######## design 1 ########
Fig. 1: design 1, sequential cells colored by netlist name
Scale bar: 20 µm. Other sequential cells in the stronger gray, the rest of the logic in the fainter gray.
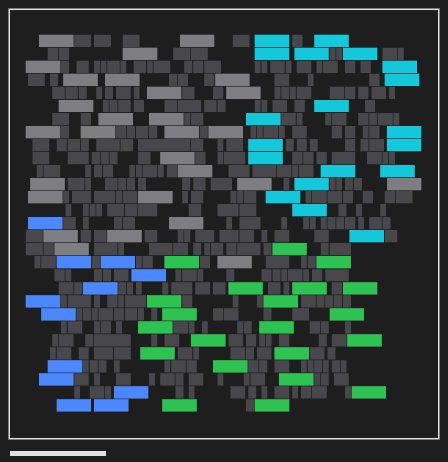
File: config.mk
export PLATFORM = sky130hd
export DESIGN_NAME = avoid_obstacle_echo
export DESIGN_NICKNAME = d
export VERILOG_FILES = /design/src/rtl/avoid_obstacle_pkg.sv /design/src/rtl/sync_edge.sv /design/src/rtl/avoid_obstacle_echo.sv
export SDC_FILE = /design/constraint.sdc
export NUM_CORES = 1
export LEC_CHECK = 0
export ABC_AREA = 0
export CAP_MARGIN = 15
export CORE_MARGIN = 3
export CORE_UTILIZATION = 54
export CTS_CLUSTER_DIAMETER = 60
export DETAILED_ROUTE_END_ITERATION = 6
export PLACE_DENSITY = 0.72
export SLEW_MARGIN = 20
export SYNTH_ARGS = -nofsm -noshare
export SYNTH_HDL_FRONTEND = slang
export SYNTH_SLANG_ARGS = --single-unit
File: constraint.sdc
create_clock -name clk -period 3.3 [get_ports clk]
set_input_delay 0.66 -clock clk [delete_from_list [all_inputs] [get_ports clk]]
set_output_delay 0.66 -clock clk [all_outputs]
set_load 0.01 [all_outputs]
File: src/rtl/avoid_obstacle_pkg.sv
// Shared definitions for the ultrasonic obstacle-avoidance blocks.
// Holds the measurement FSM state encoding and the default timing constants
// (50 MHz clk) used by the echo receiver and the trigger generator.
package avoid_obstacle_pkg;

   typedef enum logic [1:0] {
      ST_IDLE = 2'd0,
      ST_ARM  = 2'd1,
      ST_MEAS = 2'd2,
      ST_DONE = 2'd3
   } echo_state_t;

   // Echo receiver defaults
   localparam int CLK_PER_CM_DEF = 2900;      // 58 us of echo per cm
   localparam int MAX_CM_DEF     = 400;       // saturation / out-of-range value
   localparam int THRESH_CM_DEF  = 20;        // obstacle when distance below this
   localparam int WAIT_TO_DEF    = 500000;    // 10 ms trig fall -> echo rise
   localparam int MEAS_TO_DEF    = 2000000;   // 40 ms max echo high
   localparam int DW_DEF         = 9;

   // Trigger generator defaults
   localparam int TRIG_PERIOD_DEF = 3000000;  // 60 ms between pings
   localparam int TRIG_PULSE_DEF  = 500;      // 10 us trig high

endpackage

File: src/rtl/sync_edge.sv
// Two-flop synchronizer plus one edge flop for an asynchronous input.
// Ports:
//   clk   - system clock
//   rst   - synchronous active-high reset, clears all flops
//   din   - asynchronous input
//   level - synchronized level
//   rise  - one-cycle pulse when level goes 0->1
//   fall  - one-cycle pulse when level goes 1->0
module sync_edge (
   input  logic clk,
   input  logic rst,
   input  logic din,
   output logic level,
   output logic rise,
   output logic fall
);

   logic meta;
   logic prev;

   always_ff @(posedge clk) begin
      if (rst) begin
         meta  <= 1'b0;
         level <= 1'b0;
         prev  <= 1'b0;
      end else begin
         meta  <= din;
         level <= meta;
         prev  <= level;
      end
   end

   assign rise = level & ~prev;
   assign fall = ~level & prev;

endmodule

File: src/rtl/avoid_obstacle_echo.sv
// Ultrasonic echo receiver: after each trig pulse, times the echo high
// period and converts it to cm by counting CLK_PER_CM-cycle slices, so no
// divider is needed. Emits a one-cycle strobe with distance, obstacle and
// timeout flags, all held until the next result.
// Ports:
//   clk        - system clock (50 MHz)
//   rst        - synchronous active-high reset
//   trig       - trigger pulse, synchronous to clk
//   echo       - raw sensor echo, asynchronous
//   dist_cm    - last measured distance in cm (MAX_CM on timeout)
//   dist_valid - one-cycle strobe, new result on the outputs
//   obstacle   - last distance below THRESH_CM (never on timeout)
//   timeout    - last measurement had no echo or an over-long echo
//
// state | meaning
// IDLE  | waiting for trig fall, echo ignored
// ARM   | trig seen, waiting for echo rise (bounded by WAIT_TO)
// MEAS  | echo high, counting cm (bounded by MEAS_TO)
// DONE  | one cycle, result latched into the output registers
module avoid_obstacle_echo
   import avoid_obstacle_pkg::*;
#(
   parameter int CLK_PER_CM = CLK_PER_CM_DEF,
   parameter int MAX_CM     = MAX_CM_DEF,
   parameter int THRESH_CM  = THRESH_CM_DEF,
   parameter int WAIT_TO    = WAIT_TO_DEF,
   parameter int MEAS_TO    = MEAS_TO_DEF,
   parameter int DW         = DW_DEF
) (
   input  logic          clk,
   input  logic          rst,
   input  logic          trig,
   input  logic          echo,
   output logic [DW-1:0] dist_cm,
   output logic          dist_valid,
   output logic          obstacle,
   output logic          timeout
);

   localparam int PRE_W  = $clog2(CLK_PER_CM + 1);
   localparam int WAIT_W = $clog2(WAIT_TO + 1);
   localparam int MEAS_W = $clog2(MEAS_TO + 1);

   echo_state_t state, state_nxt;
   logic        to_flag, to_nxt;
   logic        trig_d, trig_fall;
   logic        echo_level_unused, rise, fall;

   logic [WAIT_W-1:0] wait_cnt;
   logic [MEAS_W-1:0] meas_cnt;
   logic [PRE_W-1:0]  pre_cnt;
   logic [DW-1:0]     cm_cnt;

   sync_edge u_echo_sync (
      .clk   (clk),
      .rst   (rst),
      .din   (echo),
      .level (echo_level_unused),
      .rise  (rise),
      .fall  (fall)
   );

   assign trig_fall = ~trig & trig_d;

   always_ff @(posedge clk) begin
      if (rst) begin
         state   <= ST_IDLE;
         to_flag <= 1'b0;
      end else begin
         state   <= state_nxt;
         to_flag <= to_nxt;
      end
   end

   always_comb begin
      state_nxt = state;
      to_nxt    = to_flag;
      case (state)
         ST_IDLE: if (trig_fall) state_nxt = ST_ARM;
         ST_ARM: begin
            if (rise) begin
               state_nxt = ST_MEAS;
            end else if (wait_cnt == WAIT_W'(WAIT_TO - 1)) begin
               state_nxt = ST_DONE;
               to_nxt    = 1'b1;
            end
         end
         ST_MEAS: begin
            // fall has priority over a coincident measurement timeout
            if (fall) begin
               state_nxt = ST_DONE;
               to_nxt    = 1'b0;
            end else if (meas_cnt == MEAS_W'(MEAS_TO - 1)) begin
               state_nxt = ST_DONE;
               to_nxt    = 1'b1;
            end
         end
         ST_DONE: state_nxt = ST_IDLE;
         default: state_nxt = ST_IDLE;
      endcase
   end

   always_ff @(posedge clk) begin
      if (rst) begin
         trig_d     <= 1'b0;
         wait_cnt   <= '0;
         meas_cnt   <= '0;
         pre_cnt    <= '0;
         cm_cnt     <= '0;
         dist_cm    <= '0;
         dist_valid <= 1'b0;
         obstacle   <= 1'b0;
         timeout    <= 1'b0;
      end else begin
         trig_d     <= trig;
         dist_valid <= 1'b0;
         case (state)
            ST_IDLE: if (trig_fall) wait_cnt <= '0;
            ST_ARM: begin
               wait_cnt <= wait_cnt + 1'b1;
               if (rise) begin
                  pre_cnt  <= '0;
                  cm_cnt   <= '0;
                  meas_cnt <= '0;
               end
            end
            ST_MEAS: begin
               // counts through the fall cycle too, so cm_cnt covers every
               // echo-high cycle seen at the synchronizer output
               meas_cnt <= meas_cnt + 1'b1;
               if (pre_cnt == PRE_W'(CLK_PER_CM - 1)) begin
                  pre_cnt <= '0;
                  if (cm_cnt != DW'(MAX_CM)) cm_cnt <= cm_cnt + 1'b1;
               end else begin
                  pre_cnt <= pre_cnt + 1'b1;
               end
            end
            ST_DONE: begin
               dist_cm    <= to_flag ? DW'(MAX_CM) : cm_cnt;
               timeout    <= to_flag;
               obstacle   <= ~to_flag & (cm_cnt < DW'(THRESH_CM));
               dist_valid <= 1'b1;
            end
            default: ;
         endcase
      end
   end

endmodule

==> Slide: Implementation Results <==
Flow Results at a Glance

STA
  • F_max: roughly 0.40 GHz
  • Final hold slack: 0.453 ns

Synthesis
  • Number of enable flip-flop cells: 0
  • Post-synth mux share: under 10%
  • Yosys xor share: 10.0%
  • Ys async rst share: 0%

Run status
  • Status: completed

Setup path
  • Crit path from: state[0]$_SDFFE_PP0P_
  • Crit path buf inv count: 2

Floorplanning
  • I/O pin total: 16

Power and ir drop
  • Internal: about 1.4 mW
  • Clock Power: between 0.6 and 0.7 mW
  • Peak supply drop: between 0.4 and 0.5 mV

Clock tree
  • CTS Buffer Depth: 2
  • CTS tree: done
  • CTS Hold Buffers Added: 0

Finish
  • Post-layout nets: 467
  • Antenna Cells: 0
  • Biggest regs: meas_cnt: 21 flops, wait_cnt: 19 flops, pre_cnt: 12 flops

Global routing
  • Vias in the first global route: about 3000
## Picture notes: Fig. 1
wait_cnt -> cyan  # flops 19
pre_cnt -> blue  # flops 12
meas_cnt -> green  # flops 21
not colored = 28
Core Util, Final: 63.6%
sequential cell area share: 38.5%

area by class of cell:
cell class,instances,area (µm²)
clock buffer,13,139
tap,77,96.3
fill,554,2380
timing repair buffer,18,173
inverter,18,67.6
sequential,80,1600
multi-input combinational,326,2040
clock inverter,3,42.5
worst min-delay path by stage:
stage | to | slack, ns | depth (start not counted)
floorplan | u_echo_sync.level$_SDFF_PP0_ | 0.41 | 1
global placement | u_echo_sync.level$_SDFF_PP0_ | 0.43 | 1
detailed placement | u_echo_sync.level$_SDFF_PP0_ | 0.43 | 1
CTS | u_echo_sync.level$_SDFF_PP0_ | 0.45 | 1
global route | u_echo_sync.level$_SDFF_PP0_ | 0.49 | 1
finish | u_echo_sync.level$_SDFF_PP0_ | 0.45 | 1
through the flow:
stage	util, %	power, mW
after floorplan	-	1.22
after global placement	60.8	1.27
after detailed placement	60.8	1.28
after CTS	63.6	1.96
after global routing	63.6	2.04
final	63.6	1.94
layer usage:
metal	part of all wire, %	vias up	GRT usage (%)	wire length [µm]
met5	0	-	0	0
met4	0.64	0	5.55	47
met3	2.6	4	5.71	191
met2	49	43	34.8	3580
met1	48	1452	24.5	3520
li1	-	1568	-	-

######## design 2 ########
Fig. 2: design 2, gate-type map
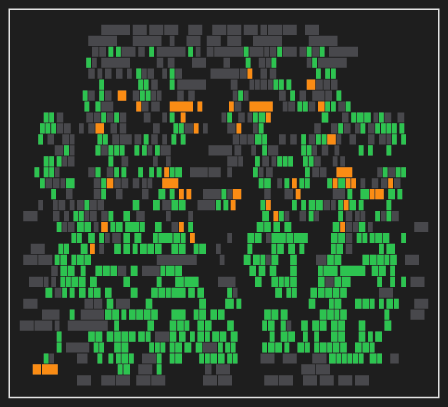
===== src/rtl/cam_match_prio_enc.sv =====
// cam_match_prio_enc: head-relative youngest-match priority encoder with a registered valid/ready output per read port.
// Optional CAM_PRIO_MULTI_EN adds multi_o, flagging two or more matches in the accepted cycle.
module cam_match_prio_enc #(
    parameter int DEPTH = 16,
    parameter int READ  = 2,
    parameter int INDEX = $clog2(DEPTH)
) (
    input  logic                        clk,
    input  logic                        rst,
    input  logic [INDEX-1:0]            head_i,
    input  logic [READ-1:0]             valid_i,
    output logic [READ-1:0]             ready_o,
    input  logic [READ-1:0][DEPTH-1:0]  match_line_i,
    output logic [READ-1:0]             valid_o,
    input  logic [READ-1:0]             ready_i,
    output logic [READ-1:0]             match_o,
    output logic [READ-1:0][INDEX-1:0]  match_idx_o
`ifdef CAM_PRIO_MULTI_EN
    ,
    output logic [READ-1:0]             multi_o
`endif
);
    logic [READ-1:0]            valid_d, valid_q, match_d, match_q, acc;
    logic [READ-1:0][INDEX-1:0] idx_d, idx_q;
    logic [INDEX-1:0]           pos, sel;
    logic                       hit, many;
`ifdef CAM_PRIO_MULTI_EN
    logic [READ-1:0]            multi_d, multi_q;
    assign multi_o = multi_q;
`endif
    assign ready_o     = ~valid_q | ready_i;
    assign acc         = valid_i & ready_o;
    assign valid_o     = valid_q;
    assign match_o     = match_q;
    assign match_idx_o = idx_q;
    // Walking age distance upward from head_i, the last hit seen is the youngest entry.
    always_comb begin
        valid_d = valid_q;
        match_d = match_q;
        idx_d   = idx_q;
`ifdef CAM_PRIO_MULTI_EN
        multi_d = multi_q;
`endif
        pos  = '0;
        sel  = '0;
        hit  = 1'b0;
        many = 1'b0;
        for (int p = 0; p < READ; p++) begin
            sel  = '0;
            hit  = 1'b0;
            many = 1'b0;
            for (int k = 0; k < DEPTH; k++) begin
                pos = INDEX'(k) + head_i;
                if (valid_i[p] && match_line_i[p][pos]) begin
                    many = many | hit;
                    hit  = 1'b1;
                    sel  = pos;
                end
            end
            if (acc[p]) begin
                valid_d[p] = 1'b1;
                match_d[p] = hit;
                idx_d[p]   = sel;
`ifdef CAM_PRIO_MULTI_EN
                multi_d[p] = many;
`endif
            end else if (ready_i[p]) begin
                valid_d[p] = 1'b0;
            end
        end
    end
    always_ff @(posedge clk) begin
        if (rst) begin
            valid_q <= '0;
            match_q <= '0;
            idx_q   <= '0;
`ifdef CAM_PRIO_MULTI_EN
            multi_q <= '0;
`endif
        end else begin
            valid_q <= valid_d;
            match_q <= match_d;
            idx_q   <= idx_d;
`ifdef CAM_PRIO_MULTI_EN
            multi_q <= multi_d;
`endif
        end
    end
endmodule


===== config.mk =====
export PLATFORM = sky130hd
export DESIGN_NAME = cam_match_prio_enc
export DESIGN_NICKNAME = d
export VERILOG_FILES = /design/src/rtl/cam_match_prio_enc.sv
export SDC_FILE = /design/constraint.sdc
export NUM_CORES = 1
export LEC_CHECK = 0
export ABC_AREA = 1
export CELL_PAD_IN_SITES_DETAIL_PLACEMENT = 0
export CELL_PAD_IN_SITES_GLOBAL_PLACEMENT = 1
export CORE_ASPECT_RATIO = 0.9
export CORE_MARGIN = 2
export CORE_UTILIZATION = 41
export CTS_BUF_LIST = sky130_fd_sc_hd__clkbuf_2
export DETAILED_ROUTE_END_ITERATION = 6
export PLACE_DENSITY = 0.87
export SLEW_MARGIN = 5
export SYNTH_ARGS = -nofsm -noshare
export SYNTH_HDL_FRONTEND = slang
export SYNTH_SLANG_ARGS = --single-unit

===== constraint.sdc =====
create_clock -name clk -period 9 [get_ports clk]
set_input_delay 1.8 -clock clk [delete_from_list [all_inputs] [get_ports clk]]
set_output_delay 1.8 -clock clk [all_outputs]
set_load 0.02 [all_outputs]

==> Slide: Implementation Results <==
Flow Results at a Glance

Detailed routing
  • Met2 Wirelength: 6710 µm
  • Final wirelength: roughly 15000 µm

STA
  • Setup TNS Final: 0 ns
  • Skew final: slightly above 0.0003 ns
  • Final hold slack: approximately 0.47 ns
  • RSZ-0062 raised after global routing: false

Synthesis
  • Yosys stat area: 0.00386 mm²
  • Post-synth mux share: 0%

Setup path
  • Crit path max fanout: ~52

Run status
  • Status: completed

Power and ir drop
  • Clk network pwr share: 5.3%
  • Clock Power: 0.0254 mW
  • Total net switching power: around 0.28 mW

Floorplanning
  • I/O pin total: between 50 and 60

Run
  • Tool warnings: 31

Placed design
  • Placed Instances: approximately 900

Clock tree
  • # Post-CTS Setup Buffers: 0
## Picture notes: Fig. 2
nand cells -> green  # cells 437
nor cells -> orange  # cells 41
fin cells: 902
logic share of the area: 70.3%
most numerous logic cell after layout: nand2_1

## worst paths after layout
path                               start                          end  slack (ns)
max                            head_i[0]  match_idx_o[3]$_SDFFE_PP0P_        2.67
max reg2reg      valid_o[0]$_SDFFE_PP0P_  match_idx_o[2]$_SDFFE_PP0P_        7.81
min reg2reg  match_idx_o[1]$_SDFFE_PP0P_  match_idx_o[1]$_SDFFE_PP0P_        0.47
min          match_idx_o[1]$_SDFFE_PP0P_  match_idx_o[1]$_SDFFE_PP0P_        0.47
## cell type report
type | instances | area (µm²)
Clock buffer | 3 | 15.0
Sequential cell | 12 | 240
Inverter | 85 | 327
Multi-Input combinational cell | 623 | 3060
Fill cell | 1014 | 4770
Tap cell | 122 | 153
Timing Repair Buffer | 57 | 561
## metal layers
layer,global-route usage [%],vias to the layer above
li1,-,2578
met2,50.2,288
met1,39.6,2383
met4,9.98,0
met3,3.18,44
met5,0,-
## state kept, by name, indices dropped and copies added, names as in the netlist
signal,cells
match_idx_o,8
match_o,2
valid_o,2

######## design 3 ########
Fig. 3: design 3, metal layers overlaid
Scale bar: 50 µm. Two of the layers only.
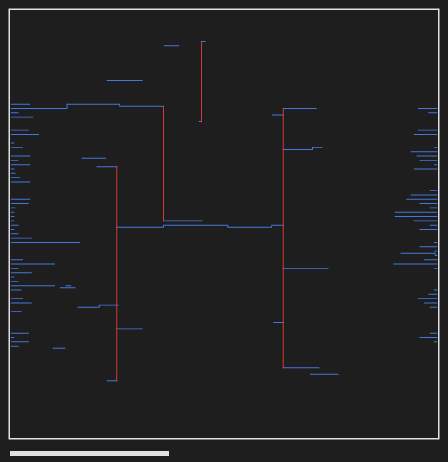
[config.mk]
export PLATFORM = sky130hd
export DESIGN_NAME = mesh_link_buf
export DESIGN_NICKNAME = d
export VERILOG_FILES = /design/src/rtl/mesh_pkg.sv /design/src/rtl/mesh_fifo_mem.sv /design/src/rtl/mesh_link_buf.sv
export SDC_FILE = /design/constraint.sdc
export NUM_CORES = 1
export LEC_CHECK = 0
export ABC_AREA = 1
export CORE_MARGIN = 2
export CORE_UTILIZATION = 30
export CTS_CLUSTER_DIAMETER = 200
export DETAILED_ROUTE_END_ITERATION = 10
export SYNTH_ARGS = -nofsm -noshare
export SYNTH_HDL_FRONTEND = slang
export SYNTH_SLANG_ARGS = --single-unit
[constraint.sdc]
create_clock -name clk -period 8.94 [get_ports clk]
set_input_delay 1.788 -clock clk [delete_from_list [all_inputs] [get_ports clk]]
set_output_delay 1.788 -clock clk [all_outputs]
set_load 0.05 [all_outputs]
[src/rtl/mesh_pkg.sv]
// Shared constants and sizing helper for the mesh link buffer slice.
package mesh_pkg;

    localparam int FLIT_W_DEFAULT = 64;
    localparam int STATS_CNT_W    = 32;

    // Smallest width w >= 1 with 2**w >= n; sizes pointers and occupancy counters.
    function automatic int clog2_depth(input int n);
        int w;
        w = 1;
        for (int i = 1; i < 31; i++) begin
            if ((32'sd1 << i) < n) begin
                w = i + 1;
            end else begin
                w = w;
            end
        end
        return w;
    endfunction

endpackage

[src/rtl/mesh_fifo_mem.sv]
// DEPTH x WIDTH flit storage: one synchronous write port, one asynchronous read port.
module mesh_fifo_mem
    import mesh_pkg::*;
#(
    parameter int WIDTH = FLIT_W_DEFAULT,
    parameter int DEPTH = 2,
    parameter int AW    = 1
) (
    input  logic             clk,
    input  logic             we,
    input  logic [AW-1:0]    waddr,
    input  logic [WIDTH-1:0] wdata,
    input  logic [AW-1:0]    raddr,
    output logic [WIDTH-1:0] rdata
);

    logic [WIDTH-1:0] mem_r [DEPTH];

    // Storage carries no reset; validity is tracked by the link's occupancy.
    always_ff @(posedge clk) begin
        if (we) begin
            mem_r[waddr] <= wdata;
        end
    end

    assign rdata = mem_r[raddr];

endmodule

[src/rtl/mesh_link_buf.sv]
// Elastic valid/ready link between adjacent router ports. Optional MESH_LINK_STATS_EN adds flit_cnt.
// "do" is a SystemVerilog keyword, so the downstream flit port is named dout.
module mesh_link_buf
    import mesh_pkg::*;
#(
    parameter  int WIDTH = FLIT_W_DEFAULT,
    parameter  int DEPTH = 2,
    localparam int OCC_W = clog2_depth(DEPTH + 1)
) (
    input  logic             clk,
    input  logic             reset,
    input  logic [WIDTH-1:0] di,
    input  logic             si,
    output logic             ri,
    output logic [WIDTH-1:0] dout,
    output logic             so,
    input  logic             ro,
    output logic [OCC_W-1:0] occ
`ifdef MESH_LINK_STATS_EN
    ,
    output logic [STATS_CNT_W-1:0] flit_cnt
`endif
);

    localparam int               PTR_W    = clog2_depth(DEPTH);
    localparam logic [PTR_W-1:0] PTR_LAST = PTR_W'(DEPTH - 1);
    localparam logic [OCC_W-1:0] OCC_FULL = OCC_W'(DEPTH);

    logic [PTR_W-1:0] wr_ptr_r;
    logic [PTR_W-1:0] rd_ptr_r;
    logic [OCC_W-1:0] occ_r;
    logic             ri_r;
    logic             so_r;
    logic             push_s;
    logic             pop_s;
    logic             we_s;
    logic [OCC_W-1:0] occ_nxt_s;
    logic [WIDTH-1:0] rdata_s;
    logic [WIDTH-1:0] dout_s;

    // Explicit wrap so non-power-of-two depths cycle through exactly DEPTH slots.
    function automatic logic [PTR_W-1:0] ptr_inc(input logic [PTR_W-1:0] p);
        if (p == PTR_LAST) begin
            return {PTR_W{1'b0}};
        end else begin
            return p + PTR_W'(1);
        end
    endfunction

    mesh_fifo_mem #(
        .WIDTH (WIDTH),
        .DEPTH (DEPTH),
        .AW    (PTR_W)
    ) u_mem (
        .clk   (clk),
        .we    (we_s),
        .waddr (wr_ptr_r),
        .wdata (di),
        .raddr (rd_ptr_r),
        .rdata (rdata_s)
    );

    // Handshake qualification and next occupancy; ri/so come only from registered flags.
    always_comb begin
        push_s    = si & ri_r;
        pop_s     = so_r & ro;
        we_s      = push_s & ~reset;
        occ_nxt_s = occ_r + OCC_W'(push_s) - OCC_W'(pop_s);
    end

    // Pointer, occupancy and flag state; reset drops everything in flight.
    always_ff @(posedge clk) begin
        if (reset) begin
            wr_ptr_r <= {PTR_W{1'b0}};
            rd_ptr_r <= {PTR_W{1'b0}};
            occ_r    <= {OCC_W{1'b0}};
            ri_r     <= 1'b0;
            so_r     <= 1'b0;
        end else begin
            if (push_s) begin
                wr_ptr_r <= ptr_inc(wr_ptr_r);
            end
            if (pop_s) begin
                rd_ptr_r <= ptr_inc(rd_ptr_r);
            end
            occ_r <= occ_nxt_s;
            ri_r  <= (occ_nxt_s != OCC_FULL);
            so_r  <= (occ_nxt_s != {OCC_W{1'b0}});
        end
    end

    // Head entry is masked to zero while empty so stale or unwritten storage never shows.
    always_comb begin
        if (so_r) begin
            dout_s = rdata_s;
        end else begin
            dout_s = {WIDTH{1'b0}};
        end
    end

    assign ri   = ri_r;
    assign so   = so_r;
    assign occ  = occ_r;
    assign dout = dout_s;

`ifdef MESH_LINK_STATS_EN
    logic [STATS_CNT_W-1:0] flit_cnt_r;

    // Downstream transfer counter, wraps modulo 2**32.
    always_ff @(posedge clk) begin
        if (reset) begin
            flit_cnt_r <= {STATS_CNT_W{1'b0}};
        end else if (pop_s) begin
            flit_cnt_r <= flit_cnt_r + STATS_CNT_W'(1);
        end
    end

    assign flit_cnt = flit_cnt_r;
`endif

endmodule

==> Slide: Implementation Results <==
Flow Results at a Glance

STA
  • Final hold slack: 0.472 ns
  • Final min period: approximately 4.5 ns
  • F_max: approximately 0.22 GHz

Run status
  • Status: completed

Floorplanning
  • Die H: between 100 and 150 µm
  • Core ar.: 0.0166 mm²

Finish
  • Fin cells: between 700 and 800
  • Inverters: 8
  • Core Util, Final: a little over two fifths
  • Flop area: ~0.004 mm²

Setup path
  • Delay-heaviest family, CP: flip-flops

Power and ir drop
  • Clock Power: 0.631 mW
  • Register share of total power: a little under two fifths
  • Peak supply drop: 0.157 mV

Detailed routing
  • DRC Markers: 0

Clock tree
  • CTS tree: done

Placed design
  • Gp weighted congestion: ~0.7

Synthesis
  • Synthesized registers: 135
Notes on Fig. 3 above:
metal 3 -> blue  # wire length 595 µm
metal 4 -> red  # wire length 210 µm
final wirelength: 11300 µm
WL/cell: 15.1 µm
via count: 3299
GR Util All Layers: 13.0%

per-layer routing:
metal,vias up,track usage (%),part of all wire (%)
met5,-,0,0
met1,1562,15.6,45
met3,16,3.87,5.3
met4,0,5.96,1.9
li1,1614,-,-
met2,107,21.5,48
how the worst max path moves through the flow:
stage | startpoint | to | slack [ns] | cells after the start
4_1_cts | so$_SDFF_PP0_ | dout[0] | 4.29 | 3
6_report | so$_SDFF_PP0_ | dout[0] | 4.40 | 3
5_1_grt | so$_SDFF_PP0_ | dout[34] | 4.12 | 3
2_1_floorplan | si | u_mem.mem_r[1][0]$_DFFE_PP_ | 2.12 | 2
3_3_place_gp | si | u_mem.mem_r[0][62]$_DFFE_PP_ | 4.72 | 6
3_5_place_dp | si | u_mem.mem_r[0][55]$_DFFE_PP_ | 4.66 | 6
logic make-up after synthesis:
family                     synth area share, %
and+or+nand+nor                           11.4
DFF                                       77.7
AOI/OAI and AO/OA                         6.35
buffers and inverters                     4.15
xor gates and xnor gates                 0.171
adders and majority gates                0.244
cells in the mapped netlist (all sizes together):
cell type	n
o21ai	64
dfxtp	7
edfxtp	128
a21oi	1
nand3	2
clkbuf	6
buf	14
xor2	1
nor2	132
ha	1
inv	8
nor3	1
nand2	19

######## design 4 ########
### src/rtl/csr_irq_unit.sv
// Machine-mode CSR file and interrupt controller that sits beside the MW stage.
// It holds mstatus/mie/mip/mepc/mcause/mtvec and executes CSRRW/CSRRS/CSRRC.
// It prioritises the platform, timer and external interrupts and issues a
// registered one-cycle redirect on trap entry or mret. The redirect also
// flushes the pipeline.
module csr_irq_unit #(
  parameter int                 NUM_IRQ   = 4,
  parameter logic [NUM_IRQ-1:0] EDGE_MASK = '0,
  parameter logic [31:0]        RESET_VEC = 32'h0000_0000
) (
  input  logic               clk,
  input  logic               reset,
  input  logic [11:0]        csr_addr,
  input  logic [1:0]         csr_op,
  input  logic [31:0]        csr_wdata,
  output logic [31:0]        csr_rdata,
  output logic               csr_illegal,
  input  logic [31:0]        csr_pc,
  input  logic               mret,
  input  logic               timer_irq,
  input  logic               ext_irq,
  input  logic [NUM_IRQ-1:0] irq_i,
  output logic               redirect_valid,
  output logic [31:0]        redirect_pc
);

  localparam logic [11:0] ADDR_MSTATUS = 12'h300;
  localparam logic [11:0] ADDR_MIE     = 12'h304;
  localparam logic [11:0] ADDR_MTVEC   = 12'h305;
  localparam logic [11:0] ADDR_MEPC    = 12'h341;
  localparam logic [11:0] ADDR_MCAUSE  = 12'h342;
  localparam logic [11:0] ADDR_MIP     = 12'h344;

  localparam logic [1:0] OP_NONE = 2'b00;
  localparam logic [1:0] OP_RW   = 2'b01;
  localparam logic [1:0] OP_RS   = 2'b10;
  localparam logic [1:0] OP_RC   = 2'b11;

  // Writable mie bits: timer (7), external (11) and the platform field at 16+.
  localparam logic [31:0] IRQ_BITS = ((32'd1 << NUM_IRQ) - 32'd1) << 16;
  localparam logic [31:0] MIE_MASK = IRQ_BITS | 32'h0000_0880;

  typedef enum logic [1:0] {ST_RUN, ST_TRAP, ST_RET} state_t;

  state_t             state_q,          state_d;
  logic               mst_mie_q,        mst_mie_d;
  logic               mst_mpie_q,       mst_mpie_d;
  logic [31:0]        mie_q,            mie_d;
  logic [31:0]        mepc_q,           mepc_d;
  logic [31:0]        mcause_q,         mcause_d;
  logic [31:0]        mtvec_q,          mtvec_d;
  logic [NUM_IRQ-1:0] edge_pend_q,      edge_pend_d;
  logic [NUM_IRQ-1:0] irq_s1_q,         irq_s1_d;
  logic [NUM_IRQ-1:0] irq_s2_q,         irq_s2_d;
  logic               redirect_valid_q, redirect_valid_d;
  logic [31:0]        redirect_pc_q,    redirect_pc_d;

  logic [NUM_IRQ-1:0] irq_lines;
  logic [NUM_IRQ-1:0] irq_rise;
  logic [NUM_IRQ-1:0] edge_clr;
  logic [31:0]        mip;
  logic [31:0]        mstatus;
  logic [31:0]        pend;
  logic               take;
  logic [4:0]         code;
  logic [31:0]        vec_base;
  logic [31:0]        vector;
  logic               csr_hit;
  logic [31:0]        wr_val;
  logic               wr_en;

  // Edge-latched lines report the pending flop; level lines pass straight through.
  assign irq_lines = (irq_i & ~EDGE_MASK) | (edge_pend_q & EDGE_MASK);
  assign irq_rise  = irq_s1_q & ~irq_s2_q & EDGE_MASK;

  // Assemble the architectural views of mip and mstatus.
  always_comb begin
    mip                 = '0;
    mip[7]              = timer_irq;
    mip[11]             = ext_irq;
    mip[16 +: NUM_IRQ]  = irq_lines;
    mstatus             = '0;
    mstatus[3]          = mst_mie_q;
    mstatus[7]          = mst_mpie_q;
  end

  assign pend = mip & mie_q;
  assign take = (pend != 32'd0) && mst_mie_q && (state_q == ST_RUN);

  // Pick the highest-priority cause: ext > timer > irq_i[0] > ... > irq_i[N-1].
  always_comb begin
    code = 5'd0;
    for (int i = NUM_IRQ - 1; i >= 0; i--) begin
      if (pend[16 + i]) code = 5'(16 + i);
    end
    if (pend[7])  code = 5'd7;
    if (pend[11]) code = 5'd11;
  end

  assign vec_base = {mtvec_q[31:2], 2'b00};
  assign vector   = mtvec_q[0] ? (vec_base + {25'd0, code, 2'b00}) : vec_base;

  // Combinational CSR read of the old value; unknown addresses read as zero.
  always_comb begin
    csr_rdata = '0;
    csr_hit   = 1'b1;
    case (csr_addr)
      ADDR_MSTATUS: csr_rdata = mstatus;
      ADDR_MIE:     csr_rdata = mie_q;
      ADDR_MTVEC:   csr_rdata = mtvec_q;
      ADDR_MEPC:    csr_rdata = mepc_q;
      ADDR_MCAUSE:  csr_rdata = mcause_q;
      ADDR_MIP:     csr_rdata = mip;
      default:      csr_hit   = 1'b0;
    endcase
  end

  assign csr_illegal = (csr_op != OP_NONE) && !csr_hit;

  // Compute the write value and whether it may commit this cycle.
  always_comb begin
    case (csr_op)
      OP_RW:   wr_val = csr_wdata;
      OP_RS:   wr_val = csr_rdata | csr_wdata;
      OP_RC:   wr_val = csr_rdata & ~csr_wdata;
      default: wr_val = csr_rdata;
    endcase
    wr_en = (csr_op != OP_NONE) && csr_hit && (state_q == ST_RUN) && !take &&
            !(((csr_op == OP_RS) || (csr_op == OP_RC)) && (csr_wdata == 32'd0));
  end

  // Next-state logic: CSR writes first, then trap/mret updates override them.
  always_comb begin
    state_d          = state_q;
    mst_mie_d        = mst_mie_q;
    mst_mpie_d       = mst_mpie_q;
    mie_d            = mie_q;
    mepc_d           = mepc_q;
    mcause_d         = mcause_q;
    mtvec_d          = mtvec_q;
    irq_s1_d         = irq_i;
    irq_s2_d         = irq_s1_q;
    redirect_valid_d = 1'b0;
    redirect_pc_d    = redirect_pc_q;
    edge_clr         = '0;

    if (wr_en) begin
      case (csr_addr)
        ADDR_MSTATUS: begin
          mst_mie_d  = wr_val[3];
          mst_mpie_d = wr_val[7];
        end
        ADDR_MIE:    mie_d    = wr_val & MIE_MASK;
        ADDR_MEPC:   mepc_d   = {wr_val[31:2], 2'b00};
        ADDR_MCAUSE: mcause_d = wr_val;
        // Reserved modes (>= 2) collapse to direct.
        ADDR_MTVEC:  mtvec_d  = {wr_val[31:2], 1'b0, (wr_val[1] ? 1'b0 : wr_val[0])};
        ADDR_MIP: begin
          if (csr_op == OP_RC) edge_clr = csr_wdata[16 +: NUM_IRQ] & EDGE_MASK;
        end
        default: ;
      endcase
    end

    for (int i = 0; i < NUM_IRQ; i++) begin
      if (take && (code == 5'(16 + i))) edge_clr[i] = edge_clr[i] | EDGE_MASK[i];
    end
    // A new rising edge wins over a clear in the same cycle.
    edge_pend_d = (edge_pend_q & ~edge_clr) | irq_rise;

    case (state_q)
      ST_RUN: begin
        if (take) begin
          state_d          = ST_TRAP;
          mepc_d           = csr_pc & ~32'h3;
          mcause_d         = {1'b1, 26'd0, code};
          mst_mpie_d       = mst_mie_q;
          mst_mie_d        = 1'b0;
          redirect_pc_d    = vector;
          redirect_valid_d = 1'b1;
        end else if (mret) begin
          state_d          = ST_RET;
          mst_mie_d        = mst_mpie_q;
          mst_mpie_d       = 1'b1;
          redirect_pc_d    = mepc_q;
          redirect_valid_d = 1'b1;
        end
      end
      default: state_d = ST_RUN;
    endcase
  end

  // Register all state and the redirect outputs.
  always_ff @(posedge clk or negedge reset) begin
    if (!reset) begin
      state_q          <= ST_RUN;
      mst_mie_q        <= 1'b0;
      mst_mpie_q       <= 1'b0;
      mie_q            <= '0;
      mepc_q           <= '0;
      mcause_q         <= '0;
      mtvec_q          <= RESET_VEC;
      edge_pend_q      <= '0;
      irq_s1_q         <= '0;
      irq_s2_q         <= '0;
      redirect_valid_q <= 1'b0;
      redirect_pc_q    <= '0;
    end else begin
      state_q          <= state_d;
      mst_mie_q        <= mst_mie_d;
      mst_mpie_q       <= mst_mpie_d;
      mie_q            <= mie_d;
      mepc_q           <= mepc_d;
      mcause_q         <= mcause_d;
      mtvec_q          <= mtvec_d;
      edge_pend_q      <= edge_pend_d;
      irq_s1_q         <= irq_s1_d;
      irq_s2_q         <= irq_s2_d;
      redirect_valid_q <= redirect_valid_d;
      redirect_pc_q    <= redirect_pc_d;
    end
  end

  assign redirect_valid = redirect_valid_q;
  assign redirect_pc    = redirect_pc_q;

endmodule
### config.mk
export PLATFORM = sky130hd
export DESIGN_NAME = csr_irq_unit
export DESIGN_NICKNAME = d
export VERILOG_FILES = /design/src/rtl/csr_irq_unit.sv
export SDC_FILE = /design/constraint.sdc
export NUM_CORES = 1
export LEC_CHECK = 0
export CORE_UTILIZATION = 25
export DETAILED_ROUTE_END_ITERATION = 10
export PLACE_DENSITY = 0.51
export SYNTH_ARGS = -nofsm -noshare
export SYNTH_HDL_FRONTEND = slang
export SYNTH_SLANG_ARGS = --single-unit
### constraint.sdc
create_clock -name clk -period 3.1 [get_ports clk]
set_input_delay 0.62 -clock clk [delete_from_list [all_inputs] [get_ports clk]]
set_output_delay 0.62 -clock clk [all_outputs]
set_load 0.005 [all_outputs]
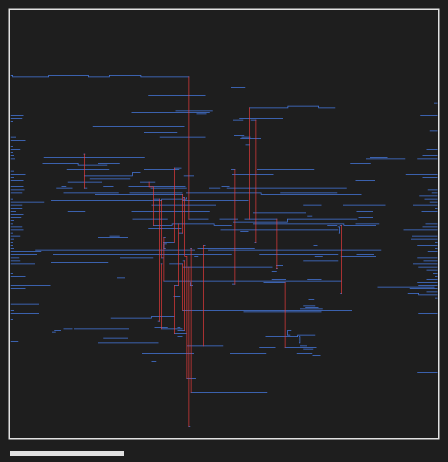
Fig. 4. Metal layers overlaid (design 4).
Scale bar: 50 µm. Two of the layers only.
metal 3 -> blue  # wire length 2880 µm
metal 4 -> red  # wire length 865 µm
final wirelength: 38400 µm
via count: 9228
WL/cell: 21.5 µm

==> Slide: Implementation Results <==
Flow Results at a Glance

Run status
  • Status: completed

Setup path
  • Critical Path Source Type: primary input
  • Data required, critical path: approximately 2.5 ns
  • Crit path buf inv count: 4

STA
  • Final setup violation count: 0
  • F_max: about 0.33 GHz
  • Skew final: roughly 0.011 ns
  • Final hold slack: roughly 0.11 ns
  • Final WS setup: roughly 0.033 ns

Synthesis
  • Commonest flop: dfrtp_1
  • Post-synth top cells: 260 x nand2_1, 138 x dfrtp_1, 64 x a22oi_1
  • Synthesized registers: 138
  • Register share after synthesis: approximately 40%
  • Area leader, netlist: dfrtp_1
  • Synth Instances: a little over 1000

Detailed routing
  • Remaining antenna violation count: 0
  • Highest Signal Layer: met4
  • Vias per cell: 5.17

Run
  • Max-cap viol count: 0

Floorplanning
  • Core ar.: 0.0338 mm²
  • Tap cells: 448
  • Die H: 188 µm
  • I/O pin total: between 150 and 200

Clock tree
  • Clk latency of the worst-skew pair: 0.44 ns

Finish
  • Logic share of the area: around two fifths

Power and ir drop
  • LEAKAGE: 5.85 nW
  • Pwr Density: between 500 and 600 mW/mm²

Placed design
  • Placed cell area: 0.0118 mm²
## sequential cells by signal, summed over array words and instances, names as in the netlist
| signal | flops |
|---|---|
| mcause_q | 32 |
| mst_mie_q | 1 |
| redirect_pc | 32 |
| mie_q | 6 |
| redirect_valid | 1 |
| mepc_q | 32 |
| mst_mpie_q | 1 |
| state_q | 2 |
| mtvec_q | 31 |
## logic make-up (layout without fill, tap and decap cells)
family,count (synthesis),in the layout,share of synthesized area [%]
simple gates,465,465,26.1
compound gates,266,266,21.7
flops,138,138,39.9
buf+inv,87,393,4.20
xor+xnor,54,54,5.46
mux,14,14,1.78
fa+ha+maj,6,6,0.953
## placed cells by master, fill, tap and decap left out, drive strengths merged, types with 35 or more instances in the layout
master,instances
xnor2,45
nor2,40
dfrtp,138
clkdlybuf4s50,104
nand3,35
buf,216
nand2,260
a22oi,64
a21oi,47
## power by group through the flow
stage                     combinational (mW)  sequential (mW)  clock (mW)
after floorplan                         1.05             2.49           0
after global placement                  2.09             2.61           0
after detailed placement                2.11             2.61           0
after CTS                               2.12             2.59        2.24
after global routing                    2.31             2.65        2.32
final                                   2.11             2.59        2.21

######## design 5 ########
Fig. 5: design 5, metal layers overlaid
Scale bar: 50 µm. Two of the layers only.
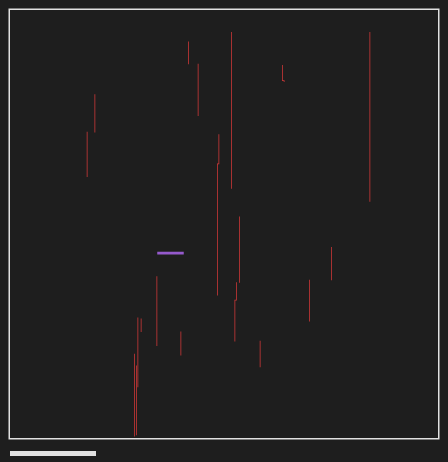
Fig. 6: design 5, cells colored by class
Scale bar: 50 µm.
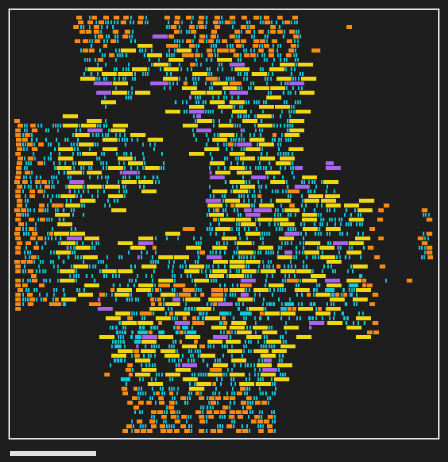
Fig. 7: design 5, congestion heat map
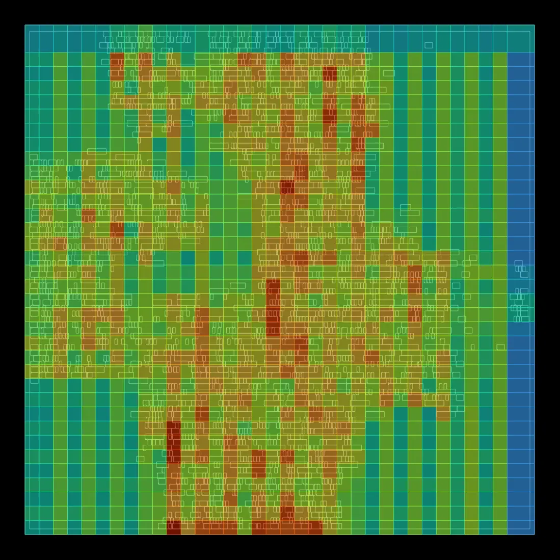
`src/rtl/mux_tree_pipe_pkg.sv`:
```
// Shared constants and elaboration-time helpers for the pipelined mux tree.
package mux_tree_pipe_pkg;

  function automatic int mux_clog2(input int n);
    int r;
    r = 0;
    for (int v = 1; v < n; v = v * 2) r++;
    return r;
  endfunction

  function automatic int mux_num_stages(input int lvl, input int reg_every);
    return (lvl + reg_every - 1) / reg_every;
  endfunction

  function automatic int mux_min(input int a, input int b);
    return (a < b) ? a : b;
  endfunction

endpackage

```
`src/rtl/mux_tree_pipe_if.sv`:
```
// Lane bus into the mux tree and selected-lane bus out of it, both with valid/ready.
interface mux_tree_pipe_if import mux_tree_pipe_pkg::*; #(
  parameter int WIDTH = 8,
  parameter int N_IN  = 32
);
  localparam int SW = mux_clog2(N_IN);

  logic [N_IN*WIDTH-1:0] in_data;
  logic [SW-1:0]         in_sel;
  logic                  in_valid;
  logic                  in_ready;
  logic [WIDTH-1:0]      out_data;
  logic [SW-1:0]         out_sel;
  logic                  out_valid;
  logic                  out_ready;

  modport master (
    output in_data, in_sel, in_valid, out_ready,
    input  in_ready, out_data, out_sel, out_valid
  );

  modport slave (
    input  in_data, in_sel, in_valid, out_ready,
    output in_ready, out_data, out_sel, out_valid
  );
endinterface

```
`src/rtl/mux_tree_pipe_stage.sv`:
```
// One pipeline stage: resolves NLVL tree levels starting at level LVL0, then registers
// the surviving lanes, the full select tag and a valid bit behind a skid-free handshake.
module mux_tree_stage #(
  parameter int WIDTH    = 8,
  parameter int LANES_IN = 32,
  parameter int NLVL     = 1,
  parameter int LVL0     = 0,
  parameter int SW       = 5
) (
  input  logic                                 clk,
  input  logic                                 rst_n,
  input  logic                                 i_valid,
  output logic                                 o_ready,
  input  logic [LANES_IN*WIDTH-1:0]            i_lanes,
  input  logic [SW-1:0]                        i_tag,
  output logic                                 o_valid,
  input  logic                                 i_ready,
  output logic [(LANES_IN>>NLVL)*WIDTH-1:0]    o_lanes,
  output logic [SW-1:0]                        o_tag
);

  logic                                 r_valid;
  logic [(LANES_IN>>NLVL)*WIDTH-1:0]    r_lanes;
  logic [SW-1:0]                        r_tag;

  // Level l halves the lane count; pair (2k, 2k+1) is chosen by tag bit LVL0+l-1.
  for (genvar l = 0; l <= NLVL; l++) begin : g_lvl
    logic [(LANES_IN>>l)*WIDTH-1:0] w_v;
    if (l == 0) begin : g_leaf
      assign w_v = i_lanes;
    end else begin : g_node
      for (genvar k = 0; k < (LANES_IN>>l); k++) begin : g_mux
        assign w_v[k*WIDTH +: WIDTH] = i_tag[LVL0+l-1]
                                     ? g_lvl[l-1].w_v[(2*k+1)*WIDTH +: WIDTH]
                                     : g_lvl[l-1].w_v[(2*k)*WIDTH +: WIDTH];
      end
    end
  end

  assign o_ready = !r_valid || i_ready;

  always_ff @(posedge clk or negedge rst_n) begin
    if (!rst_n) begin
      r_valid <= 1'b0;
      r_lanes <= '0;
      r_tag   <= '0;
    end else if (o_ready) begin
      r_valid <= i_valid;
      if (i_valid) begin
        r_lanes <= g_lvl[NLVL].w_v;
        r_tag   <= i_tag;
      end
    end
  end

  assign o_valid = r_valid;
  assign o_lanes = r_lanes;
  assign o_tag   = r_tag;

endmodule

```
`src/rtl/mux_tree_pipe.sv`:
```
// N_IN:1 pipelined mux tree with valid/ready flow control and an optional
// internal scan counter that replaces the external lane select.
module mux_tree_pipe import mux_tree_pipe_pkg::*; #(
  parameter int WIDTH     = 8,
  parameter int N_IN      = 32,
  parameter int REG_EVERY = 1
) (
  input  logic             clk,
  input  logic             rst_n,
  input  logic             scan_en,
  input  logic             scan_clr,
  mux_tree_pipe_if.slave   bus
);

  localparam int LVL = mux_clog2(N_IN);
  localparam int S   = mux_num_stages(LVL, REG_EVERY);

  logic [LVL-1:0] r_scan_cnt;
  logic [LVL-1:0] w_esel;
  logic           w_accept;
  logic [S:0]     w_valid;
  logic [S:0]     w_ready;
  logic [LVL-1:0] w_tag [0:S];

  assign w_accept = bus.in_valid && w_ready[0];
  assign w_esel   = scan_en ? r_scan_cnt : bus.in_sel;

  // Clear beats increment; the accepted beat in the clearing cycle still used the old count.
  always_ff @(posedge clk or negedge rst_n) begin
    if (!rst_n) begin
      r_scan_cnt <= '0;
    end else if (scan_clr) begin
      r_scan_cnt <= '0;
    end else if (w_accept && scan_en) begin
      r_scan_cnt <= r_scan_cnt + LVL'(1);
    end
  end

  assign w_valid[0] = bus.in_valid;
  assign w_tag[0]   = w_esel;
  assign w_ready[S] = bus.out_ready;

  for (genvar i = 0; i < S; i++) begin : g_stage
    localparam int L0  = i * REG_EVERY;
    localparam int NL  = mux_min(REG_EVERY, LVL - L0);
    localparam int LIN = N_IN >> L0;

    logic [LIN*WIDTH-1:0]        w_lanes_in;
    logic [(LIN>>NL)*WIDTH-1:0]  w_lanes_out;

    if (i == 0) begin : g_first
      assign w_lanes_in = bus.in_data;
    end else begin : g_next
      assign w_lanes_in = g_stage[i-1].w_lanes_out;
    end

    mux_tree_stage #(
      .WIDTH    (WIDTH),
      .LANES_IN (LIN),
      .NLVL     (NL),
      .LVL0     (L0),
      .SW       (LVL)
    ) u_stage (
      .clk     (clk),
      .rst_n   (rst_n),
      .i_valid (w_valid[i]),
      .o_ready (w_ready[i]),
      .i_lanes (w_lanes_in),
      .i_tag   (w_tag[i]),
      .o_valid (w_valid[i+1]),
      .i_ready (w_ready[i+1]),
      .o_lanes (w_lanes_out),
      .o_tag   (w_tag[i+1])
    );
  end

  assign bus.in_ready  = w_ready[0];
  assign bus.out_data  = g_stage[S-1].w_lanes_out;
  assign bus.out_sel   = w_tag[S];
  assign bus.out_valid = w_valid[S];

endmodule

```
`src/flat_wrapper.sv`:
```
// flat-port wrapper written by rule: the top's interface ports become plain ports
module mux_tree_pipe_flat import mux_tree_pipe_pkg::*;
#(
  parameter int WIDTH     = 8,
  parameter int N_IN      = 32,
  parameter int REG_EVERY = 1
)
  (clk, rst_n, scan_en, scan_clr, bus_in_data, bus_in_sel, bus_in_valid, bus_out_ready, bus_in_ready, bus_out_data, bus_out_sel, bus_out_valid);
  mux_tree_pipe_if #(.WIDTH(WIDTH), .N_IN(N_IN)) bus_i ();
  input  logic clk;
  input  logic rst_n;
  input  logic scan_en;
  input  logic scan_clr;
  input wire logic [$bits(bus_i.in_data)-1:0] bus_in_data;
  input wire logic [$bits(bus_i.in_sel)-1:0] bus_in_sel;
  input wire logic [$bits(bus_i.in_valid)-1:0] bus_in_valid;
  input wire logic [$bits(bus_i.out_ready)-1:0] bus_out_ready;
  output wire logic [$bits(bus_i.in_ready)-1:0] bus_in_ready;
  output wire logic [$bits(bus_i.out_data)-1:0] bus_out_data;
  output wire logic [$bits(bus_i.out_sel)-1:0] bus_out_sel;
  output wire logic [$bits(bus_i.out_valid)-1:0] bus_out_valid;
  assign bus_i.in_data = bus_in_data;
  assign bus_i.in_sel = bus_in_sel;
  assign bus_i.in_valid = bus_in_valid;
  assign bus_i.out_ready = bus_out_ready;
  assign bus_in_ready = bus_i.in_ready;
  assign bus_out_data = bus_i.out_data;
  assign bus_out_sel = bus_i.out_sel;
  assign bus_out_valid = bus_i.out_valid;
  mux_tree_pipe #(.WIDTH(WIDTH), .N_IN(N_IN), .REG_EVERY(REG_EVERY)) u_core (.clk(clk), .rst_n(rst_n), .scan_en(scan_en), .scan_clr(scan_clr), .bus(bus_i));
endmodule
```
`config.mk`:
```
export PLATFORM = sky130hd
export DESIGN_NAME = mux_tree_pipe_flat
export DESIGN_NICKNAME = d
export VERILOG_FILES = /design/src/rtl/mux_tree_pipe_pkg.sv /design/src/rtl/mux_tree_pipe_if.sv /design/src/rtl/mux_tree_pipe_stage.sv /design/src/rtl/mux_tree_pipe.sv /design/src/flat_wrapper.sv
export SDC_FILE = /design/constraint.sdc
export NUM_CORES = 1
export LEC_CHECK = 0
export ABC_AREA = 1
export CAP_MARGIN = 0
export CORE_MARGIN = 2
export CORE_UTILIZATION = 24
export CTS_CLUSTER_SIZE = 16
export DETAILED_ROUTE_END_ITERATION = 8
export SLEW_MARGIN = 30
export SYNTH_ARGS = -nofsm -noshare
export SYNTH_HDL_FRONTEND = slang
export SYNTH_HIERARCHICAL = 1
export SYNTH_SLANG_ARGS = --single-unit
```
`constraint.sdc`:
```
create_clock -name clk -period 2.55 [get_ports clk]
set_clock_uncertainty 0.1 [all_clocks]
set_input_delay 0.51 -clock clk [delete_from_list [all_inputs] [get_ports clk]]
set_output_delay 0.51 -clock clk [all_outputs]
set_load 0.01 [all_outputs]
```
==> Slide: Implementation Results <==
Flow Results at a Glance

Synthesis
  • Syn nets: about 2300
  • Yosys xor share: 0%
  • Yosys aoi share: less than 1%
  • Post-synth mux share: less than 1%
  • Synthesized registers: ~280

Setup path
  • Crit path buf inv count: 7

Run
  • Max-cap viol count: 0

STA
  • Final hold slack: 0.368 ns

Finish
  • Flop area: 0.00708 mm²
  • Comb area: about 0.0063 mm²
  • Buffering overhead: a little under a fifth

Clock tree
  • CTS Buffer Depth: 3
  • TritonCTS buffer count: 31

Floorplanning
  • Cell Rows: approximately 90
  • Die Width: about 250 µm

Power and ir drop
  • Internal: ~10 mW
  • Comb pwr share: between 20% and 30%

Global routing
  • Routing usage on met2: 22.9%

Run status
  • Status: completed

Placed design
  • Dpl hpwl: between 20000 and 30000 µm
## Picture notes: Fig. 5
metal 4 -> red  # wire length 703 µm
metal 5 -> purple  # wire length 13.8 µm
final wirelength: 41300 µm
WL/cell: 13.4 µm

## Picture notes: Fig. 6
combinational and other logic -> cyan  # cells 1633
sequential cells -> yellow  # cells 283
clock drivers and dummy loads -> purple  # cells 56
remaining buffers and delay cells -> orange  # cells 350
fin area: 0.0191 mm²
Core ar.: 0.0589 mm²

## Picture notes: Fig. 7
GR Util met3: 1.91%
met1 usage: 18.2%
Top Usage Layer GRT: met2
GR Util All Layers: 13.5%
Core Util, Final: 32.3%

## synth_stat cells (all sizes together)
cell / instances
nor2: 10
buf: 100
o21ai: 3
clkbuf: 7
inv: 20
a21oi: 12
nand3: 28
dfrtp: 283
ha: 1
nand2: 1557
mux2: 2
## path summary, 6_finish.rpt
kind / startpoint / to / slack [ns] / depth (start not counted)
min reg2reg: u_core/g_stage[4].u_stage/o_tag[3]$_DFFE_PN0P_ / u_core/g_stage[4].u_stage/o_tag[3]$_DFFE_PN0P_ / 0.37 / 2
min: u_core/g_stage[4].u_stage/o_tag[3]$_DFFE_PN0P_ / u_core/g_stage[4].u_stage/o_tag[3]$_DFFE_PN0P_ / 0.37 / 2
max in group asynchronous: rst_n / u_core/g_stage[0].u_stage/o_lanes[6]$_DFFE_PN0P_ / 1.20 / 3
max reg2reg: u_core/g_stage[4].u_stage/o_valid$_DFFE_PN0P_ / u_core/g_stage[0].u_stage/o_lanes[32]$_DFFE_PN0P_ / 0.64 / 14
min in group asynchronous: rst_n / u_core/g_stage[0].u_stage/o_lanes[55]$_DFFE_PN0P_ / 0.38 / 2
max: bus_out_ready / bus_in_ready / 0.13 / 12

######## design 6 ########
Fig. 8: design 6, gate-type map
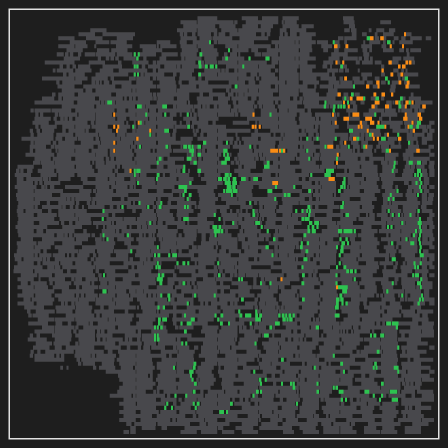
Fig. 9: design 6, cells colored by class
Scale bar: 100 µm.
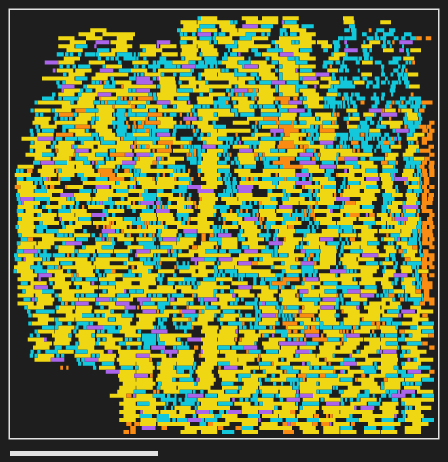
## src/rtl/nts_cookie_emitter.sv

```systemverilog
// nts_cookie_emitter
// Holds one wrapped NTS cookie (key id, nonce, SIV tag, C2S and S2C ciphertext)
// and serialises it on command as a 26-word NTP extension field over a
// valid/ready stream, most significant word first.
module nts_cookie_emitter #(
  parameter logic [15:0] EXT_TAG          = 16'h0204,
  parameter logic [15:0] EXT_LEN          = 16'h0068,
  parameter bit          CLEAR_AFTER_EMIT = 1'b1
) (
  input  logic        i_clk,
  input  logic        i_areset,
  input  logic        i_keyid_we,
  input  logic [31:0] i_keyid,
  input  logic        i_word_we,
  input  logic [1:0]  i_word_sel,
  input  logic [2:0]  i_word_addr,
  input  logic [31:0] i_word_data,
  input  logic        i_op_emit,
  input  logic        i_tx_ready,
  output logic        o_tx_valid,
  output logic [31:0] o_tx_data,
  output logic        o_tx_first,
  output logic        o_tx_last,
  output logic        o_busy,
  output logic        o_complete,
  output logic        o_error
);

  typedef enum logic [0:0] {
    ST_IDLE = 1'b0,
    ST_EMIT = 1'b1
  } state_t;

  // Index of the final stream word (the last S2C word).
  localparam logic [4:0] LAST_CNT = 5'd25;
  // Load-map bit that tracks the key id; payload words use bits 0..23.
  localparam int unsigned KEYID_BIT = 24;

  // Start of each payload field inside the 24-word payload store / load map.
  function automatic logic [4:0] base_of(input logic [1:0] sel);
    logic [4:0] base_v;
    case (sel)
      2'd0:    base_v = 5'd0;   // nonce,   4 words
      2'd1:    base_v = 5'd4;   // siv_tag, 4 words
      2'd2:    base_v = 5'd8;   // c2s,     8 words
      2'd3:    base_v = 5'd16;  // s2c,     8 words
      default: base_v = 5'd0;
    endcase
    return base_v;
  endfunction

  state_t      state_r;
  state_t      state_next_s;
  logic [4:0]  cnt_r;
  logic [4:0]  cnt_next_s;
  logic [31:0] keyid_r;
  logic [31:0] payload_r [0:23];
  logic [24:0] map_r;
  logic [24:0] map_next_s;

  logic        tx_valid_r;
  logic [31:0] tx_data_r;
  logic        tx_first_r;
  logic        tx_last_r;
  logic        busy_r;
  logic        complete_r;
  logic        error_r;

  logic        tx_valid_next_s;
  logic [31:0] tx_data_next_s;
  logic        tx_first_next_s;
  logic        tx_last_next_s;
  logic        busy_next_s;
  logic        err_s;

  logic        wr_key_s;
  logic        wr_word_s;
  logic [4:0]  wr_idx_s;
  logic        word_ok_s;
  logic        clear_s;

  logic [4:0]  nxt_cnt_s;
  logic [4:0]  pl_idx_s;
  logic [31:0] emit_word_s;

  // Word that will be presented after the current beat (stream position cnt+1).
  always_comb begin
    nxt_cnt_s = cnt_r + 5'd1;
    pl_idx_s  = nxt_cnt_s - 5'd2;
    if (nxt_cnt_s == 5'd0) begin
      emit_word_s = {EXT_TAG, EXT_LEN};
    end else if (nxt_cnt_s == 5'd1) begin
      emit_word_s = keyid_r;
    end else if (nxt_cnt_s <= LAST_CNT) begin
      emit_word_s = payload_r[pl_idx_s];
    end else begin
      emit_word_s = 32'd0;
    end
  end

  // Next-state, write decode, error detection and next stream outputs.
  always_comb begin
    state_next_s    = state_r;
    cnt_next_s      = cnt_r;
    tx_valid_next_s = tx_valid_r;
    tx_data_next_s  = tx_data_r;
    tx_first_next_s = tx_first_r;
    tx_last_next_s  = tx_last_r;
    busy_next_s     = busy_r;
    err_s           = 1'b0;
    wr_key_s        = 1'b0;
    wr_word_s       = 1'b0;
    clear_s         = 1'b0;
    wr_idx_s        = base_of(i_word_sel) + {2'b00, i_word_addr};
    // nonce and tag are only 4 words deep; c2s/s2c accept any 3-bit address
    word_ok_s       = i_word_sel[1] | ~i_word_addr[2];

    case (state_r)
      ST_IDLE: begin
        wr_key_s = i_keyid_we;
        if (i_word_we) begin
          if (word_ok_s) begin
            wr_word_s = 1'b1;
          end else begin
            err_s = 1'b1;
          end
        end else begin
          wr_word_s = 1'b0;
        end
        // Emit is judged on the registered complete flag; a coinciding
        // write still lands before any payload word is read out.
        if (i_op_emit) begin
          if (complete_r) begin
            state_next_s    = ST_EMIT;
            cnt_next_s      = 5'd0;
            tx_valid_next_s = 1'b1;
            tx_data_next_s  = {EXT_TAG, EXT_LEN};
            tx_first_next_s = 1'b1;
            tx_last_next_s  = 1'b0;
            busy_next_s     = 1'b1;
          end else begin
            err_s = 1'b1;
          end
        end else begin
          state_next_s = ST_IDLE;
        end
      end

      ST_EMIT: begin
        // Register contents are frozen while the stream is running.
        if (i_keyid_we | i_word_we | i_op_emit) begin
          err_s = 1'b1;
        end else begin
          err_s = 1'b0;
        end
        if (tx_valid_r & i_tx_ready) begin
          if (cnt_r == LAST_CNT) begin
            state_next_s    = ST_IDLE;
            cnt_next_s      = 5'd0;
            tx_valid_next_s = 1'b0;
            tx_data_next_s  = 32'd0;
            tx_first_next_s = 1'b0;
            tx_last_next_s  = 1'b0;
            busy_next_s     = 1'b0;
            clear_s         = CLEAR_AFTER_EMIT;
          end else begin
            cnt_next_s      = nxt_cnt_s;
            tx_data_next_s  = emit_word_s;
            tx_first_next_s = 1'b0;
            tx_last_next_s  = (nxt_cnt_s == LAST_CNT);
          end
        end else begin
          // stall: hold word and flags
          cnt_next_s = cnt_r;
        end
      end

      default: begin
        state_next_s    = ST_IDLE;
        cnt_next_s      = 5'd0;
        tx_valid_next_s = 1'b0;
        tx_data_next_s  = 32'd0;
        tx_first_next_s = 1'b0;
        tx_last_next_s  = 1'b0;
        busy_next_s     = 1'b0;
      end
    endcase

    map_next_s = map_r;
    if (clear_s) begin
      map_next_s = 25'd0;
    end else begin
      if (wr_key_s) begin
        map_next_s[KEYID_BIT] = 1'b1;
      end else begin
        map_next_s[KEYID_BIT] = map_r[KEYID_BIT];
      end
      if (wr_word_s) begin
        map_next_s[wr_idx_s] = 1'b1;
      end else begin
        map_next_s[wr_idx_s] = map_r[wr_idx_s];
      end
    end
  end

  // State, counter, load map and registered stream/status outputs.
  always_ff @(posedge i_clk) begin
    if (i_areset) begin
      state_r    <= ST_IDLE;
      cnt_r      <= 5'd0;
      map_r      <= 25'd0;
      tx_valid_r <= 1'b0;
      tx_data_r  <= 32'd0;
      tx_first_r <= 1'b0;
      tx_last_r  <= 1'b0;
      busy_r     <= 1'b0;
      complete_r <= 1'b0;
      error_r    <= 1'b0;
    end else begin
      state_r    <= state_next_s;
      cnt_r      <= cnt_next_s;
      map_r      <= map_next_s;
      tx_valid_r <= tx_valid_next_s;
      tx_data_r  <= tx_data_next_s;
      tx_first_r <= tx_first_next_s;
      tx_last_r  <= tx_last_next_s;
      busy_r     <= busy_next_s;
      complete_r <= &map_next_s;
      error_r    <= err_s;
    end
  end

  // Key id and payload storage; zeroised on reset and optionally after emission.
  always_ff @(posedge i_clk) begin
    if (i_areset || clear_s) begin
      keyid_r <= 32'd0;
      for (int i = 0; i < 24; i++) begin
        payload_r[i] <= 32'd0;
      end
    end else begin
      if (wr_key_s) begin
        keyid_r <= i_keyid;
      end
      if (wr_word_s) begin
        payload_r[wr_idx_s] <= i_word_data;
      end
    end
  end

  assign o_tx_valid = tx_valid_r;
  assign o_tx_data  = tx_data_r;
  assign o_tx_first = tx_first_r;
  assign o_tx_last  = tx_last_r;
  assign o_busy     = busy_r;
  assign o_complete = complete_r;
  assign o_error    = error_r;

endmodule

```

## config.mk

```make
export PLATFORM = sky130hd
export DESIGN_NAME = nts_cookie_emitter
export DESIGN_NICKNAME = d
export VERILOG_FILES = /design/src/rtl/nts_cookie_emitter.sv
export SDC_FILE = /design/constraint.sdc
export NUM_CORES = 2
export LEC_CHECK = 0
export CORE_MARGIN = 2
export CORE_UTILIZATION = 60
export DETAILED_ROUTE_END_ITERATION = 10
export GPL_TIMING_DRIVEN = 0
export PLACE_DENSITY = 0.77
export SLEW_MARGIN = 20
export SYNTH_ARGS = -nofsm -noshare
export SYNTH_HDL_FRONTEND = slang
export SYNTH_SLANG_ARGS = --single-unit
```

## constraint.sdc

```tcl
create_clock -name i_clk -period 6.4 [get_ports i_clk]
set_clock_uncertainty 0.1 [all_clocks]
set_input_delay 1.28 -clock i_clk [delete_from_list [all_inputs] [get_ports i_clk]]
set_output_delay 1.28 -clock i_clk [all_outputs]
set_load 0.02 [all_outputs]
```

==> Slide: Implementation Results <==
Flow Results at a Glance

Run status
  • Status: completed

Floorplanning
  • DIE AREA: around 0.084 mm²
  • I/O pin total: around 110
  • Tap cells: around 1100
  • Die Width: roughly 290 µm

Setup path
  • Setup CP Type: flop to flop
  • FF-to-FF End: o_tx_data[10]$_SDFFE_PP0P_
  • Data required, critical path: 6.94 ns
  • Worst setup path endpoint: o_tx_data[10]$_SDFFE_PP0P_

Finish
  • Area fraction of clock buffers and clock inverters: between 6 and 7%
  • Antenna Cells: 1
  • Fillers: ~5200
  • Registers: ~1100

Synthesis
  • Syn nets: 3401
  • Yosys aoi share: approximately 2.8%
  • Synthesized registers: around 1100
  • Top post-synthesis cells by area: edfxtp_1 63%, mux4_2 12%, and2_1 9.8%

Global routing
  • Routing usage on met2: 54.0%
  • GR Util met3: around 11%
  • GR Util All Layers: between 30% and 40%

Hold path
  • Worst hold stages: 2
  • Worst Hold Path EP: keyid_r[20]$_SDFFE_PP0P_

STA
  • Final hold slack: between 0.3 and 0.4 ns

Clock tree
  • CTS Sinks: 1124

Detailed routing
  • DRC Markers: 0
  • Final wirelength: approximately 150000 µm

Placed design
  • Dpl hpwl: ~110000 µm
  • PortBufs: around 110
  • Dpl ws: approximately 0.27 ns
Notes on Fig. 8 above:
nor cells -> orange  # cells 97
nand cells -> green  # cells 516
fin cells: 4760
logic share of the area: 27.3%
most numerous logic cell after layout: edfxtp_1

Notes on Fig. 9 above:
remaining buffers and delay cells -> orange  # cells 454
sequential cells -> yellow  # cells 1124
combinational and other logic -> cyan  # cells 1913
clock drivers and dummy loads -> purple  # cells 208
sequential cell area share: 58.0%
fin area: 0.0565 mm²
Core ar.: 0.0807 mm²
Cell Rows: 104
Core Util, Final: 70.0%

[metrics by stage]
stage               total power, mW  cells
global placement               9.17   4490
CTS                            15.6   4758
floorplan                      8.84   3318
detailed placement             9.26   4550
finish                         15.6   4760
global route                   15.9   4759
[worst max-delay path, cell delays in order (launching register included)]
cell	delay [ns]
dfxtp_1	0.39
buf_4	0.27
inv_1	0.09
ha_1	0.28
clkbuf_1	0.36
clkbuf_2	0.56
clkbuf_1	0.65
inv_1	0.23
ha_1	0.33
xnor2_2	0.62
clkbuf_1	0.62
clkbuf_1	0.54
nand2_1	0.20
nand3_1	0.22
nand4_1	0.39
o21ai_1	0.27
[synthesized netlist by cell type, drive strengths merged (14+ instances only)]
master	n
mux4	259
a311oi	14
nand3	133
buf	52
o21ai	59
a21oi	70
edfxtp	1024
dfxtp	100
nor2	62
a22oi	31
nand4	31
nand2	340
clkbuf	229
and2	771
[kinds of logic (layout without fill, tap and decap cells)]
family,count (synthesis),in the layout
other,0,1
flip-flops,1124,1124
multiplexers,270,270
buffers and inverters,289,670
AND/OR/NAND/NOR,1405,1405
XOR/XNOR,9,9
adder cells (fa/ha/maj),8,8
AND-OR/OR-AND,213,213

######## design 7 ########
`src/rtl/chimera_uart_rx_monitor.sv`:
```
// Sim-side 8N1 UART receiver: 2-flop sync, mid-bit sampling FSM, byte FIFO handed out over valid/ready.
// Stop-bit errors pulse frame_err_o; bytes arriving at a full FIFO are dropped and flagged sticky.
module chimera_uart_rx_monitor #(
  parameter int BaudDiv   = 434,
  parameter int FifoDepth = 8
) (
  input  logic                               clk_i,
  input  logic                               rst_i,
  input  logic                               uart_rx_i,
  output logic [7:0]                         byte_o,
  output logic                               valid_o,
  input  logic                               ready_i,
  output logic                               frame_err_o,
  output logic                               overflow_o,
  output logic                               busy_o,
  output logic [$clog2(FifoDepth+1)-1:0]     count_o
);

  localparam int CntW  = $clog2(BaudDiv);
  localparam int PtrW  = $clog2(FifoDepth);
  localparam int OccW  = $clog2(FifoDepth + 1);
  localparam logic [CntW-1:0] CntLast = CntW'(BaudDiv - 1);
  localparam logic [CntW-1:0] CntHalf = CntW'(BaudDiv / 2);

  typedef enum logic [2:0] {
    S_IDLE,
    S_START,
    S_DATA,
    S_STOP,
    S_BREAK
  } state_e;

  logic            rx_meta_q, rx_s_q;
  state_e          state_q, state_d;
  logic [CntW-1:0] cnt_q, cnt_d;
  logic [2:0]      bit_q, bit_d;
  logic [7:0]      shift_q, shift_d;
  logic            push_req, frame_err_d;

  logic [7:0]      mem_q [FifoDepth];
  logic [PtrW-1:0] rd_ptr_q, rd_ptr_d, wr_ptr_q, wr_ptr_d;
  logic [OccW-1:0] count_q, count_d;
  logic [7:0]      byte_q, byte_d;
  logic            ovf_q, ovf_d, fe_q;
  logic            full, pop, do_push;

  always_ff @(posedge clk_i or posedge rst_i) begin
    if (rst_i) begin
      rx_meta_q <= 1'b1;
      rx_s_q    <= 1'b1;
    end else begin
      rx_meta_q <= uart_rx_i;
      rx_s_q    <= rx_meta_q;
    end
  end

  always_comb begin
    state_d     = state_q;
    cnt_d       = cnt_q + 1'b1;
    bit_d       = bit_q;
    shift_d     = shift_q;
    push_req    = 1'b0;
    frame_err_d = 1'b0;
    unique case (state_q)
      S_IDLE: begin
        cnt_d = '0;
        // The detection cycle already lies inside the start bit, so it is counted.
        if (!rx_s_q) begin
          state_d = S_START;
          cnt_d   = CntW'(1);
        end
      end
      S_START: begin
        if (cnt_q == CntHalf) begin
          if (rx_s_q) begin
            state_d = S_IDLE;
          end else begin
            state_d = S_DATA;
            cnt_d   = '0;
            bit_d   = '0;
          end
        end
      end
      S_DATA: begin
        if (cnt_q == CntLast) begin
          shift_d = {rx_s_q, shift_q[7:1]};
          cnt_d   = '0;
          bit_d   = bit_q + 1'b1;
          if (bit_q == 3'd7) state_d = S_STOP;
        end
      end
      S_STOP: begin
        if (cnt_q == CntLast) begin
          cnt_d = '0;
          if (rx_s_q) begin
            push_req = 1'b1;
            state_d  = S_IDLE;
          end else begin
            frame_err_d = 1'b1;
            state_d     = S_BREAK;
          end
        end
      end
      S_BREAK: begin
        cnt_d = '0;
        if (rx_s_q) state_d = S_IDLE;
      end
      default: state_d = S_IDLE;
    endcase
  end

  always_ff @(posedge clk_i or posedge rst_i) begin
    if (rst_i) begin
      state_q <= S_IDLE;
      cnt_q   <= '0;
      bit_q   <= '0;
      shift_q <= '0;
      fe_q    <= 1'b0;
    end else begin
      state_q <= state_d;
      cnt_q   <= cnt_d;
      bit_q   <= bit_d;
      shift_q <= shift_d;
      fe_q    <= frame_err_d;
    end
  end

  assign full    = (count_q == OccW'(FifoDepth));
  assign pop     = (count_q != '0) && ready_i;
  assign do_push = push_req && (!full || pop);

  always_comb begin
    rd_ptr_d = pop ? rd_ptr_q + 1'b1 : rd_ptr_q;
    wr_ptr_d = do_push ? wr_ptr_q + 1'b1 : wr_ptr_q;
    count_d  = count_q;
    if (do_push && !pop) count_d = count_q + 1'b1;
    else if (pop && !do_push) count_d = count_q - 1'b1;
    ovf_d = ovf_q | (push_req && full && !pop);
    // Head is registered; a byte landing in an otherwise empty FIFO bypasses storage.
    byte_d = 8'h00;
    if (do_push && count_d == OccW'(1)) byte_d = shift_q;
    else if (count_d != '0) byte_d = mem_q[rd_ptr_d];
  end

  always_ff @(posedge clk_i) begin
    if (do_push) mem_q[wr_ptr_q] <= shift_q;
  end

  always_ff @(posedge clk_i or posedge rst_i) begin
    if (rst_i) begin
      rd_ptr_q <= '0;
      wr_ptr_q <= '0;
      count_q  <= '0;
      byte_q   <= 8'h00;
      ovf_q    <= 1'b0;
    end else begin
      rd_ptr_q <= rd_ptr_d;
      wr_ptr_q <= wr_ptr_d;
      count_q  <= count_d;
      byte_q   <= byte_d;
      ovf_q    <= ovf_d;
    end
  end

  assign byte_o      = byte_q;
  assign valid_o     = (count_q != '0);
  assign count_o     = count_q;
  assign frame_err_o = fe_q;
  assign overflow_o  = ovf_q;
  assign busy_o      = (state_q != S_IDLE);

endmodule

```
`config.mk`:
```
export PLATFORM = sky130hd
export DESIGN_NAME = chimera_uart_rx_monitor
export DESIGN_NICKNAME = d
export VERILOG_FILES = /design/src/rtl/chimera_uart_rx_monitor.sv
export SDC_FILE = /design/constraint.sdc
export NUM_CORES = 1
export LEC_CHECK = 0
export CAP_MARGIN = 20
export CORE_MARGIN = 2
export CORE_UTILIZATION = 57
export CTS_BUF_LIST = sky130_fd_sc_hd__clkbuf_4 sky130_fd_sc_hd__clkbuf_8
export DETAILED_ROUTE_END_ITERATION = 7
export GPL_ROUTABILITY_DRIVEN = 0
export PLACE_DENSITY = 0.87
export SYNTH_ARGS = -nofsm -noshare
export SYNTH_HDL_FRONTEND = slang
export SYNTH_SLANG_ARGS = --single-unit
```
`constraint.sdc`:
```
create_clock -name clk_i -period 2.45 [get_ports clk_i]
set_input_delay 0.49 -clock clk_i [delete_from_list [all_inputs] [get_ports clk_i]]
set_output_delay 0.49 -clock clk_i [all_outputs]
set_load 0.01 [all_outputs]
```
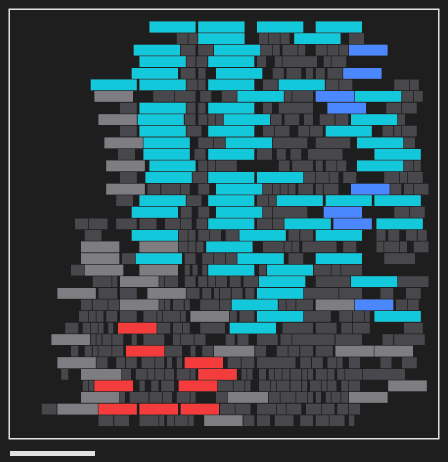
Fig. 10. Sequential cells colored by netlist name (design 7).
Scale bar: 20 µm. Other sequential cells in the stronger gray, the rest of the logic in the fainter gray.
byte_o -> blue  # flops 8
cnt_q -> red  # flops 9
mem_q -> cyan  # flops 64
not colored = 28
Flop area: 0.00305 mm²
Core Util, Final: 67.8%
Seq. pwr: 2.10 mW

==> Slide: Implementation Results <==
Flow Results at a Glance

Finish
  • Fin cells: 585
  • Fillers: 590

Floorplanning
  • I/O pin total: 20
  • Cell Rows: 35
  • Core ar.: 0.00915 mm²

Synthesis
  • Number of enable flip-flop cells: roughly 64
  • Syn nets: ~420

Setup path
  • Crit path buf inv count: 2
  • R2R depth: 9

Clock tree
  • CTS Hold Buffers Added: 0

Hold path
  • Worst hold stages: 0
  • Worst Hold Path EP: rx_s_q$_DFF_PP1_

STA
  • RSZ-0062 raised after global routing: true
  • Final WS setup: -0.0227 ns
  • Final setup violation count: 1

Run status
  • Failing checks: setup timing
  • Status: complete, but fails checks
cell usage after synthesis (2+ instances only):
cell and count:
buf_6 2, edfxtp_1 64, a21o_1 2, nor4_1 2, xor2_1 7, o221ai_1 2, a22o_1 10, nand4bb_1 2
inv_1 8, nand3_1 7, clkbuf_1 16, nand4_1 2, nand2b_1 3, buf_2 6, mux2i_1 32, a21oi_1 33
or3_1 4, mux4_1 9, nor3_1 8, nand4b_1 2, nand2_1 15, a211oi_1 29, dfstp_2 2, nor2_1 21
or2_2 2, nor2b_1 28, o22ai_1 3, ha_1 8, mux2_2 10, xnor2_1 7, dfrtp_1 43, o21ai_0 4
power by group:
| part | internal [mW] | switching, mW |
|---|---|---|
| Clock | 0.384 | 0.637 |
| Sequential | 2.04 | 0.0592 |
| Combinational | 1.09 | 1.22 |
layer usage:
metal	part of all wire [%]	track usage, %	vias up
li1	-	-	1670
met1	44	29.5	1787
met2	50	37.1	96
met3	4.9	5.41	11
met4	0.98	4.95	0
met5	0	0	-
timing repair:
| action | CTS | global route |
|---|---|---|
| pin swaps | 1 | 7 |
| gates cloned | 0 | 0 |
| buffers inserted | 0 | 5 |
| endpoints found under the setup margin | 9 | 17 |
| resized | 9 | 10 |

######## design 8 ########
===== src/rtl/mem_access_unit_pkg.sv =====
// Shared configuration for the memory-access stage: widths, one-hot op encodings,
// FSM state codes and byte-lane helpers.
package mem_access_unit_pkg;

    localparam int XLEN           = 32;
    localparam int XREG_ADDRWIDTH = 5;

    localparam logic [4:0] NO_LOAD = 5'b00000;
    localparam logic [4:0] LOAD_B  = 5'b00001;
    localparam logic [4:0] LOAD_H  = 5'b00010;
    localparam logic [4:0] LOAD_W  = 5'b00100;
    localparam logic [4:0] LOAD_BU = 5'b01000;
    localparam logic [4:0] LOAD_HU = 5'b10000;

    localparam logic [2:0] NO_STORE = 3'b000;
    localparam logic [2:0] STORE_B  = 3'b001;
    localparam logic [2:0] STORE_H  = 3'b010;
    localparam logic [2:0] STORE_W  = 3'b100;

    typedef enum logic [1:0] {
        ST_IDLE = 2'd0,
        ST_REQ  = 2'd1,
        ST_RESP = 2'd2
    } state_e;

    function automatic logic [3:0] lane_be(input logic [4:0] ld, input logic [2:0] st,
                                           input logic [1:0] off);
        logic [3:0] be;
        if ((ld == LOAD_B) || (ld == LOAD_BU) || (st == STORE_B)) begin
            be = 4'b0001 << off;
        end else if ((ld == LOAD_H) || (ld == LOAD_HU) || (st == STORE_H)) begin
            be = 4'b0011 << off;
        end else begin
            be = 4'b1111;
        end
        return be;
    endfunction

    function automatic logic [XLEN-1:0] lane_wdata(input logic [2:0] st, input logic [XLEN-1:0] d);
        logic [XLEN-1:0] w;
        case (st)
            STORE_B: w = {4{d[7:0]}};
            STORE_H: w = {2{d[15:0]}};
            default: w = d;
        endcase
        return w;
    endfunction

endpackage


===== src/rtl/mem_access_unit_load_align_ext.sv =====
// Aligns a read word to the addressed byte/half and sign- or zero-extends it.
module load_align_ext
    import mem_access_unit_pkg::*;
(
    input  logic [XLEN-1:0] rdata,
    input  logic [1:0]      offset,
    input  logic [4:0]      load_flag,
    output logic [XLEN-1:0] ext_data
);

    logic [XLEN-1:0] field_s;

    // Shift the addressed lane down to bit 0 and extend by load type
    always_comb begin
        field_s = rdata >> {offset, 3'b000};
        case (load_flag)
            LOAD_B:  ext_data = {{24{field_s[7]}}, field_s[7:0]};
            LOAD_BU: ext_data = {24'h000000, field_s[7:0]};
            LOAD_H:  ext_data = {{16{field_s[15]}}, field_s[15:0]};
            LOAD_HU: ext_data = {16'h0000, field_s[15:0]};
            LOAD_W:  ext_data = rdata;
            default: ext_data = {XLEN{1'b0}};
        endcase
    end

endmodule


===== src/rtl/mem_access_unit.sv =====
// Memory stage: issues aligned byte-lane bus accesses for loads/stores and
// produces one registered writeback record per accepted EXU operation.
module mem_access_unit
    import mem_access_unit_pkg::*;
(
    input  logic                      clk,
    input  logic                      rst_n,
    input  logic                      ex_valid_in,
    output logic                      ex_ready_out,
    input  logic [XLEN-1:0]           addr_in,
    input  logic [4:0]                load_flag_in,
    input  logic [2:0]                store_flag_in,
    input  logic [XLEN-1:0]           store_data_in,
    input  logic                      rd_en_in,
    input  logic [XREG_ADDRWIDTH-1:0] rd_addr_in,
    output logic                      dmem_req,
    output logic                      dmem_we,
    output logic [XLEN-1:0]           dmem_addr,
    output logic [3:0]                dmem_be,
    output logic [XLEN-1:0]           dmem_wdata,
    input  logic                      dmem_gnt,
    input  logic                      dmem_rvalid,
    input  logic [XLEN-1:0]           dmem_rdata,
    output logic                      wb_valid_out,
    output logic                      wb_rd_en_out,
    output logic [XREG_ADDRWIDTH-1:0] wb_rd_addr_out,
    output logic [XLEN-1:0]           wb_rd_data_out,
    output logic                      misalign_exc_out,
    output logic [XLEN-1:0]           misalign_addr_out
);

    state_e                    state_r, state_nx;
    logic                      req_r, req_nx, we_r, we_nx;
    logic [XLEN-1:0]           maddr_r, maddr_nx, wdata_r, wdata_nx;
    logic [3:0]                be_r, be_nx;
    logic [4:0]                ld_r, ld_nx;
    logic [1:0]                off_r, off_nx;
    logic                      rd_en_r, rd_en_nx;
    logic [XREG_ADDRWIDTH-1:0] rd_addr_r, rd_addr_nx;
    logic                      wb_valid_r, wb_valid_nx, wb_rd_en_r, wb_rd_en_nx;
    logic [XREG_ADDRWIDTH-1:0] wb_rd_addr_r, wb_rd_addr_nx;
    logic [XLEN-1:0]           wb_rd_data_r, wb_rd_data_nx;
    logic                      mis_exc_r, mis_exc_nx;
    logic [XLEN-1:0]           mis_addr_r, mis_addr_nx;

    logic                      accept_s, is_mem_s, half_s, word_s, mis_s, rd_wr_s;
    logic [2:0]                st_s;
    logic [XLEN-1:0]           ext_s;

    load_align_ext u_load_align_ext (
        .rdata     (dmem_rdata),
        .offset    (off_r),
        .load_flag (ld_r),
        .ext_data  (ext_s)
    );

    // Decode the incoming record; a load flag overrides any store flag
    always_comb begin
        accept_s = ex_valid_in && (state_r == ST_IDLE);
        st_s     = (load_flag_in != NO_LOAD) ? NO_STORE : store_flag_in;
        is_mem_s = (load_flag_in != NO_LOAD) || (st_s != NO_STORE);
        half_s   = (load_flag_in == LOAD_H) || (load_flag_in == LOAD_HU) || (st_s == STORE_H);
        word_s   = (load_flag_in == LOAD_W) || (st_s == STORE_W);
        mis_s    = (half_s && addr_in[0]) || (word_s && (addr_in[1:0] != 2'b00));
        rd_wr_s  = rd_en_in && (rd_addr_in != {XREG_ADDRWIDTH{1'b0}});
    end

    // Next-state and next-output logic; pulses default low, everything else holds
    always_comb begin
        state_nx      = state_r;
        req_nx        = req_r;
        we_nx         = we_r;
        maddr_nx      = maddr_r;
        be_nx         = be_r;
        wdata_nx      = wdata_r;
        ld_nx         = ld_r;
        off_nx        = off_r;
        rd_en_nx      = rd_en_r;
        rd_addr_nx    = rd_addr_r;
        wb_valid_nx   = 1'b0;
        wb_rd_en_nx   = wb_rd_en_r;
        wb_rd_addr_nx = wb_rd_addr_r;
        wb_rd_data_nx = wb_rd_data_r;
        mis_exc_nx    = 1'b0;
        mis_addr_nx   = mis_addr_r;
        case (state_r)
            ST_IDLE: begin
                if (accept_s && mis_s) begin
                    wb_valid_nx   = 1'b1;
                    wb_rd_en_nx   = 1'b0;
                    wb_rd_addr_nx = rd_addr_in;
                    mis_exc_nx    = 1'b1;
                    mis_addr_nx   = addr_in;
                end else if (accept_s && is_mem_s) begin
                    state_nx   = ST_REQ;
                    req_nx     = 1'b1;
                    we_nx      = (st_s != NO_STORE);
                    maddr_nx   = {addr_in[XLEN-1:2], 2'b00};
                    be_nx      = lane_be(load_flag_in, st_s, addr_in[1:0]);
                    wdata_nx   = lane_wdata(st_s, store_data_in);
                    ld_nx      = load_flag_in;
                    off_nx     = addr_in[1:0];
                    rd_en_nx   = rd_wr_s && (load_flag_in != NO_LOAD);
                    rd_addr_nx = rd_addr_in;
                end else if (accept_s) begin
                    wb_valid_nx   = 1'b1;
                    wb_rd_en_nx   = rd_wr_s;
                    wb_rd_addr_nx = rd_addr_in;
                    wb_rd_data_nx = addr_in;
                end else begin
                    state_nx = ST_IDLE;
                end
            end
            ST_REQ: begin
                if (dmem_gnt && we_r) begin
                    state_nx      = ST_IDLE;
                    req_nx        = 1'b0;
                    wb_valid_nx   = 1'b1;
                    wb_rd_en_nx   = 1'b0;
                    wb_rd_addr_nx = rd_addr_r;
                end else if (dmem_gnt) begin
                    state_nx = ST_RESP;
                    req_nx   = 1'b0;
                end else begin
                    req_nx = 1'b1;
                end
            end
            ST_RESP: begin
                if (dmem_rvalid) begin
                    state_nx      = ST_IDLE;
                    wb_valid_nx   = 1'b1;
                    wb_rd_en_nx   = rd_en_r;
                    wb_rd_addr_nx = rd_addr_r;
                    wb_rd_data_nx = ext_s;
                end else begin
                    state_nx = ST_RESP;
                end
            end
            default: begin
                state_nx = ST_IDLE;
                req_nx   = 1'b0;
            end
        endcase
    end

    // State and output registers
    always_ff @(posedge clk or negedge rst_n) begin
        if (!rst_n) begin
            state_r      <= ST_IDLE;
            req_r        <= 1'b0;
            we_r         <= 1'b0;
            maddr_r      <= {XLEN{1'b0}};
            be_r         <= 4'b0000;
            wdata_r      <= {XLEN{1'b0}};
            ld_r         <= NO_LOAD;
            off_r        <= 2'b00;
            rd_en_r      <= 1'b0;
            rd_addr_r    <= {XREG_ADDRWIDTH{1'b0}};
            wb_valid_r   <= 1'b0;
            wb_rd_en_r   <= 1'b0;
            wb_rd_addr_r <= {XREG_ADDRWIDTH{1'b0}};
            wb_rd_data_r <= {XLEN{1'b0}};
            mis_exc_r    <= 1'b0;
            mis_addr_r   <= {XLEN{1'b0}};
        end else begin
            state_r      <= state_nx;
            req_r        <= req_nx;
            we_r         <= we_nx;
            maddr_r      <= maddr_nx;
            be_r         <= be_nx;
            wdata_r      <= wdata_nx;
            ld_r         <= ld_nx;
            off_r        <= off_nx;
            rd_en_r      <= rd_en_nx;
            rd_addr_r    <= rd_addr_nx;
            wb_valid_r   <= wb_valid_nx;
            wb_rd_en_r   <= wb_rd_en_nx;
            wb_rd_addr_r <= wb_rd_addr_nx;
            wb_rd_data_r <= wb_rd_data_nx;
            mis_exc_r    <= mis_exc_nx;
            mis_addr_r   <= mis_addr_nx;
        end
    end

    assign ex_ready_out      = (state_r == ST_IDLE);
    assign dmem_req          = req_r;
    assign dmem_we           = we_r;
    assign dmem_addr         = maddr_r;
    assign dmem_be           = be_r;
    assign dmem_wdata        = wdata_r;
    assign wb_valid_out      = wb_valid_r;
    assign wb_rd_en_out      = wb_rd_en_r;
    assign wb_rd_addr_out    = wb_rd_addr_r;
    assign wb_rd_data_out    = wb_rd_data_r;
    assign misalign_exc_out  = mis_exc_r;
    assign misalign_addr_out = mis_addr_r;

endmodule


===== config.mk =====
export PLATFORM = sky130hd
export DESIGN_NAME = mem_access_unit
export DESIGN_NICKNAME = d
export VERILOG_FILES = /design/src/rtl/mem_access_unit_pkg.sv /design/src/rtl/mem_access_unit_load_align_ext.sv /design/src/rtl/mem_access_unit.sv
export SDC_FILE = /design/constraint.sdc
export NUM_CORES = 1
export LEC_CHECK = 0
export ABC_AREA = 0
export ABC_CLOCK_PERIOD_IN_PS = 2000
export CAP_MARGIN = 25
export CORE_MARGIN = 8
export CORE_UTILIZATION = 42
export DETAILED_ROUTE_END_ITERATION = 8
export PLACE_DENSITY = 0.84
export SYNTH_ARGS = -nofsm -noshare
export SYNTH_HDL_FRONTEND = slang
export SYNTH_HIERARCHICAL = 1
export SYNTH_SLANG_ARGS = --single-unit

===== constraint.sdc =====
create_clock -name clk -period 2 [get_ports clk]
set_clock_uncertainty 0.1 [all_clocks]
set_input_delay 0.5 -clock clk [delete_from_list [all_inputs] [get_ports clk]]
set_output_delay 0.5 -clock clk [all_outputs]
set_load 0.01 [all_outputs]

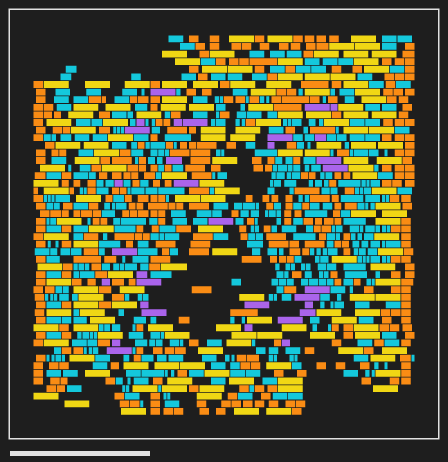
Fig. 11. Cells colored by class (design 8).
Scale bar: 50 µm.
sequential cells -> yellow  # cells 155
remaining buffers and delay cells -> orange  # cells 400
clock drivers and dummy loads -> purple  # cells 32
combinational and other logic -> cyan  # cells 465
Cell Rows: 50
Core ar.: 0.0186 mm²
Core Util, Final: 71.1%

synth_stat cells, types with 2 or more instances:
cell type  instances
a21oi_1           14
mux2i_1           52
nor2_1             9
o31ai_1            8
nor4b_1            2
nand3b_1           2
nor2b_1            3
a31oi_1           11
o22ai_1            3
and3_1             2
nand3_1           33
xor2_1             3
mux4_2             8
buf_2             10
dfrtp_1          155
inv_1             17
mux2_2           110
ha_1               8
a22oi_1            9
nand2_1           67
o211ai_1          23
buf_6             14
a2bb2oi_1          7
or4_1              3
nor3b_1            2
buf_4              5
nand2b_1           6
nor4_1             3
o21ai_0           33
clkbuf_1          21
o211ai_2           2
sequential cells by signal (all words and copies together), names as in the netlist:
register,flops
dmem_wdata,32
misalign_addr_out,32
wb_rd_data_out,32
dmem_addr,30
ld_r,5
rd_addr_r,5
wb_rd_addr_out,5
dmem_be,4
off_r,2
state_r,2
dmem_req,1
dmem_we,1
misalign_exc_out,1
rd_en_r,1
wb_rd_en_out,1
wb_valid_out,1
what timing repair did:
item	CTS	global route
buffers inserted	24	5
gates cloned	9	4
endpoints found under the hold margin	23	0
pin swaps	6	17
resized	180	59
endpoints found under the setup margin	158	170
hold buffers	1	0
==> Slide: Implementation Results <==
Flow Results at a Glance

STA
  • Final setup violation count: about 150
  • Final WS setup: -0.199 ns

Detailed routing
  • Remaining antenna violation count: 0

Setup path
  • Critical Path Source Type: primary input
  • FF-to-FF Start: state_r[1]$_DFFE_PN0P_
  • Crit path from: load_flag_in[0]

Power and ir drop
  • Pwr Density: approximately 1500 mW/mm²
  • Comb pwr: approximately 11 mW
  • Max power group: combinational logic
  • Sw frac: approximately 36%

Run
  • Tool warnings: 35

Run status
  • Failing checks: setup timing
  • Status: complete, but fails checks

Clock tree
  • CTS clk-pin slew, worst paths: around 0.07 ns
  • CTS root buf: clkbuf_16

Synthesis
  • Yosys stat area: between 0.007 and 0.008 mm²
  • Mean Syn Cell Area: around 12 µm²
  • Synth Instances: between 600 and 700
  • Yosys Warn Count: 6

Floorplanning
  • Die H: around 150 µm
  • Fp util: about 43%

######## design 9 ########
[config.mk]
export PLATFORM = sky130hd
export DESIGN_NAME = load_unit
export DESIGN_NICKNAME = d
export VERILOG_FILES = /design/src/rtl/load_pkg.sv /design/src/rtl/load_lane_ext.sv /design/src/rtl/load_unit.sv
export SDC_FILE = /design/constraint.sdc
export NUM_CORES = 1
export LEC_CHECK = 0
export CAP_MARGIN = 20
export CORE_ASPECT_RATIO = 1.5
export CORE_MARGIN = 2
export CORE_UTILIZATION = 35
export CTS_BUF_LIST = sky130_fd_sc_hd__clkbuf_16
export DETAILED_ROUTE_END_ITERATION = 12
export PLACE_DENSITY = 0.74
export RECOVER_POWER = 25
export SLEW_MARGIN = 10
export SYNTH_ARGS = -nofsm -noshare
export SYNTH_HDL_FRONTEND = slang
export SYNTH_SLANG_ARGS = --single-unit
[constraint.sdc]
create_clock -name clk -period 3.38 [get_ports clk]
set_clock_uncertainty 0.2 [all_clocks]
set_input_delay 1.014 -clock clk [delete_from_list [all_inputs] [get_ports clk]]
set_output_delay 1.014 -clock clk [all_outputs]
set_load 0.05 [all_outputs]
[src/rtl/load_pkg.sv]
// Shared definitions for the load unit: op encodings, FSM states
// and the op-to-access-size helper.
package load_pkg;

    localparam logic [2:0] OP_FULL = 3'b000;
    localparam logic [2:0] OP_LBU  = 3'b001;
    localparam logic [2:0] OP_LB   = 3'b010;
    localparam logic [2:0] OP_LHU  = 3'b011;
    localparam logic [2:0] OP_LH   = 3'b100;
    localparam logic [2:0] OP_LWU  = 3'b101;
    localparam logic [2:0] OP_LW   = 3'b110;

    typedef enum logic [1:0] {
        IDLE = 2'd0,
        BUS  = 2'd1,
        RESP = 2'd2
    } state_t;

    typedef enum logic [1:0] {
        SZ_BYTE = 2'd0,
        SZ_HALF = 2'd1,
        SZ_WORD = 2'd2,
        SZ_FULL = 2'd3
    } size_t;

    // Op 111 has no lane, so it is treated as byte-sized (never misaligned).
    function automatic size_t op_size(input logic [2:0] op);
        size_t sz;
        case (op)
            OP_FULL:       sz = SZ_FULL;
            OP_LHU, OP_LH: sz = SZ_HALF;
            OP_LWU, OP_LW: sz = SZ_WORD;
            default:       sz = SZ_BYTE;
        endcase
        return sz;
    endfunction

endpackage

[src/rtl/load_lane_ext.sv]
// Combinational lane extraction and zero/sign extension of a
// DATA_W-bit bus word according to the load op and low address bits.
module load_lane_ext
    import load_pkg::*;
#(
    parameter int DATA_W = 32,
    parameter int OB     = $clog2(DATA_W / 8)
) (
    input  logic [OB-1:0]     lo,
    input  logic [2:0]        op,
    input  logic [DATA_W-1:0] data,
    output logic [DATA_W-1:0] ext
);

    logic [7:0]  b_lane;
    logic [15:0] h_lane;
    logic [31:0] w_lane;

    // Select the addressed lane, then extend it per op.
    always_comb begin
        b_lane = 8'(data >> {lo, 3'b000});
        h_lane = 16'(data >> {lo[OB-1:1], 4'b0000});
        w_lane = 32'(data >> {lo[OB-1], 5'b00000});
        ext    = '0;
        case (op)
            OP_FULL: ext = data;
            OP_LBU:  ext = DATA_W'(b_lane);
            OP_LB:   ext = DATA_W'($signed(b_lane));
            OP_LHU:  ext = DATA_W'(h_lane);
            OP_LH:   ext = DATA_W'($signed(h_lane));
            OP_LWU: begin
                if (DATA_W == 64) ext = DATA_W'(w_lane);
                else              ext = data;
            end
            OP_LW: begin
                if (DATA_W == 64) ext = DATA_W'($signed(w_lane));
                else              ext = data;
            end
            default: ext = '0;
        endcase
    end

endmodule

[src/rtl/load_unit.sv]
// Handshaked load unit: request -> aligned bus read -> extended response.
// Optional address-error detection is enabled by LOAD_ADEL_CHECK_EN.
module load_unit
    import load_pkg::*;
#(
    parameter int DATA_W = 32,
    parameter int ADDR_W = 32
) (
    input  logic              clk,
    input  logic              reset,
    input  logic              req_valid,
    output logic              req_ready,
    input  logic [ADDR_W-1:0] req_addr,
    input  logic [2:0]        req_op,
    output logic              bus_req,
    output logic [ADDR_W-1:0] bus_addr,
    input  logic              bus_ack,
    input  logic [DATA_W-1:0] bus_rdata,
    output logic              rsp_valid,
    input  logic              rsp_ready,
    output logic [DATA_W-1:0] rsp_data,
    output logic              rsp_exc
);

    localparam int OB = $clog2(DATA_W / 8);

    state_t            state_q, state_d;
    logic [ADDR_W-1:0] addr_q, addr_d;
    logic [2:0]        op_q, op_d;
    logic [DATA_W-1:0] data_q, data_d;
    logic              exc_q, exc_d;
    logic              mis;
    logic [DATA_W-1:0] ext;

    load_lane_ext #(
        .DATA_W(DATA_W),
        .OB    (OB)
    ) u_ext (
        .lo  (addr_q[OB-1:0]),
        .op  (op_q),
        .data(bus_rdata),
        .ext (ext)
    );

    // Flag an incoming request whose address is not size-aligned.
    always_comb begin
        mis = 1'b0;
`ifdef LOAD_ADEL_CHECK_EN
        case (op_size(req_op))
            SZ_HALF: mis = req_addr[0];
            SZ_WORD: mis = |req_addr[1:0];
            SZ_FULL: mis = |req_addr[OB-1:0];
            default: mis = 1'b0;
        endcase
`endif
    end

    // Next-state and datapath update for the IDLE/BUS/RESP sequence.
    always_comb begin
        state_d = state_q;
        addr_d  = addr_q;
        op_d    = op_q;
        data_d  = data_q;
        exc_d   = exc_q;
        case (state_q)
            IDLE: begin
                if (req_valid) begin
                    addr_d = req_addr;
                    op_d   = req_op;
                    exc_d  = mis;
                    if (mis) begin
                        data_d  = '0;
                        state_d = RESP;
                    end else begin
                        state_d = BUS;
                    end
                end
            end
            BUS: begin
                if (bus_ack) begin
                    data_d  = ext;
                    state_d = RESP;
                end
            end
            RESP: begin
                if (rsp_ready) state_d = IDLE;
            end
            default: state_d = IDLE;
        endcase
    end

    // State registers; reset aborts any transaction in flight.
    always_ff @(posedge clk or posedge reset) begin
        if (reset) begin
            state_q <= IDLE;
            addr_q  <= '0;
            op_q    <= OP_FULL;
            data_q  <= '0;
            exc_q   <= 1'b0;
        end else begin
            state_q <= state_d;
            addr_q  <= addr_d;
            op_q    <= op_d;
            data_q  <= data_d;
            exc_q   <= exc_d;
        end
    end

    assign req_ready = (state_q == IDLE);
    assign bus_req   = (state_q == BUS);
    assign rsp_valid = (state_q == RESP);
    assign bus_addr  = {addr_q[ADDR_W-1:OB], {OB{1'b0}}};
    assign rsp_data  = data_q;
    assign rsp_exc   = exc_q;

endmodule

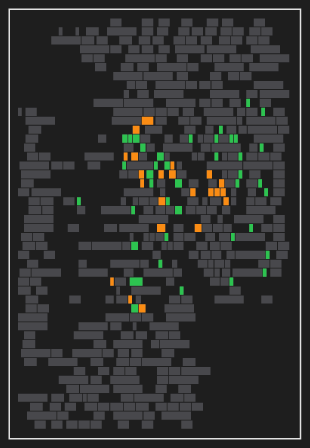
Fig. 12. Gate-type map (design 9).
nor cells -> orange  # cells 22, where center
nand cells -> green  # cells 40
most numerous logic cell after layout: clkdlybuf4s50_1
logic share of the area: 30.7%

==> Slide: Implementation Results <==
Flow Results at a Glance

Finish
  • Top logic cells by instance count in the layout: 134 x clkdlybuf4s50_1, 69 x dfrtp_1, 34 x mux2_2, 29 x nand2_1, 19 x o21ai_0
  • Post-layout nets: approximately 510

Setup path
  • FF-to-FF Start: addr_q[1]$_DFFE_PP0P_
  • Crit path max fanout: 6
  • Crit-path cells: nand2b_1 > inv_1 > clkdlybuf4s50_1

Synthesis
  • Post-synth top cells: 69 x dfrtp_1, 34 x mux2_2, 33 x buf_4
  • Top-count cell post-synth: dfrtp_1
  • Yosys stat area: around 0.0037 mm²
  • Top post-synthesis cells by area: dfrtp_1 46%, mux2_2 10%, buf_4 6.7%
  • Commonest flop: dfrtp_1

Floorplanning
  • I/O pin total: roughly 140

Clock tree
  • # Post-CTS Setup Buffers: 0
  • CTS Sinks: 69

Power and ir drop
  • Internal: around 3 mW
  • Comb pwr share: between 50% and 60%
  • Clk network pwr share: 16.2%
  • Max power group: combinational logic
  • Peak supply drop: approximately 0.43 mV

Run
  • Tool warnings: 26

Detailed routing
  • TritonRoute pass-1 iters: 4

Global routing
  • Met1 usage: around a fifth

Hold path
  • Min-Delay Path Class: flop to flop

STA
  • Final WS setup: roughly 0.37 ns

Run status
  • Status: completed
logic make-up (layout without fill, tap and decap cells):
kind of cell	count (synthesis)	count (layout)
other	1	4
AOI/OAI and AO/OA	92	92
and+or+nand+nor	65	65
xor gates and xnor gates	1	1
DFF	69	69
buffers and inverters	62	164
muxes	50	50
final cells by class:
class                   instances  area, µm²
fillers                       989       5200
flip-flops and latches         69       1730
multi-input cells             211       1620
repair buffers                145       1440
clock buffers                   9        225
well taps                     144        180
clock inverters                 6       65.1
inverters                       4       15.0
diodes                          1       2.50
tightest hold or removal path: cells and delay by family (launching register included):
family / cells / cell delay [ns]
and+or+nand+nor: 1 / 0.05
AOI/OAI and AO/OA: 1 / 0.07
DFF: 1 / 0.34
stage by stage:
step           hold slack (ns)  power (mW)  instances  area (µm²)  utilization (%)
6_report                 0.296        5.67        589        5270             50.3
5_1_grt                  0.314        5.96        589        5270             50.3
4_1_cts                  0.303        5.71        588        5280             50.4
3_5_place_dp             0.290        4.76        573        4990             47.7
3_3_place_gp             0.285        4.70        573        4990             47.7
2_1_floorplan            0.273        3.96        342        3730                -
flip-flops by register name, indices dropped and copies added, names as in the netlist:
name	count
addr_q	32
op_q	3
state_q	2
rsp_data	32

######## design 10 ########
Fig. 13: design 10, cells colored by class
Scale bar: 50 µm.
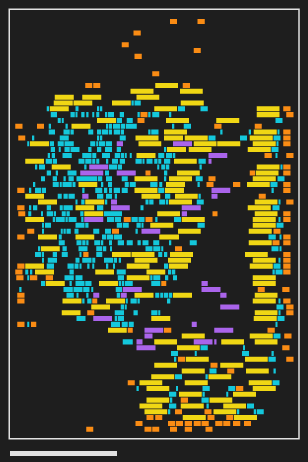
Fig. 14: design 10, gate-type map
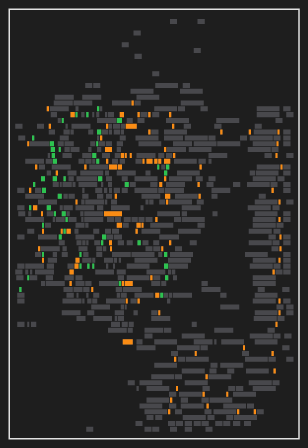
$ cat src/rtl/relu_ctrl_pkg.sv
// Shared types for the ReLU post-processing stage controller: FSM state
// encoding and the path-select mode constants.
package relu_ctrl_pkg;

  typedef enum logic [1:0] {
    ST_IDLE  = 2'd0,
    ST_RUN   = 2'd1,
    ST_DRAIN = 2'd2,
    ST_DONE  = 2'd3
  } state_t;

  localparam logic MODE_1X7 = 1'b0;  // pass-through path, ReLU S2 = 1
  localparam logic MODE_1X1 = 1'b1;  // sum + sum1 path, ReLU S2 = 0

  localparam int FIFO_DEPTH = 2;

endpackage

$ cat src/rtl/relu_out_fifo.sv
// Two-entry synchronous FIFO holding {data, idx} results on their way to the
// output stream. Push and pop may coincide at any fill level.
module relu_out_fifo #(
  parameter int DW = 44
) (
  input  logic          clk,
  input  logic          rst,
  input  logic          push,
  input  logic [DW-1:0] push_data,
  input  logic          pop,
  output logic [DW-1:0] head,
  output logic          valid,
  output logic [1:0]    count
);

  logic [DW-1:0] mem [2];
  logic          rd_ptr;
  logic          wr_ptr;
  logic [1:0]    cnt;
  logic          do_push;
  logic          do_pop;

  assign do_pop  = pop && (cnt != 2'd0);
  assign do_push = push && ((cnt != 2'd2) || do_pop);

  // NOTE: storage is deliberately not reset; the head is masked to zero while
  // empty, so stale contents are never visible.
  always_ff @(posedge clk) begin
    if (do_push) mem[wr_ptr] <= push_data;
  end

  // NOTE: sequential state is updated with non-blocking assignments only, so
  // every register sees the pre-edge values of its neighbours.
  always_ff @(posedge clk or posedge rst) begin
    if (rst) begin
      rd_ptr <= 1'b0;
      wr_ptr <= 1'b0;
      cnt    <= 2'd0;
    end else begin
      if (do_push) wr_ptr <= ~wr_ptr;
      if (do_pop)  rd_ptr <= ~rd_ptr;
      cnt <= cnt + {1'b0, do_push} - {1'b0, do_pop};
    end
  end

  assign valid = (cnt != 2'd0);
  assign count = cnt;
  assign head  = valid ? mem[rd_ptr] : '0;

endmodule

$ cat src/rtl/relu_stage_ctrl.sv
// Frame sequencer for the ReLU stage: picks the 1x7 or 1x1 path, aligns
// valid with the ReLU latency and streams tagged results through a 2-entry FIFO.
module relu_stage_ctrl
  import relu_ctrl_pkg::*;
#(
  parameter int WIDTH = 32,
  parameter int LEN_W = 12
) (
  input  logic             clk,
  input  logic             rst,
  input  logic             start,
  input  logic             cfg_mode,
  input  logic [LEN_W-1:0] cfg_len,
  input  logic             in_valid,
  output logic             in_ready,
  output logic             relu_s2,
  input  logic [WIDTH-1:0] relu_out,
  output logic             out_valid,
  input  logic             out_ready,
  output logic [WIDTH-1:0] out_data,
  output logic [LEN_W-1:0] out_idx,
  output logic             out_last,
  output logic             busy,
  output logic             done
);

  localparam int FW = WIDTH + LEN_W;

  state_t           state;
  state_t           state_nx;
  logic             mode_q;
  logic [LEN_W-1:0] len_q;
  logic [LEN_W-1:0] in_cnt;
  logic [LEN_W-1:0] wr_idx;
  logic             inflight;
  logic             fire;
  logic             push;
  logic             pop;
  logic [1:0]       fifo_cnt;
  logic [1:0]       used;
  logic [FW-1:0]    head;
  logic             fifo_valid;

  // A beat is accepted only if a FIFO slot is guaranteed for it, counting the
  // result still inside the registered ReLU.
  assign used     = fifo_cnt + {1'b0, inflight};
  assign in_ready = (state == ST_RUN) && (used < 2'd2) && (in_cnt < len_q);
  assign fire     = in_valid && in_ready;
  assign push     = (fire && (mode_q == MODE_1X7)) || inflight;
  assign pop      = out_valid && out_ready;

  // NOTE: every output of this block gets a default first, so no path can
  // leave state_nx unassigned and infer a latch.
  always_comb begin
    state_nx = state;
    case (state)
      ST_IDLE:  if (start) state_nx = (cfg_len == '0) ? ST_DONE : ST_RUN;
      ST_RUN:   if (fire && (in_cnt == len_q - 1'b1)) state_nx = ST_DRAIN;
      // Leave as the last entry pops so done follows the final pop directly.
      ST_DRAIN: if (!inflight && ((fifo_cnt == 2'd0) || (fifo_cnt == 2'd1 && pop)))
                  state_nx = ST_DONE;
      ST_DONE:  state_nx = ST_IDLE;
      default:  state_nx = ST_IDLE;
    endcase
  end

  always_ff @(posedge clk or posedge rst) begin
    if (rst) begin
      state    <= ST_IDLE;
      mode_q   <= MODE_1X7;
      len_q    <= '0;
      in_cnt   <= '0;
      wr_idx   <= '0;
      inflight <= 1'b0;
    end else begin
      state    <= state_nx;
      inflight <= fire && (mode_q == MODE_1X1);
      if (state == ST_IDLE && start) begin
        mode_q <= cfg_mode;
        len_q  <= cfg_len;
        in_cnt <= '0;
        wr_idx <= '0;
      end else begin
        if (fire) in_cnt <= in_cnt + 1'b1;
        if (push) wr_idx <= wr_idx + 1'b1;
      end
    end
  end

  relu_out_fifo #(.DW(FW)) u_fifo (
    .clk       (clk),
    .rst       (rst),
    .push      (push),
    .push_data ({relu_out, wr_idx}),
    .pop       (pop),
    .head      (head),
    .valid     (fifo_valid),
    .count     (fifo_cnt)
  );

  assign out_valid = fifo_valid;
  assign out_data  = head[FW-1:LEN_W];
  assign out_idx   = head[LEN_W-1:0];
  assign out_last  = out_valid && (out_idx == len_q - 1'b1);
  assign busy      = (state != ST_IDLE);
  assign done      = (state == ST_DONE);
  assign relu_s2   = (state == ST_IDLE) ? 1'b1 : ~mode_q;

endmodule

$ cat config.mk
export PLATFORM = sky130hd
export DESIGN_NAME = relu_stage_ctrl
export DESIGN_NICKNAME = d
export VERILOG_FILES = /design/src/rtl/relu_ctrl_pkg.sv /design/src/rtl/relu_out_fifo.sv /design/src/rtl/relu_stage_ctrl.sv
export SDC_FILE = /design/constraint.sdc
export NUM_CORES = 1
export LEC_CHECK = 0
export CORE_ASPECT_RATIO = 1.5
export CORE_MARGIN = 2
export CORE_UTILIZATION = 25
export DETAILED_ROUTE_END_ITERATION = 16
export SETUP_SLACK_MARGIN = 0.05
export SYNTH_ARGS = -nofsm -noshare
export SYNTH_HDL_FRONTEND = slang
export SYNTH_SLANG_ARGS = --single-unit
$ cat constraint.sdc
create_clock -name clk -period 6 [get_ports clk]
set_input_delay 1.2 -clock clk [delete_from_list [all_inputs] [get_ports clk]]
set_output_delay 1.2 -clock clk [all_outputs]
set_load 0.05 [all_outputs]
==> Slide: Implementation Results <==
Flow Results at a Glance

Detailed routing
  • TritonRoute pass-1 iters: 4
  • Met2 Wirelength: roughly 8000 µm
  • Highest Signal Layer: met4

Finish
  • Post-layout nets: approximately 700

Global routing
  • Wire length of the first global-routing pass: 24100 µm
  • Routing usage on met2: between 20% and 30%
  • Met1 usage: 13.2%
  • Vias in the first global route: between 4000 and 5000

Setup path
  • WP depth: 8
  • Data required, critical path: ~4.8 ns
  • Crit-path cells: mux2i_1 > nor2_1 > xnor2_1 > xor2_1 > a31oi_1 > o311a_1 > nor4_1 > clkdlybuf4s50_1
  • Critical-path top delay cell: clkdlybuf4s50_1
  • Critical Path Source Type: flop
  • Worst setup EP type: primary output

Synthesis
  • Area leader, netlist: edfxtp_1
  • Syn nets: 599

Run
  • Max-cap viol count: 0

STA
  • Final setup violation count: 0
  • Skew final: 0.0103 ns
  • Final period util: 79.9%

Hold path
  • Min-delay src: wr_idx[11]$_DFFE_PP0P_

Clock tree
  • CTS Sinks: between 100 and 150

Placed design
  • PortBufs: ~100
  • Gp weighted congestion: approximately 0.83

Run status
  • Status: completed

Floorplanning
  • Core ar.: ~0.025 mm²

Power and ir drop
  • Comb pwr: approximately 2.2 mW
Notes on Fig. 13 above:
sequential cells -> yellow  # cells 132
remaining buffers and delay cells -> orange  # cells 107
clock drivers and dummy loads -> purple  # cells 32
combinational and other logic -> cyan  # cells 371
Core Util, Final: 33.1%
fin area: 0.00832 mm²

Notes on Fig. 14 above:
nand cells -> green  # cells 49
nor cells -> orange  # cells 101
fin cells: 970
logic share of the area: 29.5%
most numerous logic cell after layout: clkdlybuf4s50_1

[area by class of cell]
type	count	area [µm²]	share of cell area, %
inverter	24	90.1	1.08
sequential	132	3740	45.0
multi-input combinational	347	2450	29.5
tap	328	410	4.93
timing repair buffer	107	1050	12.6
clock inverter	14	140	1.68
clock buffer	18	429	5.16
[state kept, by name, indices dropped and copies added, names as in the netlist]
name           flops
inflight           1
in_cnt            12
u_fifo.rd_ptr      1
u_fifo.mem        88
u_fifo.wr_ptr      1
u_fifo.count       2
mode_q             1
state              2
wr_idx            12
len_q             12
[cell usage after synthesis (all sizes together), types with 5 or more instances]
cell type and number:
and3 7, o21ai 21, xnor2 30, dfrtp 44, ha 22, nor2 78, nor4 6, clkbuf 11
inv 24, nor2b 5, nor3 6, nand3 9, xor2 18, nand2 24, mux2i 49, nand4 13
a21oi 12, edfxtp 88, buf 13
[through the flow]
stage          hold WS (ns)  power (mW)
3_3_place_gp          0.466        3.55
6_report              0.494        4.51
5_1_grt               0.501        4.77
2_1_floorplan         0.455        2.88
4_1_cts               0.495        4.58
3_5_place_dp          0.481        3.56

######## design 11 ########
Fig. 15: design 11, cells colored by class
Scale bar: 20 µm.
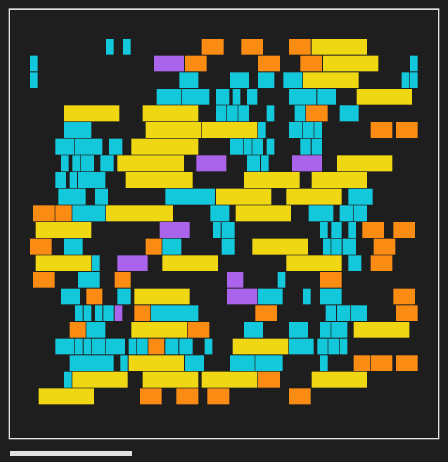
$ cat config.mk
export PLATFORM = sky130hd
export DESIGN_NAME = ticket_feeder
export DESIGN_NICKNAME = d
export VERILOG_FILES = /design/src/rtl/ticket_feeder.sv
export SDC_FILE = /design/constraint.sdc
export NUM_CORES = 1
export LEC_CHECK = 0
export CORE_MARGIN = 3
export CORE_UTILIZATION = 40
export DETAILED_ROUTE_END_ITERATION = 10
export PLACE_DENSITY_LB_ADDON = 0.08
export SYNTH_ARGS = -nofsm -noshare
export SYNTH_HDL_FRONTEND = slang
export SYNTH_SLANG_ARGS = --single-unit
$ cat constraint.sdc
create_clock -name clk -period 2.47 [get_ports clk]
set_clock_uncertainty 0.15 [all_clocks]
set_input_delay 0.247 -clock clk [delete_from_list [all_inputs] [get_ports clk]]
set_output_delay 0.247 -clock clk [all_outputs]
set_load 0.005 [all_outputs]
$ cat src/rtl/ticket_feeder.sv
// Bill-acceptor front end: buffers validator codes and replays them as ten/twenty strobes.
// Optional invalid-code counter: define TICKET_FEEDER_REJECT_CNT_EN.
module ticket_feeder #(
  parameter int FIFO_DEPTH = 4,
  parameter int CNT_W      = 8
) (
  input  logic             clk,
  input  logic             clear_n,
  input  logic             in_valid,
  input  logic [1:0]       in_value,
  output logic             in_ready,
  input  logic             ready_i,
  input  logic             bill_i,
  input  logic             dispense_i,
  input  logic             return_i,
  output logic             ten,
  output logic             twenty,
  output logic [CNT_W-1:0] tickets,
  output logic [CNT_W-1:0] refunds,
  output logic [CNT_W-1:0] rejects,
  output logic             busy
);

  localparam int AW = $clog2(FIFO_DEPTH);
  localparam logic [AW:0]      C_ONE   = 1;
  localparam logic [AW-1:0]    P_ONE   = 1;
  localparam logic [AW:0]      C_DEPTH = (AW+1)'(FIFO_DEPTH);
  localparam logic [CNT_W-1:0] N_ONE   = 1;

  typedef enum logic [1:0] {IDLE, STROBE, SETTLE} state_t;

  state_t           r_state;
  state_t           w_state_nxt;
  logic [AW-1:0]    r_wr;
  logic [AW-1:0]    r_rd;
  logic [AW:0]      r_cnt;
  logic [AW:0]      w_cnt_nxt;
  logic             r_full;
  logic             r_mem [FIFO_DEPTH];
  logic             r_ten;
  logic             r_twenty;
  logic             r_busy;
  logic [CNT_W-1:0] r_tickets;
  logic [CNT_W-1:0] r_refunds;
  logic             w_take;
  logic             w_code_ok;
  logic             w_push;
  logic             w_pop;
  logic             w_head;

  assign w_take    = in_valid & in_ready;
  assign w_code_ok = in_value[0] ^ in_value[1];
  assign w_push    = w_take & w_code_ok;
  assign w_head    = r_mem[r_rd];
  assign w_pop     = (r_state == IDLE) & (r_cnt != '0)
                   & (ready_i | bill_i);

  // full is registered, so a pop on a full edge cannot reopen in_ready early
  assign in_ready = clear_n & ~r_full;

  always_comb begin
    w_cnt_nxt = r_cnt;
    unique case ({w_push, w_pop})
      2'b10:   w_cnt_nxt = r_cnt + C_ONE;
      2'b01:   w_cnt_nxt = r_cnt - C_ONE;
      default: w_cnt_nxt = r_cnt;
    endcase
  end

  always_comb begin
    w_state_nxt = r_state;
    unique case (r_state)
      IDLE:    if (w_pop) w_state_nxt = STROBE;
      STROBE:  w_state_nxt = SETTLE;
      SETTLE:  w_state_nxt = IDLE;
      default: w_state_nxt = IDLE;
    endcase
  end

  always_ff @(posedge clk) begin
    if (w_push) r_mem[r_wr] <= in_value[1];
  end

  always_ff @(posedge clk or negedge clear_n) begin
    if (!clear_n) begin
      r_state   <= IDLE;
      r_wr      <= '0;
      r_rd      <= '0;
      r_cnt     <= '0;
      r_full    <= 1'b0;
      r_ten     <= 1'b0;
      r_twenty  <= 1'b0;
      r_busy    <= 1'b0;
      r_tickets <= '0;
      r_refunds <= '0;
    end else begin
      r_state  <= w_state_nxt;
      r_cnt    <= w_cnt_nxt;
      r_full   <= (w_cnt_nxt == C_DEPTH);
      r_ten    <= w_pop & ~w_head;
      r_twenty <= w_pop & w_head;
      r_busy   <= (w_cnt_nxt != '0) | (w_state_nxt != IDLE);
      if (w_push) r_wr <= r_wr + P_ONE;
      if (w_pop)  r_rd <= r_rd + P_ONE;
      if (dispense_i && r_tickets != '1)
        r_tickets <= r_tickets + N_ONE;
      if (return_i && r_refunds != '1)
        r_refunds <= r_refunds + N_ONE;
    end
  end

`ifdef TICKET_FEEDER_REJECT_CNT_EN
  logic [CNT_W-1:0] r_rejects;
  logic             w_rej;

  assign w_rej = w_take & ~w_code_ok;

  always_ff @(posedge clk or negedge clear_n) begin
    if (!clear_n) begin
      r_rejects <= '0;
    end else if (w_rej && r_rejects != '1) begin
      r_rejects <= r_rejects + N_ONE;
    end
  end

  assign rejects = r_rejects;
`else
  assign rejects = '0;
`endif

  assign ten     = r_ten;
  assign twenty  = r_twenty;
  assign busy    = r_busy;
  assign tickets = r_tickets;
  assign refunds = r_refunds;

endmodule

==> Slide: Implementation Results <==
Flow Results at a Glance

Placed design
  • Gp weighted congestion: 0.778

Synthesis
  • Synth Instances: 145
  • Ys async rst share: roughly 88%
  • Post-synth mux share: between 5 and 6%
  • Yosys aoi share: approximately 6.2%
  • Yosys stat area: 0.00164 mm²
  • Yosys xor share: between 6 and 7%

Detailed routing
  • Vias per cell: approximately 4.8
  • DRC Markers: 0
  • Met2 Wirelength: between 1000 and 1500 µm

Floorplanning
  • DIE AREA: between 0.004 and 0.005 mm²
  • Fp util: between 40% and 50%

Clock tree
  • CTS Sinks: 33

Run
  • Max-cap viol count: 0

STA
  • Final period util: 91.0%
  • Final Hold Fails: 0

Setup path
  • Setup CP Type: primary input to flop
  • Critical-path top delay cell: fa_1
  • Critical Path Source Type: primary input

Run status
  • Status: completed
About Fig. 15:
clock drivers and dummy loads -> purple  # cells 8
remaining buffers and delay cells -> orange  # cells 36
sequential cells -> yellow  # cells 33
combinational and other logic -> cyan  # cells 110
sequential cell area share: 40.3%
fin area: 0.00210 mm²
Cell Rows: 22
Core ar.: 0.00380 mm²

power breakdown:
part	switching [mW]	total [mW]	internal [mW]
clock network	0.183	0.409	0.226
logic	0.394	0.978	0.584
registers	0.224	0.991	0.766
layout by cell type (no fill, tap or decap), drive strengths merged, types with 3 or more instances in the layout:
master and count:
clkdlybuf4s50 28, buf 8, and2 5, edfxtp 4, o21ai 7, nor2 11, clkbuf 7, xnor2 7
dfrtp 29, ha 7, nor2b 4, nor3 3, inv 8, nand4 4, conb 8, nand2 10
a21oi 6, and3 3, nand3 5, mux2 5, xor2 5
flip-flops by register name, summed over array words and instances (netlist names):
signal,flops
busy,1
r_cnt,3
r_full,1
r_mem,4
r_rd,2
r_state,2
r_wr,2
refunds,8
ten,1
tickets,8
twenty,1
what timing repair did:
item | 4_1_cts | 5_1_grt
endpoints found under the setup margin | 0 | 2
buffers inserted | 0 | 1
resized | 0 | 2
hold buffers | 0 | 0
layout make-up:
cell class / instances / area share (%)
tap: 48 / 2.86
clock buffer: 7 / 4.12
sequential: 33 / 40.3
timing repair buffer: 36 / 16.2
clock inverter: 1 / 0.358
multi-input combinational: 102 / 34.7
inverter: 8 / 1.43

######## design 12 ########
`src/rtl/tpu_optimized.sv`:
```
// ---------------------------------------------------------------------------
// tpu_optimized
//   N x N multiply array with per-column summation; compute core of the TPU
//   datapath. Column j result: acc_out[j] = sum_i (d_i * w_j).
//   Three register stages (operands, products, column sums), fixed latency 3.
//   'control' advances every stage together; with control=0 all stages hold.
//
// Ports
//   clk       in   1          rising-edge clock
//   rst_n     in   1          asynchronous active-low reset, clears all stages
//   control   in   1          1 = advance pipeline, 0 = freeze
//   data_arr  in   N*DATA_W   d_i at [i*DATA_W +: DATA_W]
//   wt_arr    in   N*DATA_W   w_j at [j*DATA_W +: DATA_W]
//   acc_out   out  N*ACC_W    column j result at [j*ACC_W +: ACC_W]
//
// Configuration
//   TPU_OPT_SIGNED_EN  defined: operands are two's complement, products and
//                      sums are sign-extended to ACC_W.
//                      undefined (default): unsigned, zero-extended.
//   An ACC_W below 2*DATA_W+clog2(N) truncates results modulo 2^ACC_W.
// ---------------------------------------------------------------------------
module tpu_optimized #(
  parameter int N      = 4,
  parameter int DATA_W = 8,
  parameter int ACC_W  = 24
) (
  input  logic                clk,
  input  logic                rst_n,
  input  logic                control,
  input  logic [N*DATA_W-1:0] data_arr,
  input  logic [N*DATA_W-1:0] wt_arr,
  output logic [N*ACC_W-1:0]  acc_out
);

  localparam int PROD_W = 2 * DATA_W;
  localparam int SUM_W  = PROD_W + $clog2(N);

`ifdef TPU_OPT_SIGNED_EN
  localparam bit IS_SIGNED = 1'b1;
`else
  localparam bit IS_SIGNED = 1'b0;
`endif

  // Operands are widened to the product width before multiplying, so one
  // multiplier serves both modes: the low PROD_W bits of the widened product
  // equal the true signed (or unsigned) product.
  function automatic logic signed [PROD_W-1:0] pe_mul(
    input logic [DATA_W-1:0] d,
    input logic [DATA_W-1:0] w
  );
    logic signed [PROD_W-1:0] dx;
    logic signed [PROD_W-1:0] wx;
    dx = {{DATA_W{IS_SIGNED & d[DATA_W-1]}}, d};
    wx = {{DATA_W{IS_SIGNED & w[DATA_W-1]}}, w};
    return dx * wx;
  endfunction

  // Product to column-sum width (sign- or zero-extension).
  function automatic logic [SUM_W-1:0] ext_sum(input logic [PROD_W-1:0] p);
    logic [SUM_W+PROD_W-1:0] x;
    x = {{SUM_W{IS_SIGNED & p[PROD_W-1]}}, p};
    return x[SUM_W-1:0];
  endfunction

  // Column sum to output width: extends when ACC_W is wider, truncates
  // modulo 2^ACC_W when it is narrower.
  function automatic logic [ACC_W-1:0] fit_acc(input logic [SUM_W-1:0] s);
    logic [ACC_W+SUM_W-1:0] x;
    x = {{ACC_W{IS_SIGNED & s[SUM_W-1]}}, s};
    return x[ACC_W-1:0];
  endfunction

  logic        [DATA_W-1:0] d_p0    [N];
  logic        [DATA_W-1:0] w_p0    [N];
  logic signed [PROD_W-1:0] prod_p1 [N][N];
  logic        [ACC_W-1:0]  acc_p2  [N];

  logic        [SUM_W-1:0]  col_sum [N];
  logic        [ACC_W-1:0]  col_acc [N];

  always_comb begin
    for (int j = 0; j < N; j++) begin
      col_sum[j] = '0;
      for (int i = 0; i < N; i++) begin
        col_sum[j] = col_sum[j] + ext_sum(prod_p1[i][j]);
      end
      col_acc[j] = fit_acc(col_sum[j]);
    end
  end

  always_ff @(posedge clk or negedge rst_n) begin
    if (!rst_n) begin
      for (int i = 0; i < N; i++) begin
        d_p0[i]   <= '0;
        w_p0[i]   <= '0;
        acc_p2[i] <= '0;
        for (int j = 0; j < N; j++) begin
          prod_p1[i][j] <= '0;
        end
      end
    end else if (control) begin
      // ---- stage p0: capture operand vectors
      for (int i = 0; i < N; i++) begin
        d_p0[i] <= data_arr[i*DATA_W +: DATA_W];
        w_p0[i] <= wt_arr[i*DATA_W +: DATA_W];
      end
      // ---- stage p1: PE(i,j) product d_i * w_j
      for (int i = 0; i < N; i++) begin
        for (int j = 0; j < N; j++) begin
          prod_p1[i][j] <= pe_mul(d_p0[i], w_p0[j]);
        end
      end
      // ---- stage p2: column sums
      for (int j = 0; j < N; j++) begin
        acc_p2[j] <= col_acc[j];
      end
    end
  end

  always_comb begin
    acc_out = '0;
    for (int j = 0; j < N; j++) begin
      acc_out[j*ACC_W +: ACC_W] = acc_p2[j];
    end
  end

endmodule

```
`config.mk`:
```
export PLATFORM = sky130hd
export DESIGN_NAME = tpu_optimized
export DESIGN_NICKNAME = d
export VERILOG_FILES = /design/src/rtl/tpu_optimized.sv
export SDC_FILE = /design/constraint.sdc
export NUM_CORES = 2
export LEC_CHECK = 0
export ABC_CLOCK_PERIOD_IN_PS = 10500
export CAP_MARGIN = 20
export CELL_PAD_IN_SITES_DETAIL_PLACEMENT = 1
export CELL_PAD_IN_SITES_GLOBAL_PLACEMENT = 1
export CORE_AREA = 2 2 371 373
export CTS_BUF_LIST = sky130_fd_sc_hd__clkbuf_16
export DETAILED_ROUTE_END_ITERATION = 16
export DIE_AREA = 0 0 373 375
export PLACE_DENSITY = 0.78
export SYNTH_ARGS = -nofsm -noshare
export SYNTH_HDL_FRONTEND = slang
export SYNTH_SLANG_ARGS = --single-unit
```
`constraint.sdc`:
```
create_clock -name clk -period 10.5 [get_ports clk]
set_input_delay 2.1 -clock clk [delete_from_list [all_inputs] [get_ports clk]]
set_output_delay 2.1 -clock clk [all_outputs]
set_load 0.01 [all_outputs]
```
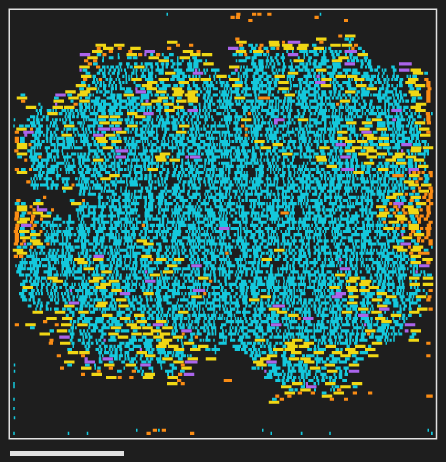
Fig. 16. Cells colored by class (design 12).
Scale bar: 100 µm.
sequential cells -> yellow  # cells 392
remaining buffers and delay cells -> orange  # cells 211
combinational and other logic -> cyan  # cells 4884
clock drivers and dummy loads -> purple  # cells 91
Cell Rows: 136
Core ar.: 0.136 mm²
Core Util, Final: 43.3%
sequential cell area share: 16.6%
fin area: 0.0590 mm²

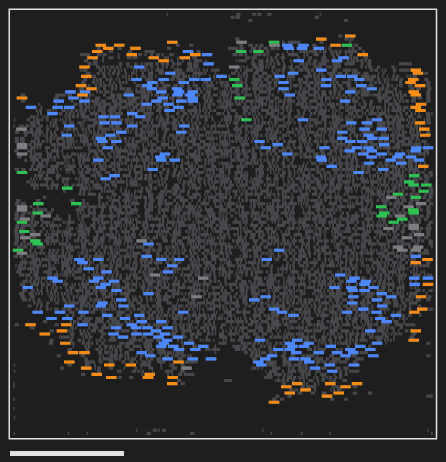
Fig. 17. Sequential cells colored by netlist name (design 12).
Scale bar: 100 µm. Other sequential cells in the stronger gray, the rest of the logic in the fainter gray.
prod_p1 -> blue  # flops 256, where widely spread
acc_out -> orange  # flops 72, where widely spread
d_p0 -> green  # flops 32
not colored = 32
Flop area: 0.00981 mm²

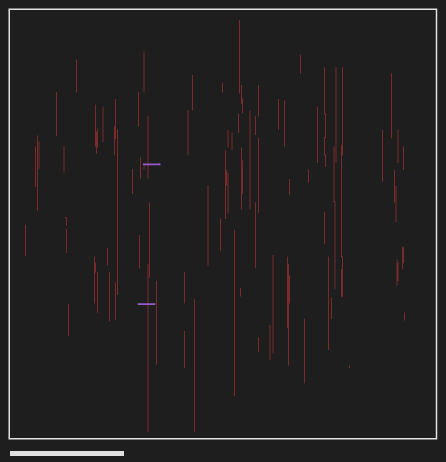
Fig. 18. Metal layers overlaid (design 12).
Scale bar: 100 µm. Two of the layers only.
metal 4 -> red  # wire length 3820 µm
metal 5 -> purple  # wire length 27.6 µm
via count: 39700
final wirelength: 151000 µm
GR Util All Layers: 22.0%
WL/cell: 20.5 µm

==> Slide: Implementation Results <==
Flow Results at a Glance

Placed design
  • Gp weighted congestion: between 0.8 and 0.9

STA
  • Final WS setup: 5.17 ns
  • Skew final: between 0.03 and 0.04 ns
  • Final period util: 50.7%
  • Worst rel slew slack: between 20 and 30%
  • RSZ-0062 raised after global routing: false
  • Final min period: roughly 5.3 ns

Run status
  • Status: completed

Finish
  • Inverters: between 800 and 900
  • Largest register FFs: 256
  • Comb area: ~0.04 mm²
  • Registers: approximately 400

Hold path
  • Min-Delay Path Class: flop to flop

Setup path
  • CP dominant cell by count: fa_1

Floorplanning
  • DIE AREA: roughly 0.14 mm²
  • Die Width: ~370 µm

Detailed routing
  • Remaining antenna violation count: 0

Synthesis
  • Netlist cell types: between 80 and 90
  • Number of enable flip-flop cells: 0

Clock tree
  • Clk latency of the worst-skew pair: 0.66 ns
  • # resized after CTS: 0

Global routing
  • Vias in the first global route: 44800
-- cell families after synthesis --
kind of cell | synth area share, %
AND/OR/NAND/NOR | 15.2
adder cells (fa/ha/maj) | 41.0
AND-OR/OR-AND | 9.03
XOR/XNOR | 2.79
buffers and inverters | 8.04
multiplexers | 5.82
flip-flops | 18.1
other | 0.00694
-- layer usage --
metal | vias up | track usage (%) | wire length [µm]
met5 | - | 0 | 27
met4 | 4 | 5.89 | 3820
met3 | 214 | 2.60 | 6240
met2 | 724 | 39.0 | 76200
met1 | 20900 | 28.4 | 65100
li1 | 17900 | - | -
-- worst paths after layout --
check	start	endpoint	slack, ns	cells past startpoint
setup / recovery	d_p0[6]$_DFFE_PN0P_	prod_p1[29]$_DFFE_PN0P_	5.17	15
hold / removal	acc_out[29]$_DFFE_PN0P_	acc_out[29]$_DFFE_PN0P_	0.48	1
setup reg to reg	d_p0[6]$_DFFE_PN0P_	prod_p1[29]$_DFFE_PN0P_	5.17	15
hold reg to reg	acc_out[29]$_DFFE_PN0P_	acc_out[29]$_DFFE_PN0P_	0.48	1
max in group asynchronous	rst_n	prod_p1[231]$_DFFE_PN0P_	7.53	2
min in group asynchronous	rst_n	prod_p1[21]$_DFFE_PN0P_	1.54	1


## Gallery

Gate-type map.
picture 1
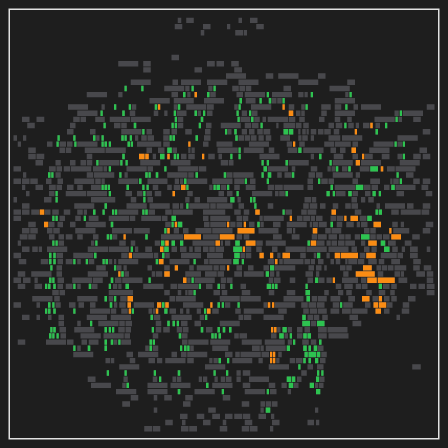
picture 2
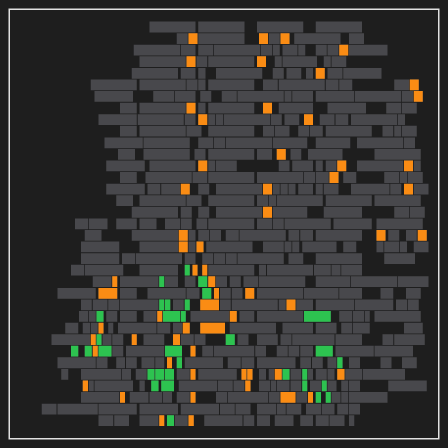
picture 3
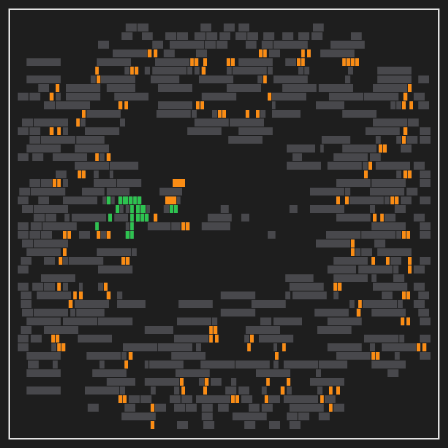
picture 4
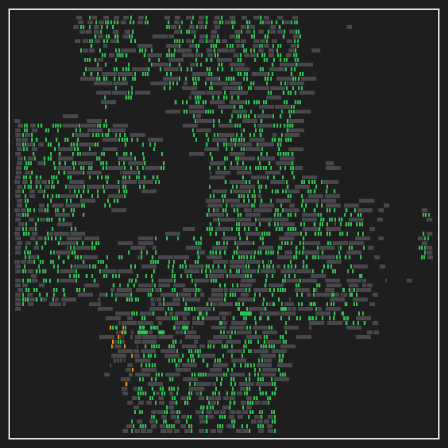
picture 5
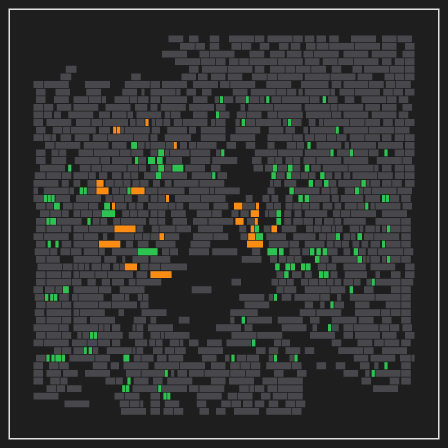
picture 6
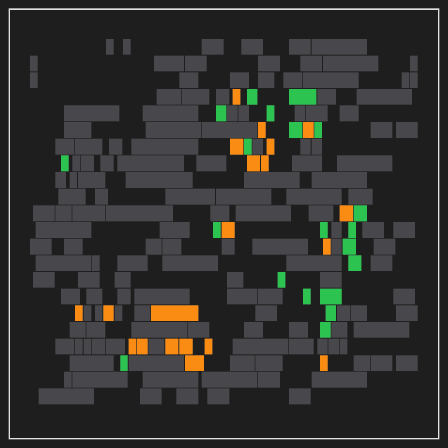
| from | picture |
|---|---|
| design 7 | picture 2 |
| design 3 | picture 3 |
| design 11 | picture 6 |
| design 4 | picture 1 |
| design 5 | picture 4 |
| design 8 | picture 5 |


==> gallery <==
Sequential cells colored by netlist name.
Plate I
Scale bar: 20 µm. Other sequential cells in the stronger gray, the rest of the logic in the fainter gray.
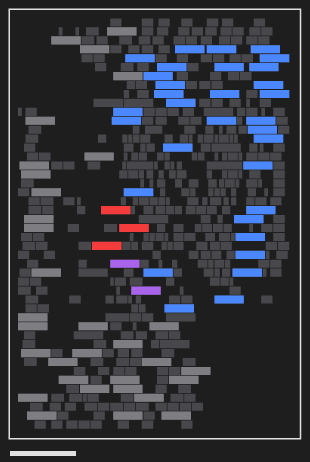
Plate II
Scale bar: 50 µm. Other sequential cells in the stronger gray, the rest of the logic in the fainter gray.
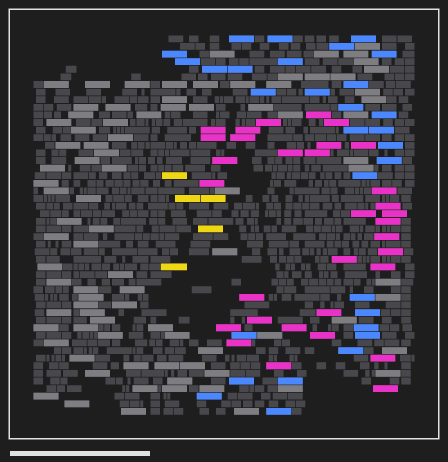
Plate III
Scale bar: 20 µm. Other sequential cells in the stronger gray, the rest of the logic in the fainter gray.
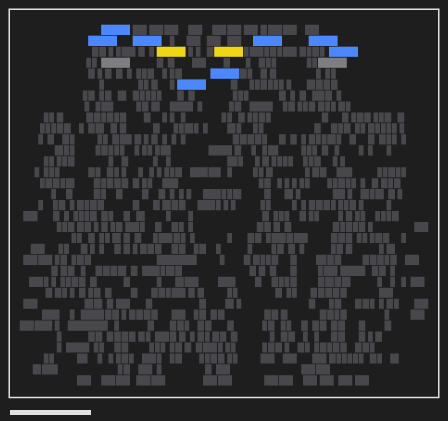
Plate IV
Scale bar: 20 µm. Other sequential cells in the stronger gray, the rest of the logic in the fainter gray.
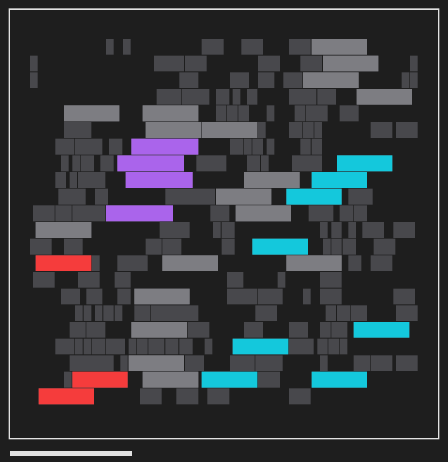
Plate V
Scale bar: 50 µm. Other sequential cells in the stronger gray, the rest of the logic in the fainter gray.
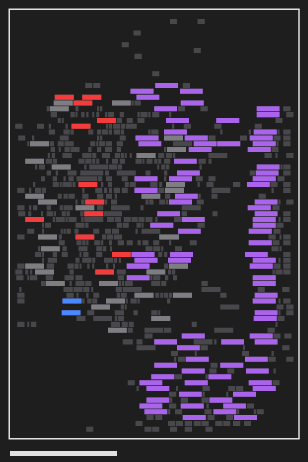
Plate VI
Scale bar: 50 µm. Other sequential cells in the stronger gray, the rest of the logic in the fainter gray.
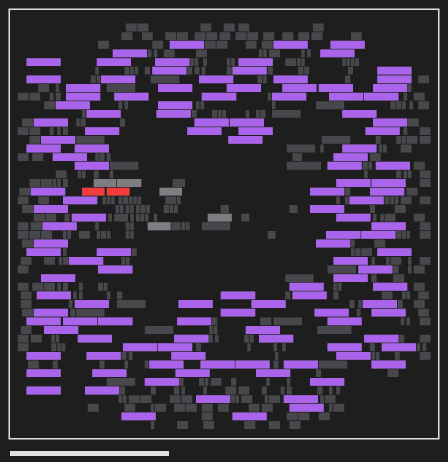
design 10 -> Plate V
design 8 -> Plate II
design 11 -> Plate IV
design 9 -> Plate I
design 2 -> Plate III
design 3 -> Plate VI
Of these, smallest die: Plate IV
Of these, most cells: Plate II

Key to Plate VI:
u_mem.mem_r -> purple  # flops 128, where widely spread
occ -> red  # flops 2

Power is estimated from default activity; no workload was simulated.
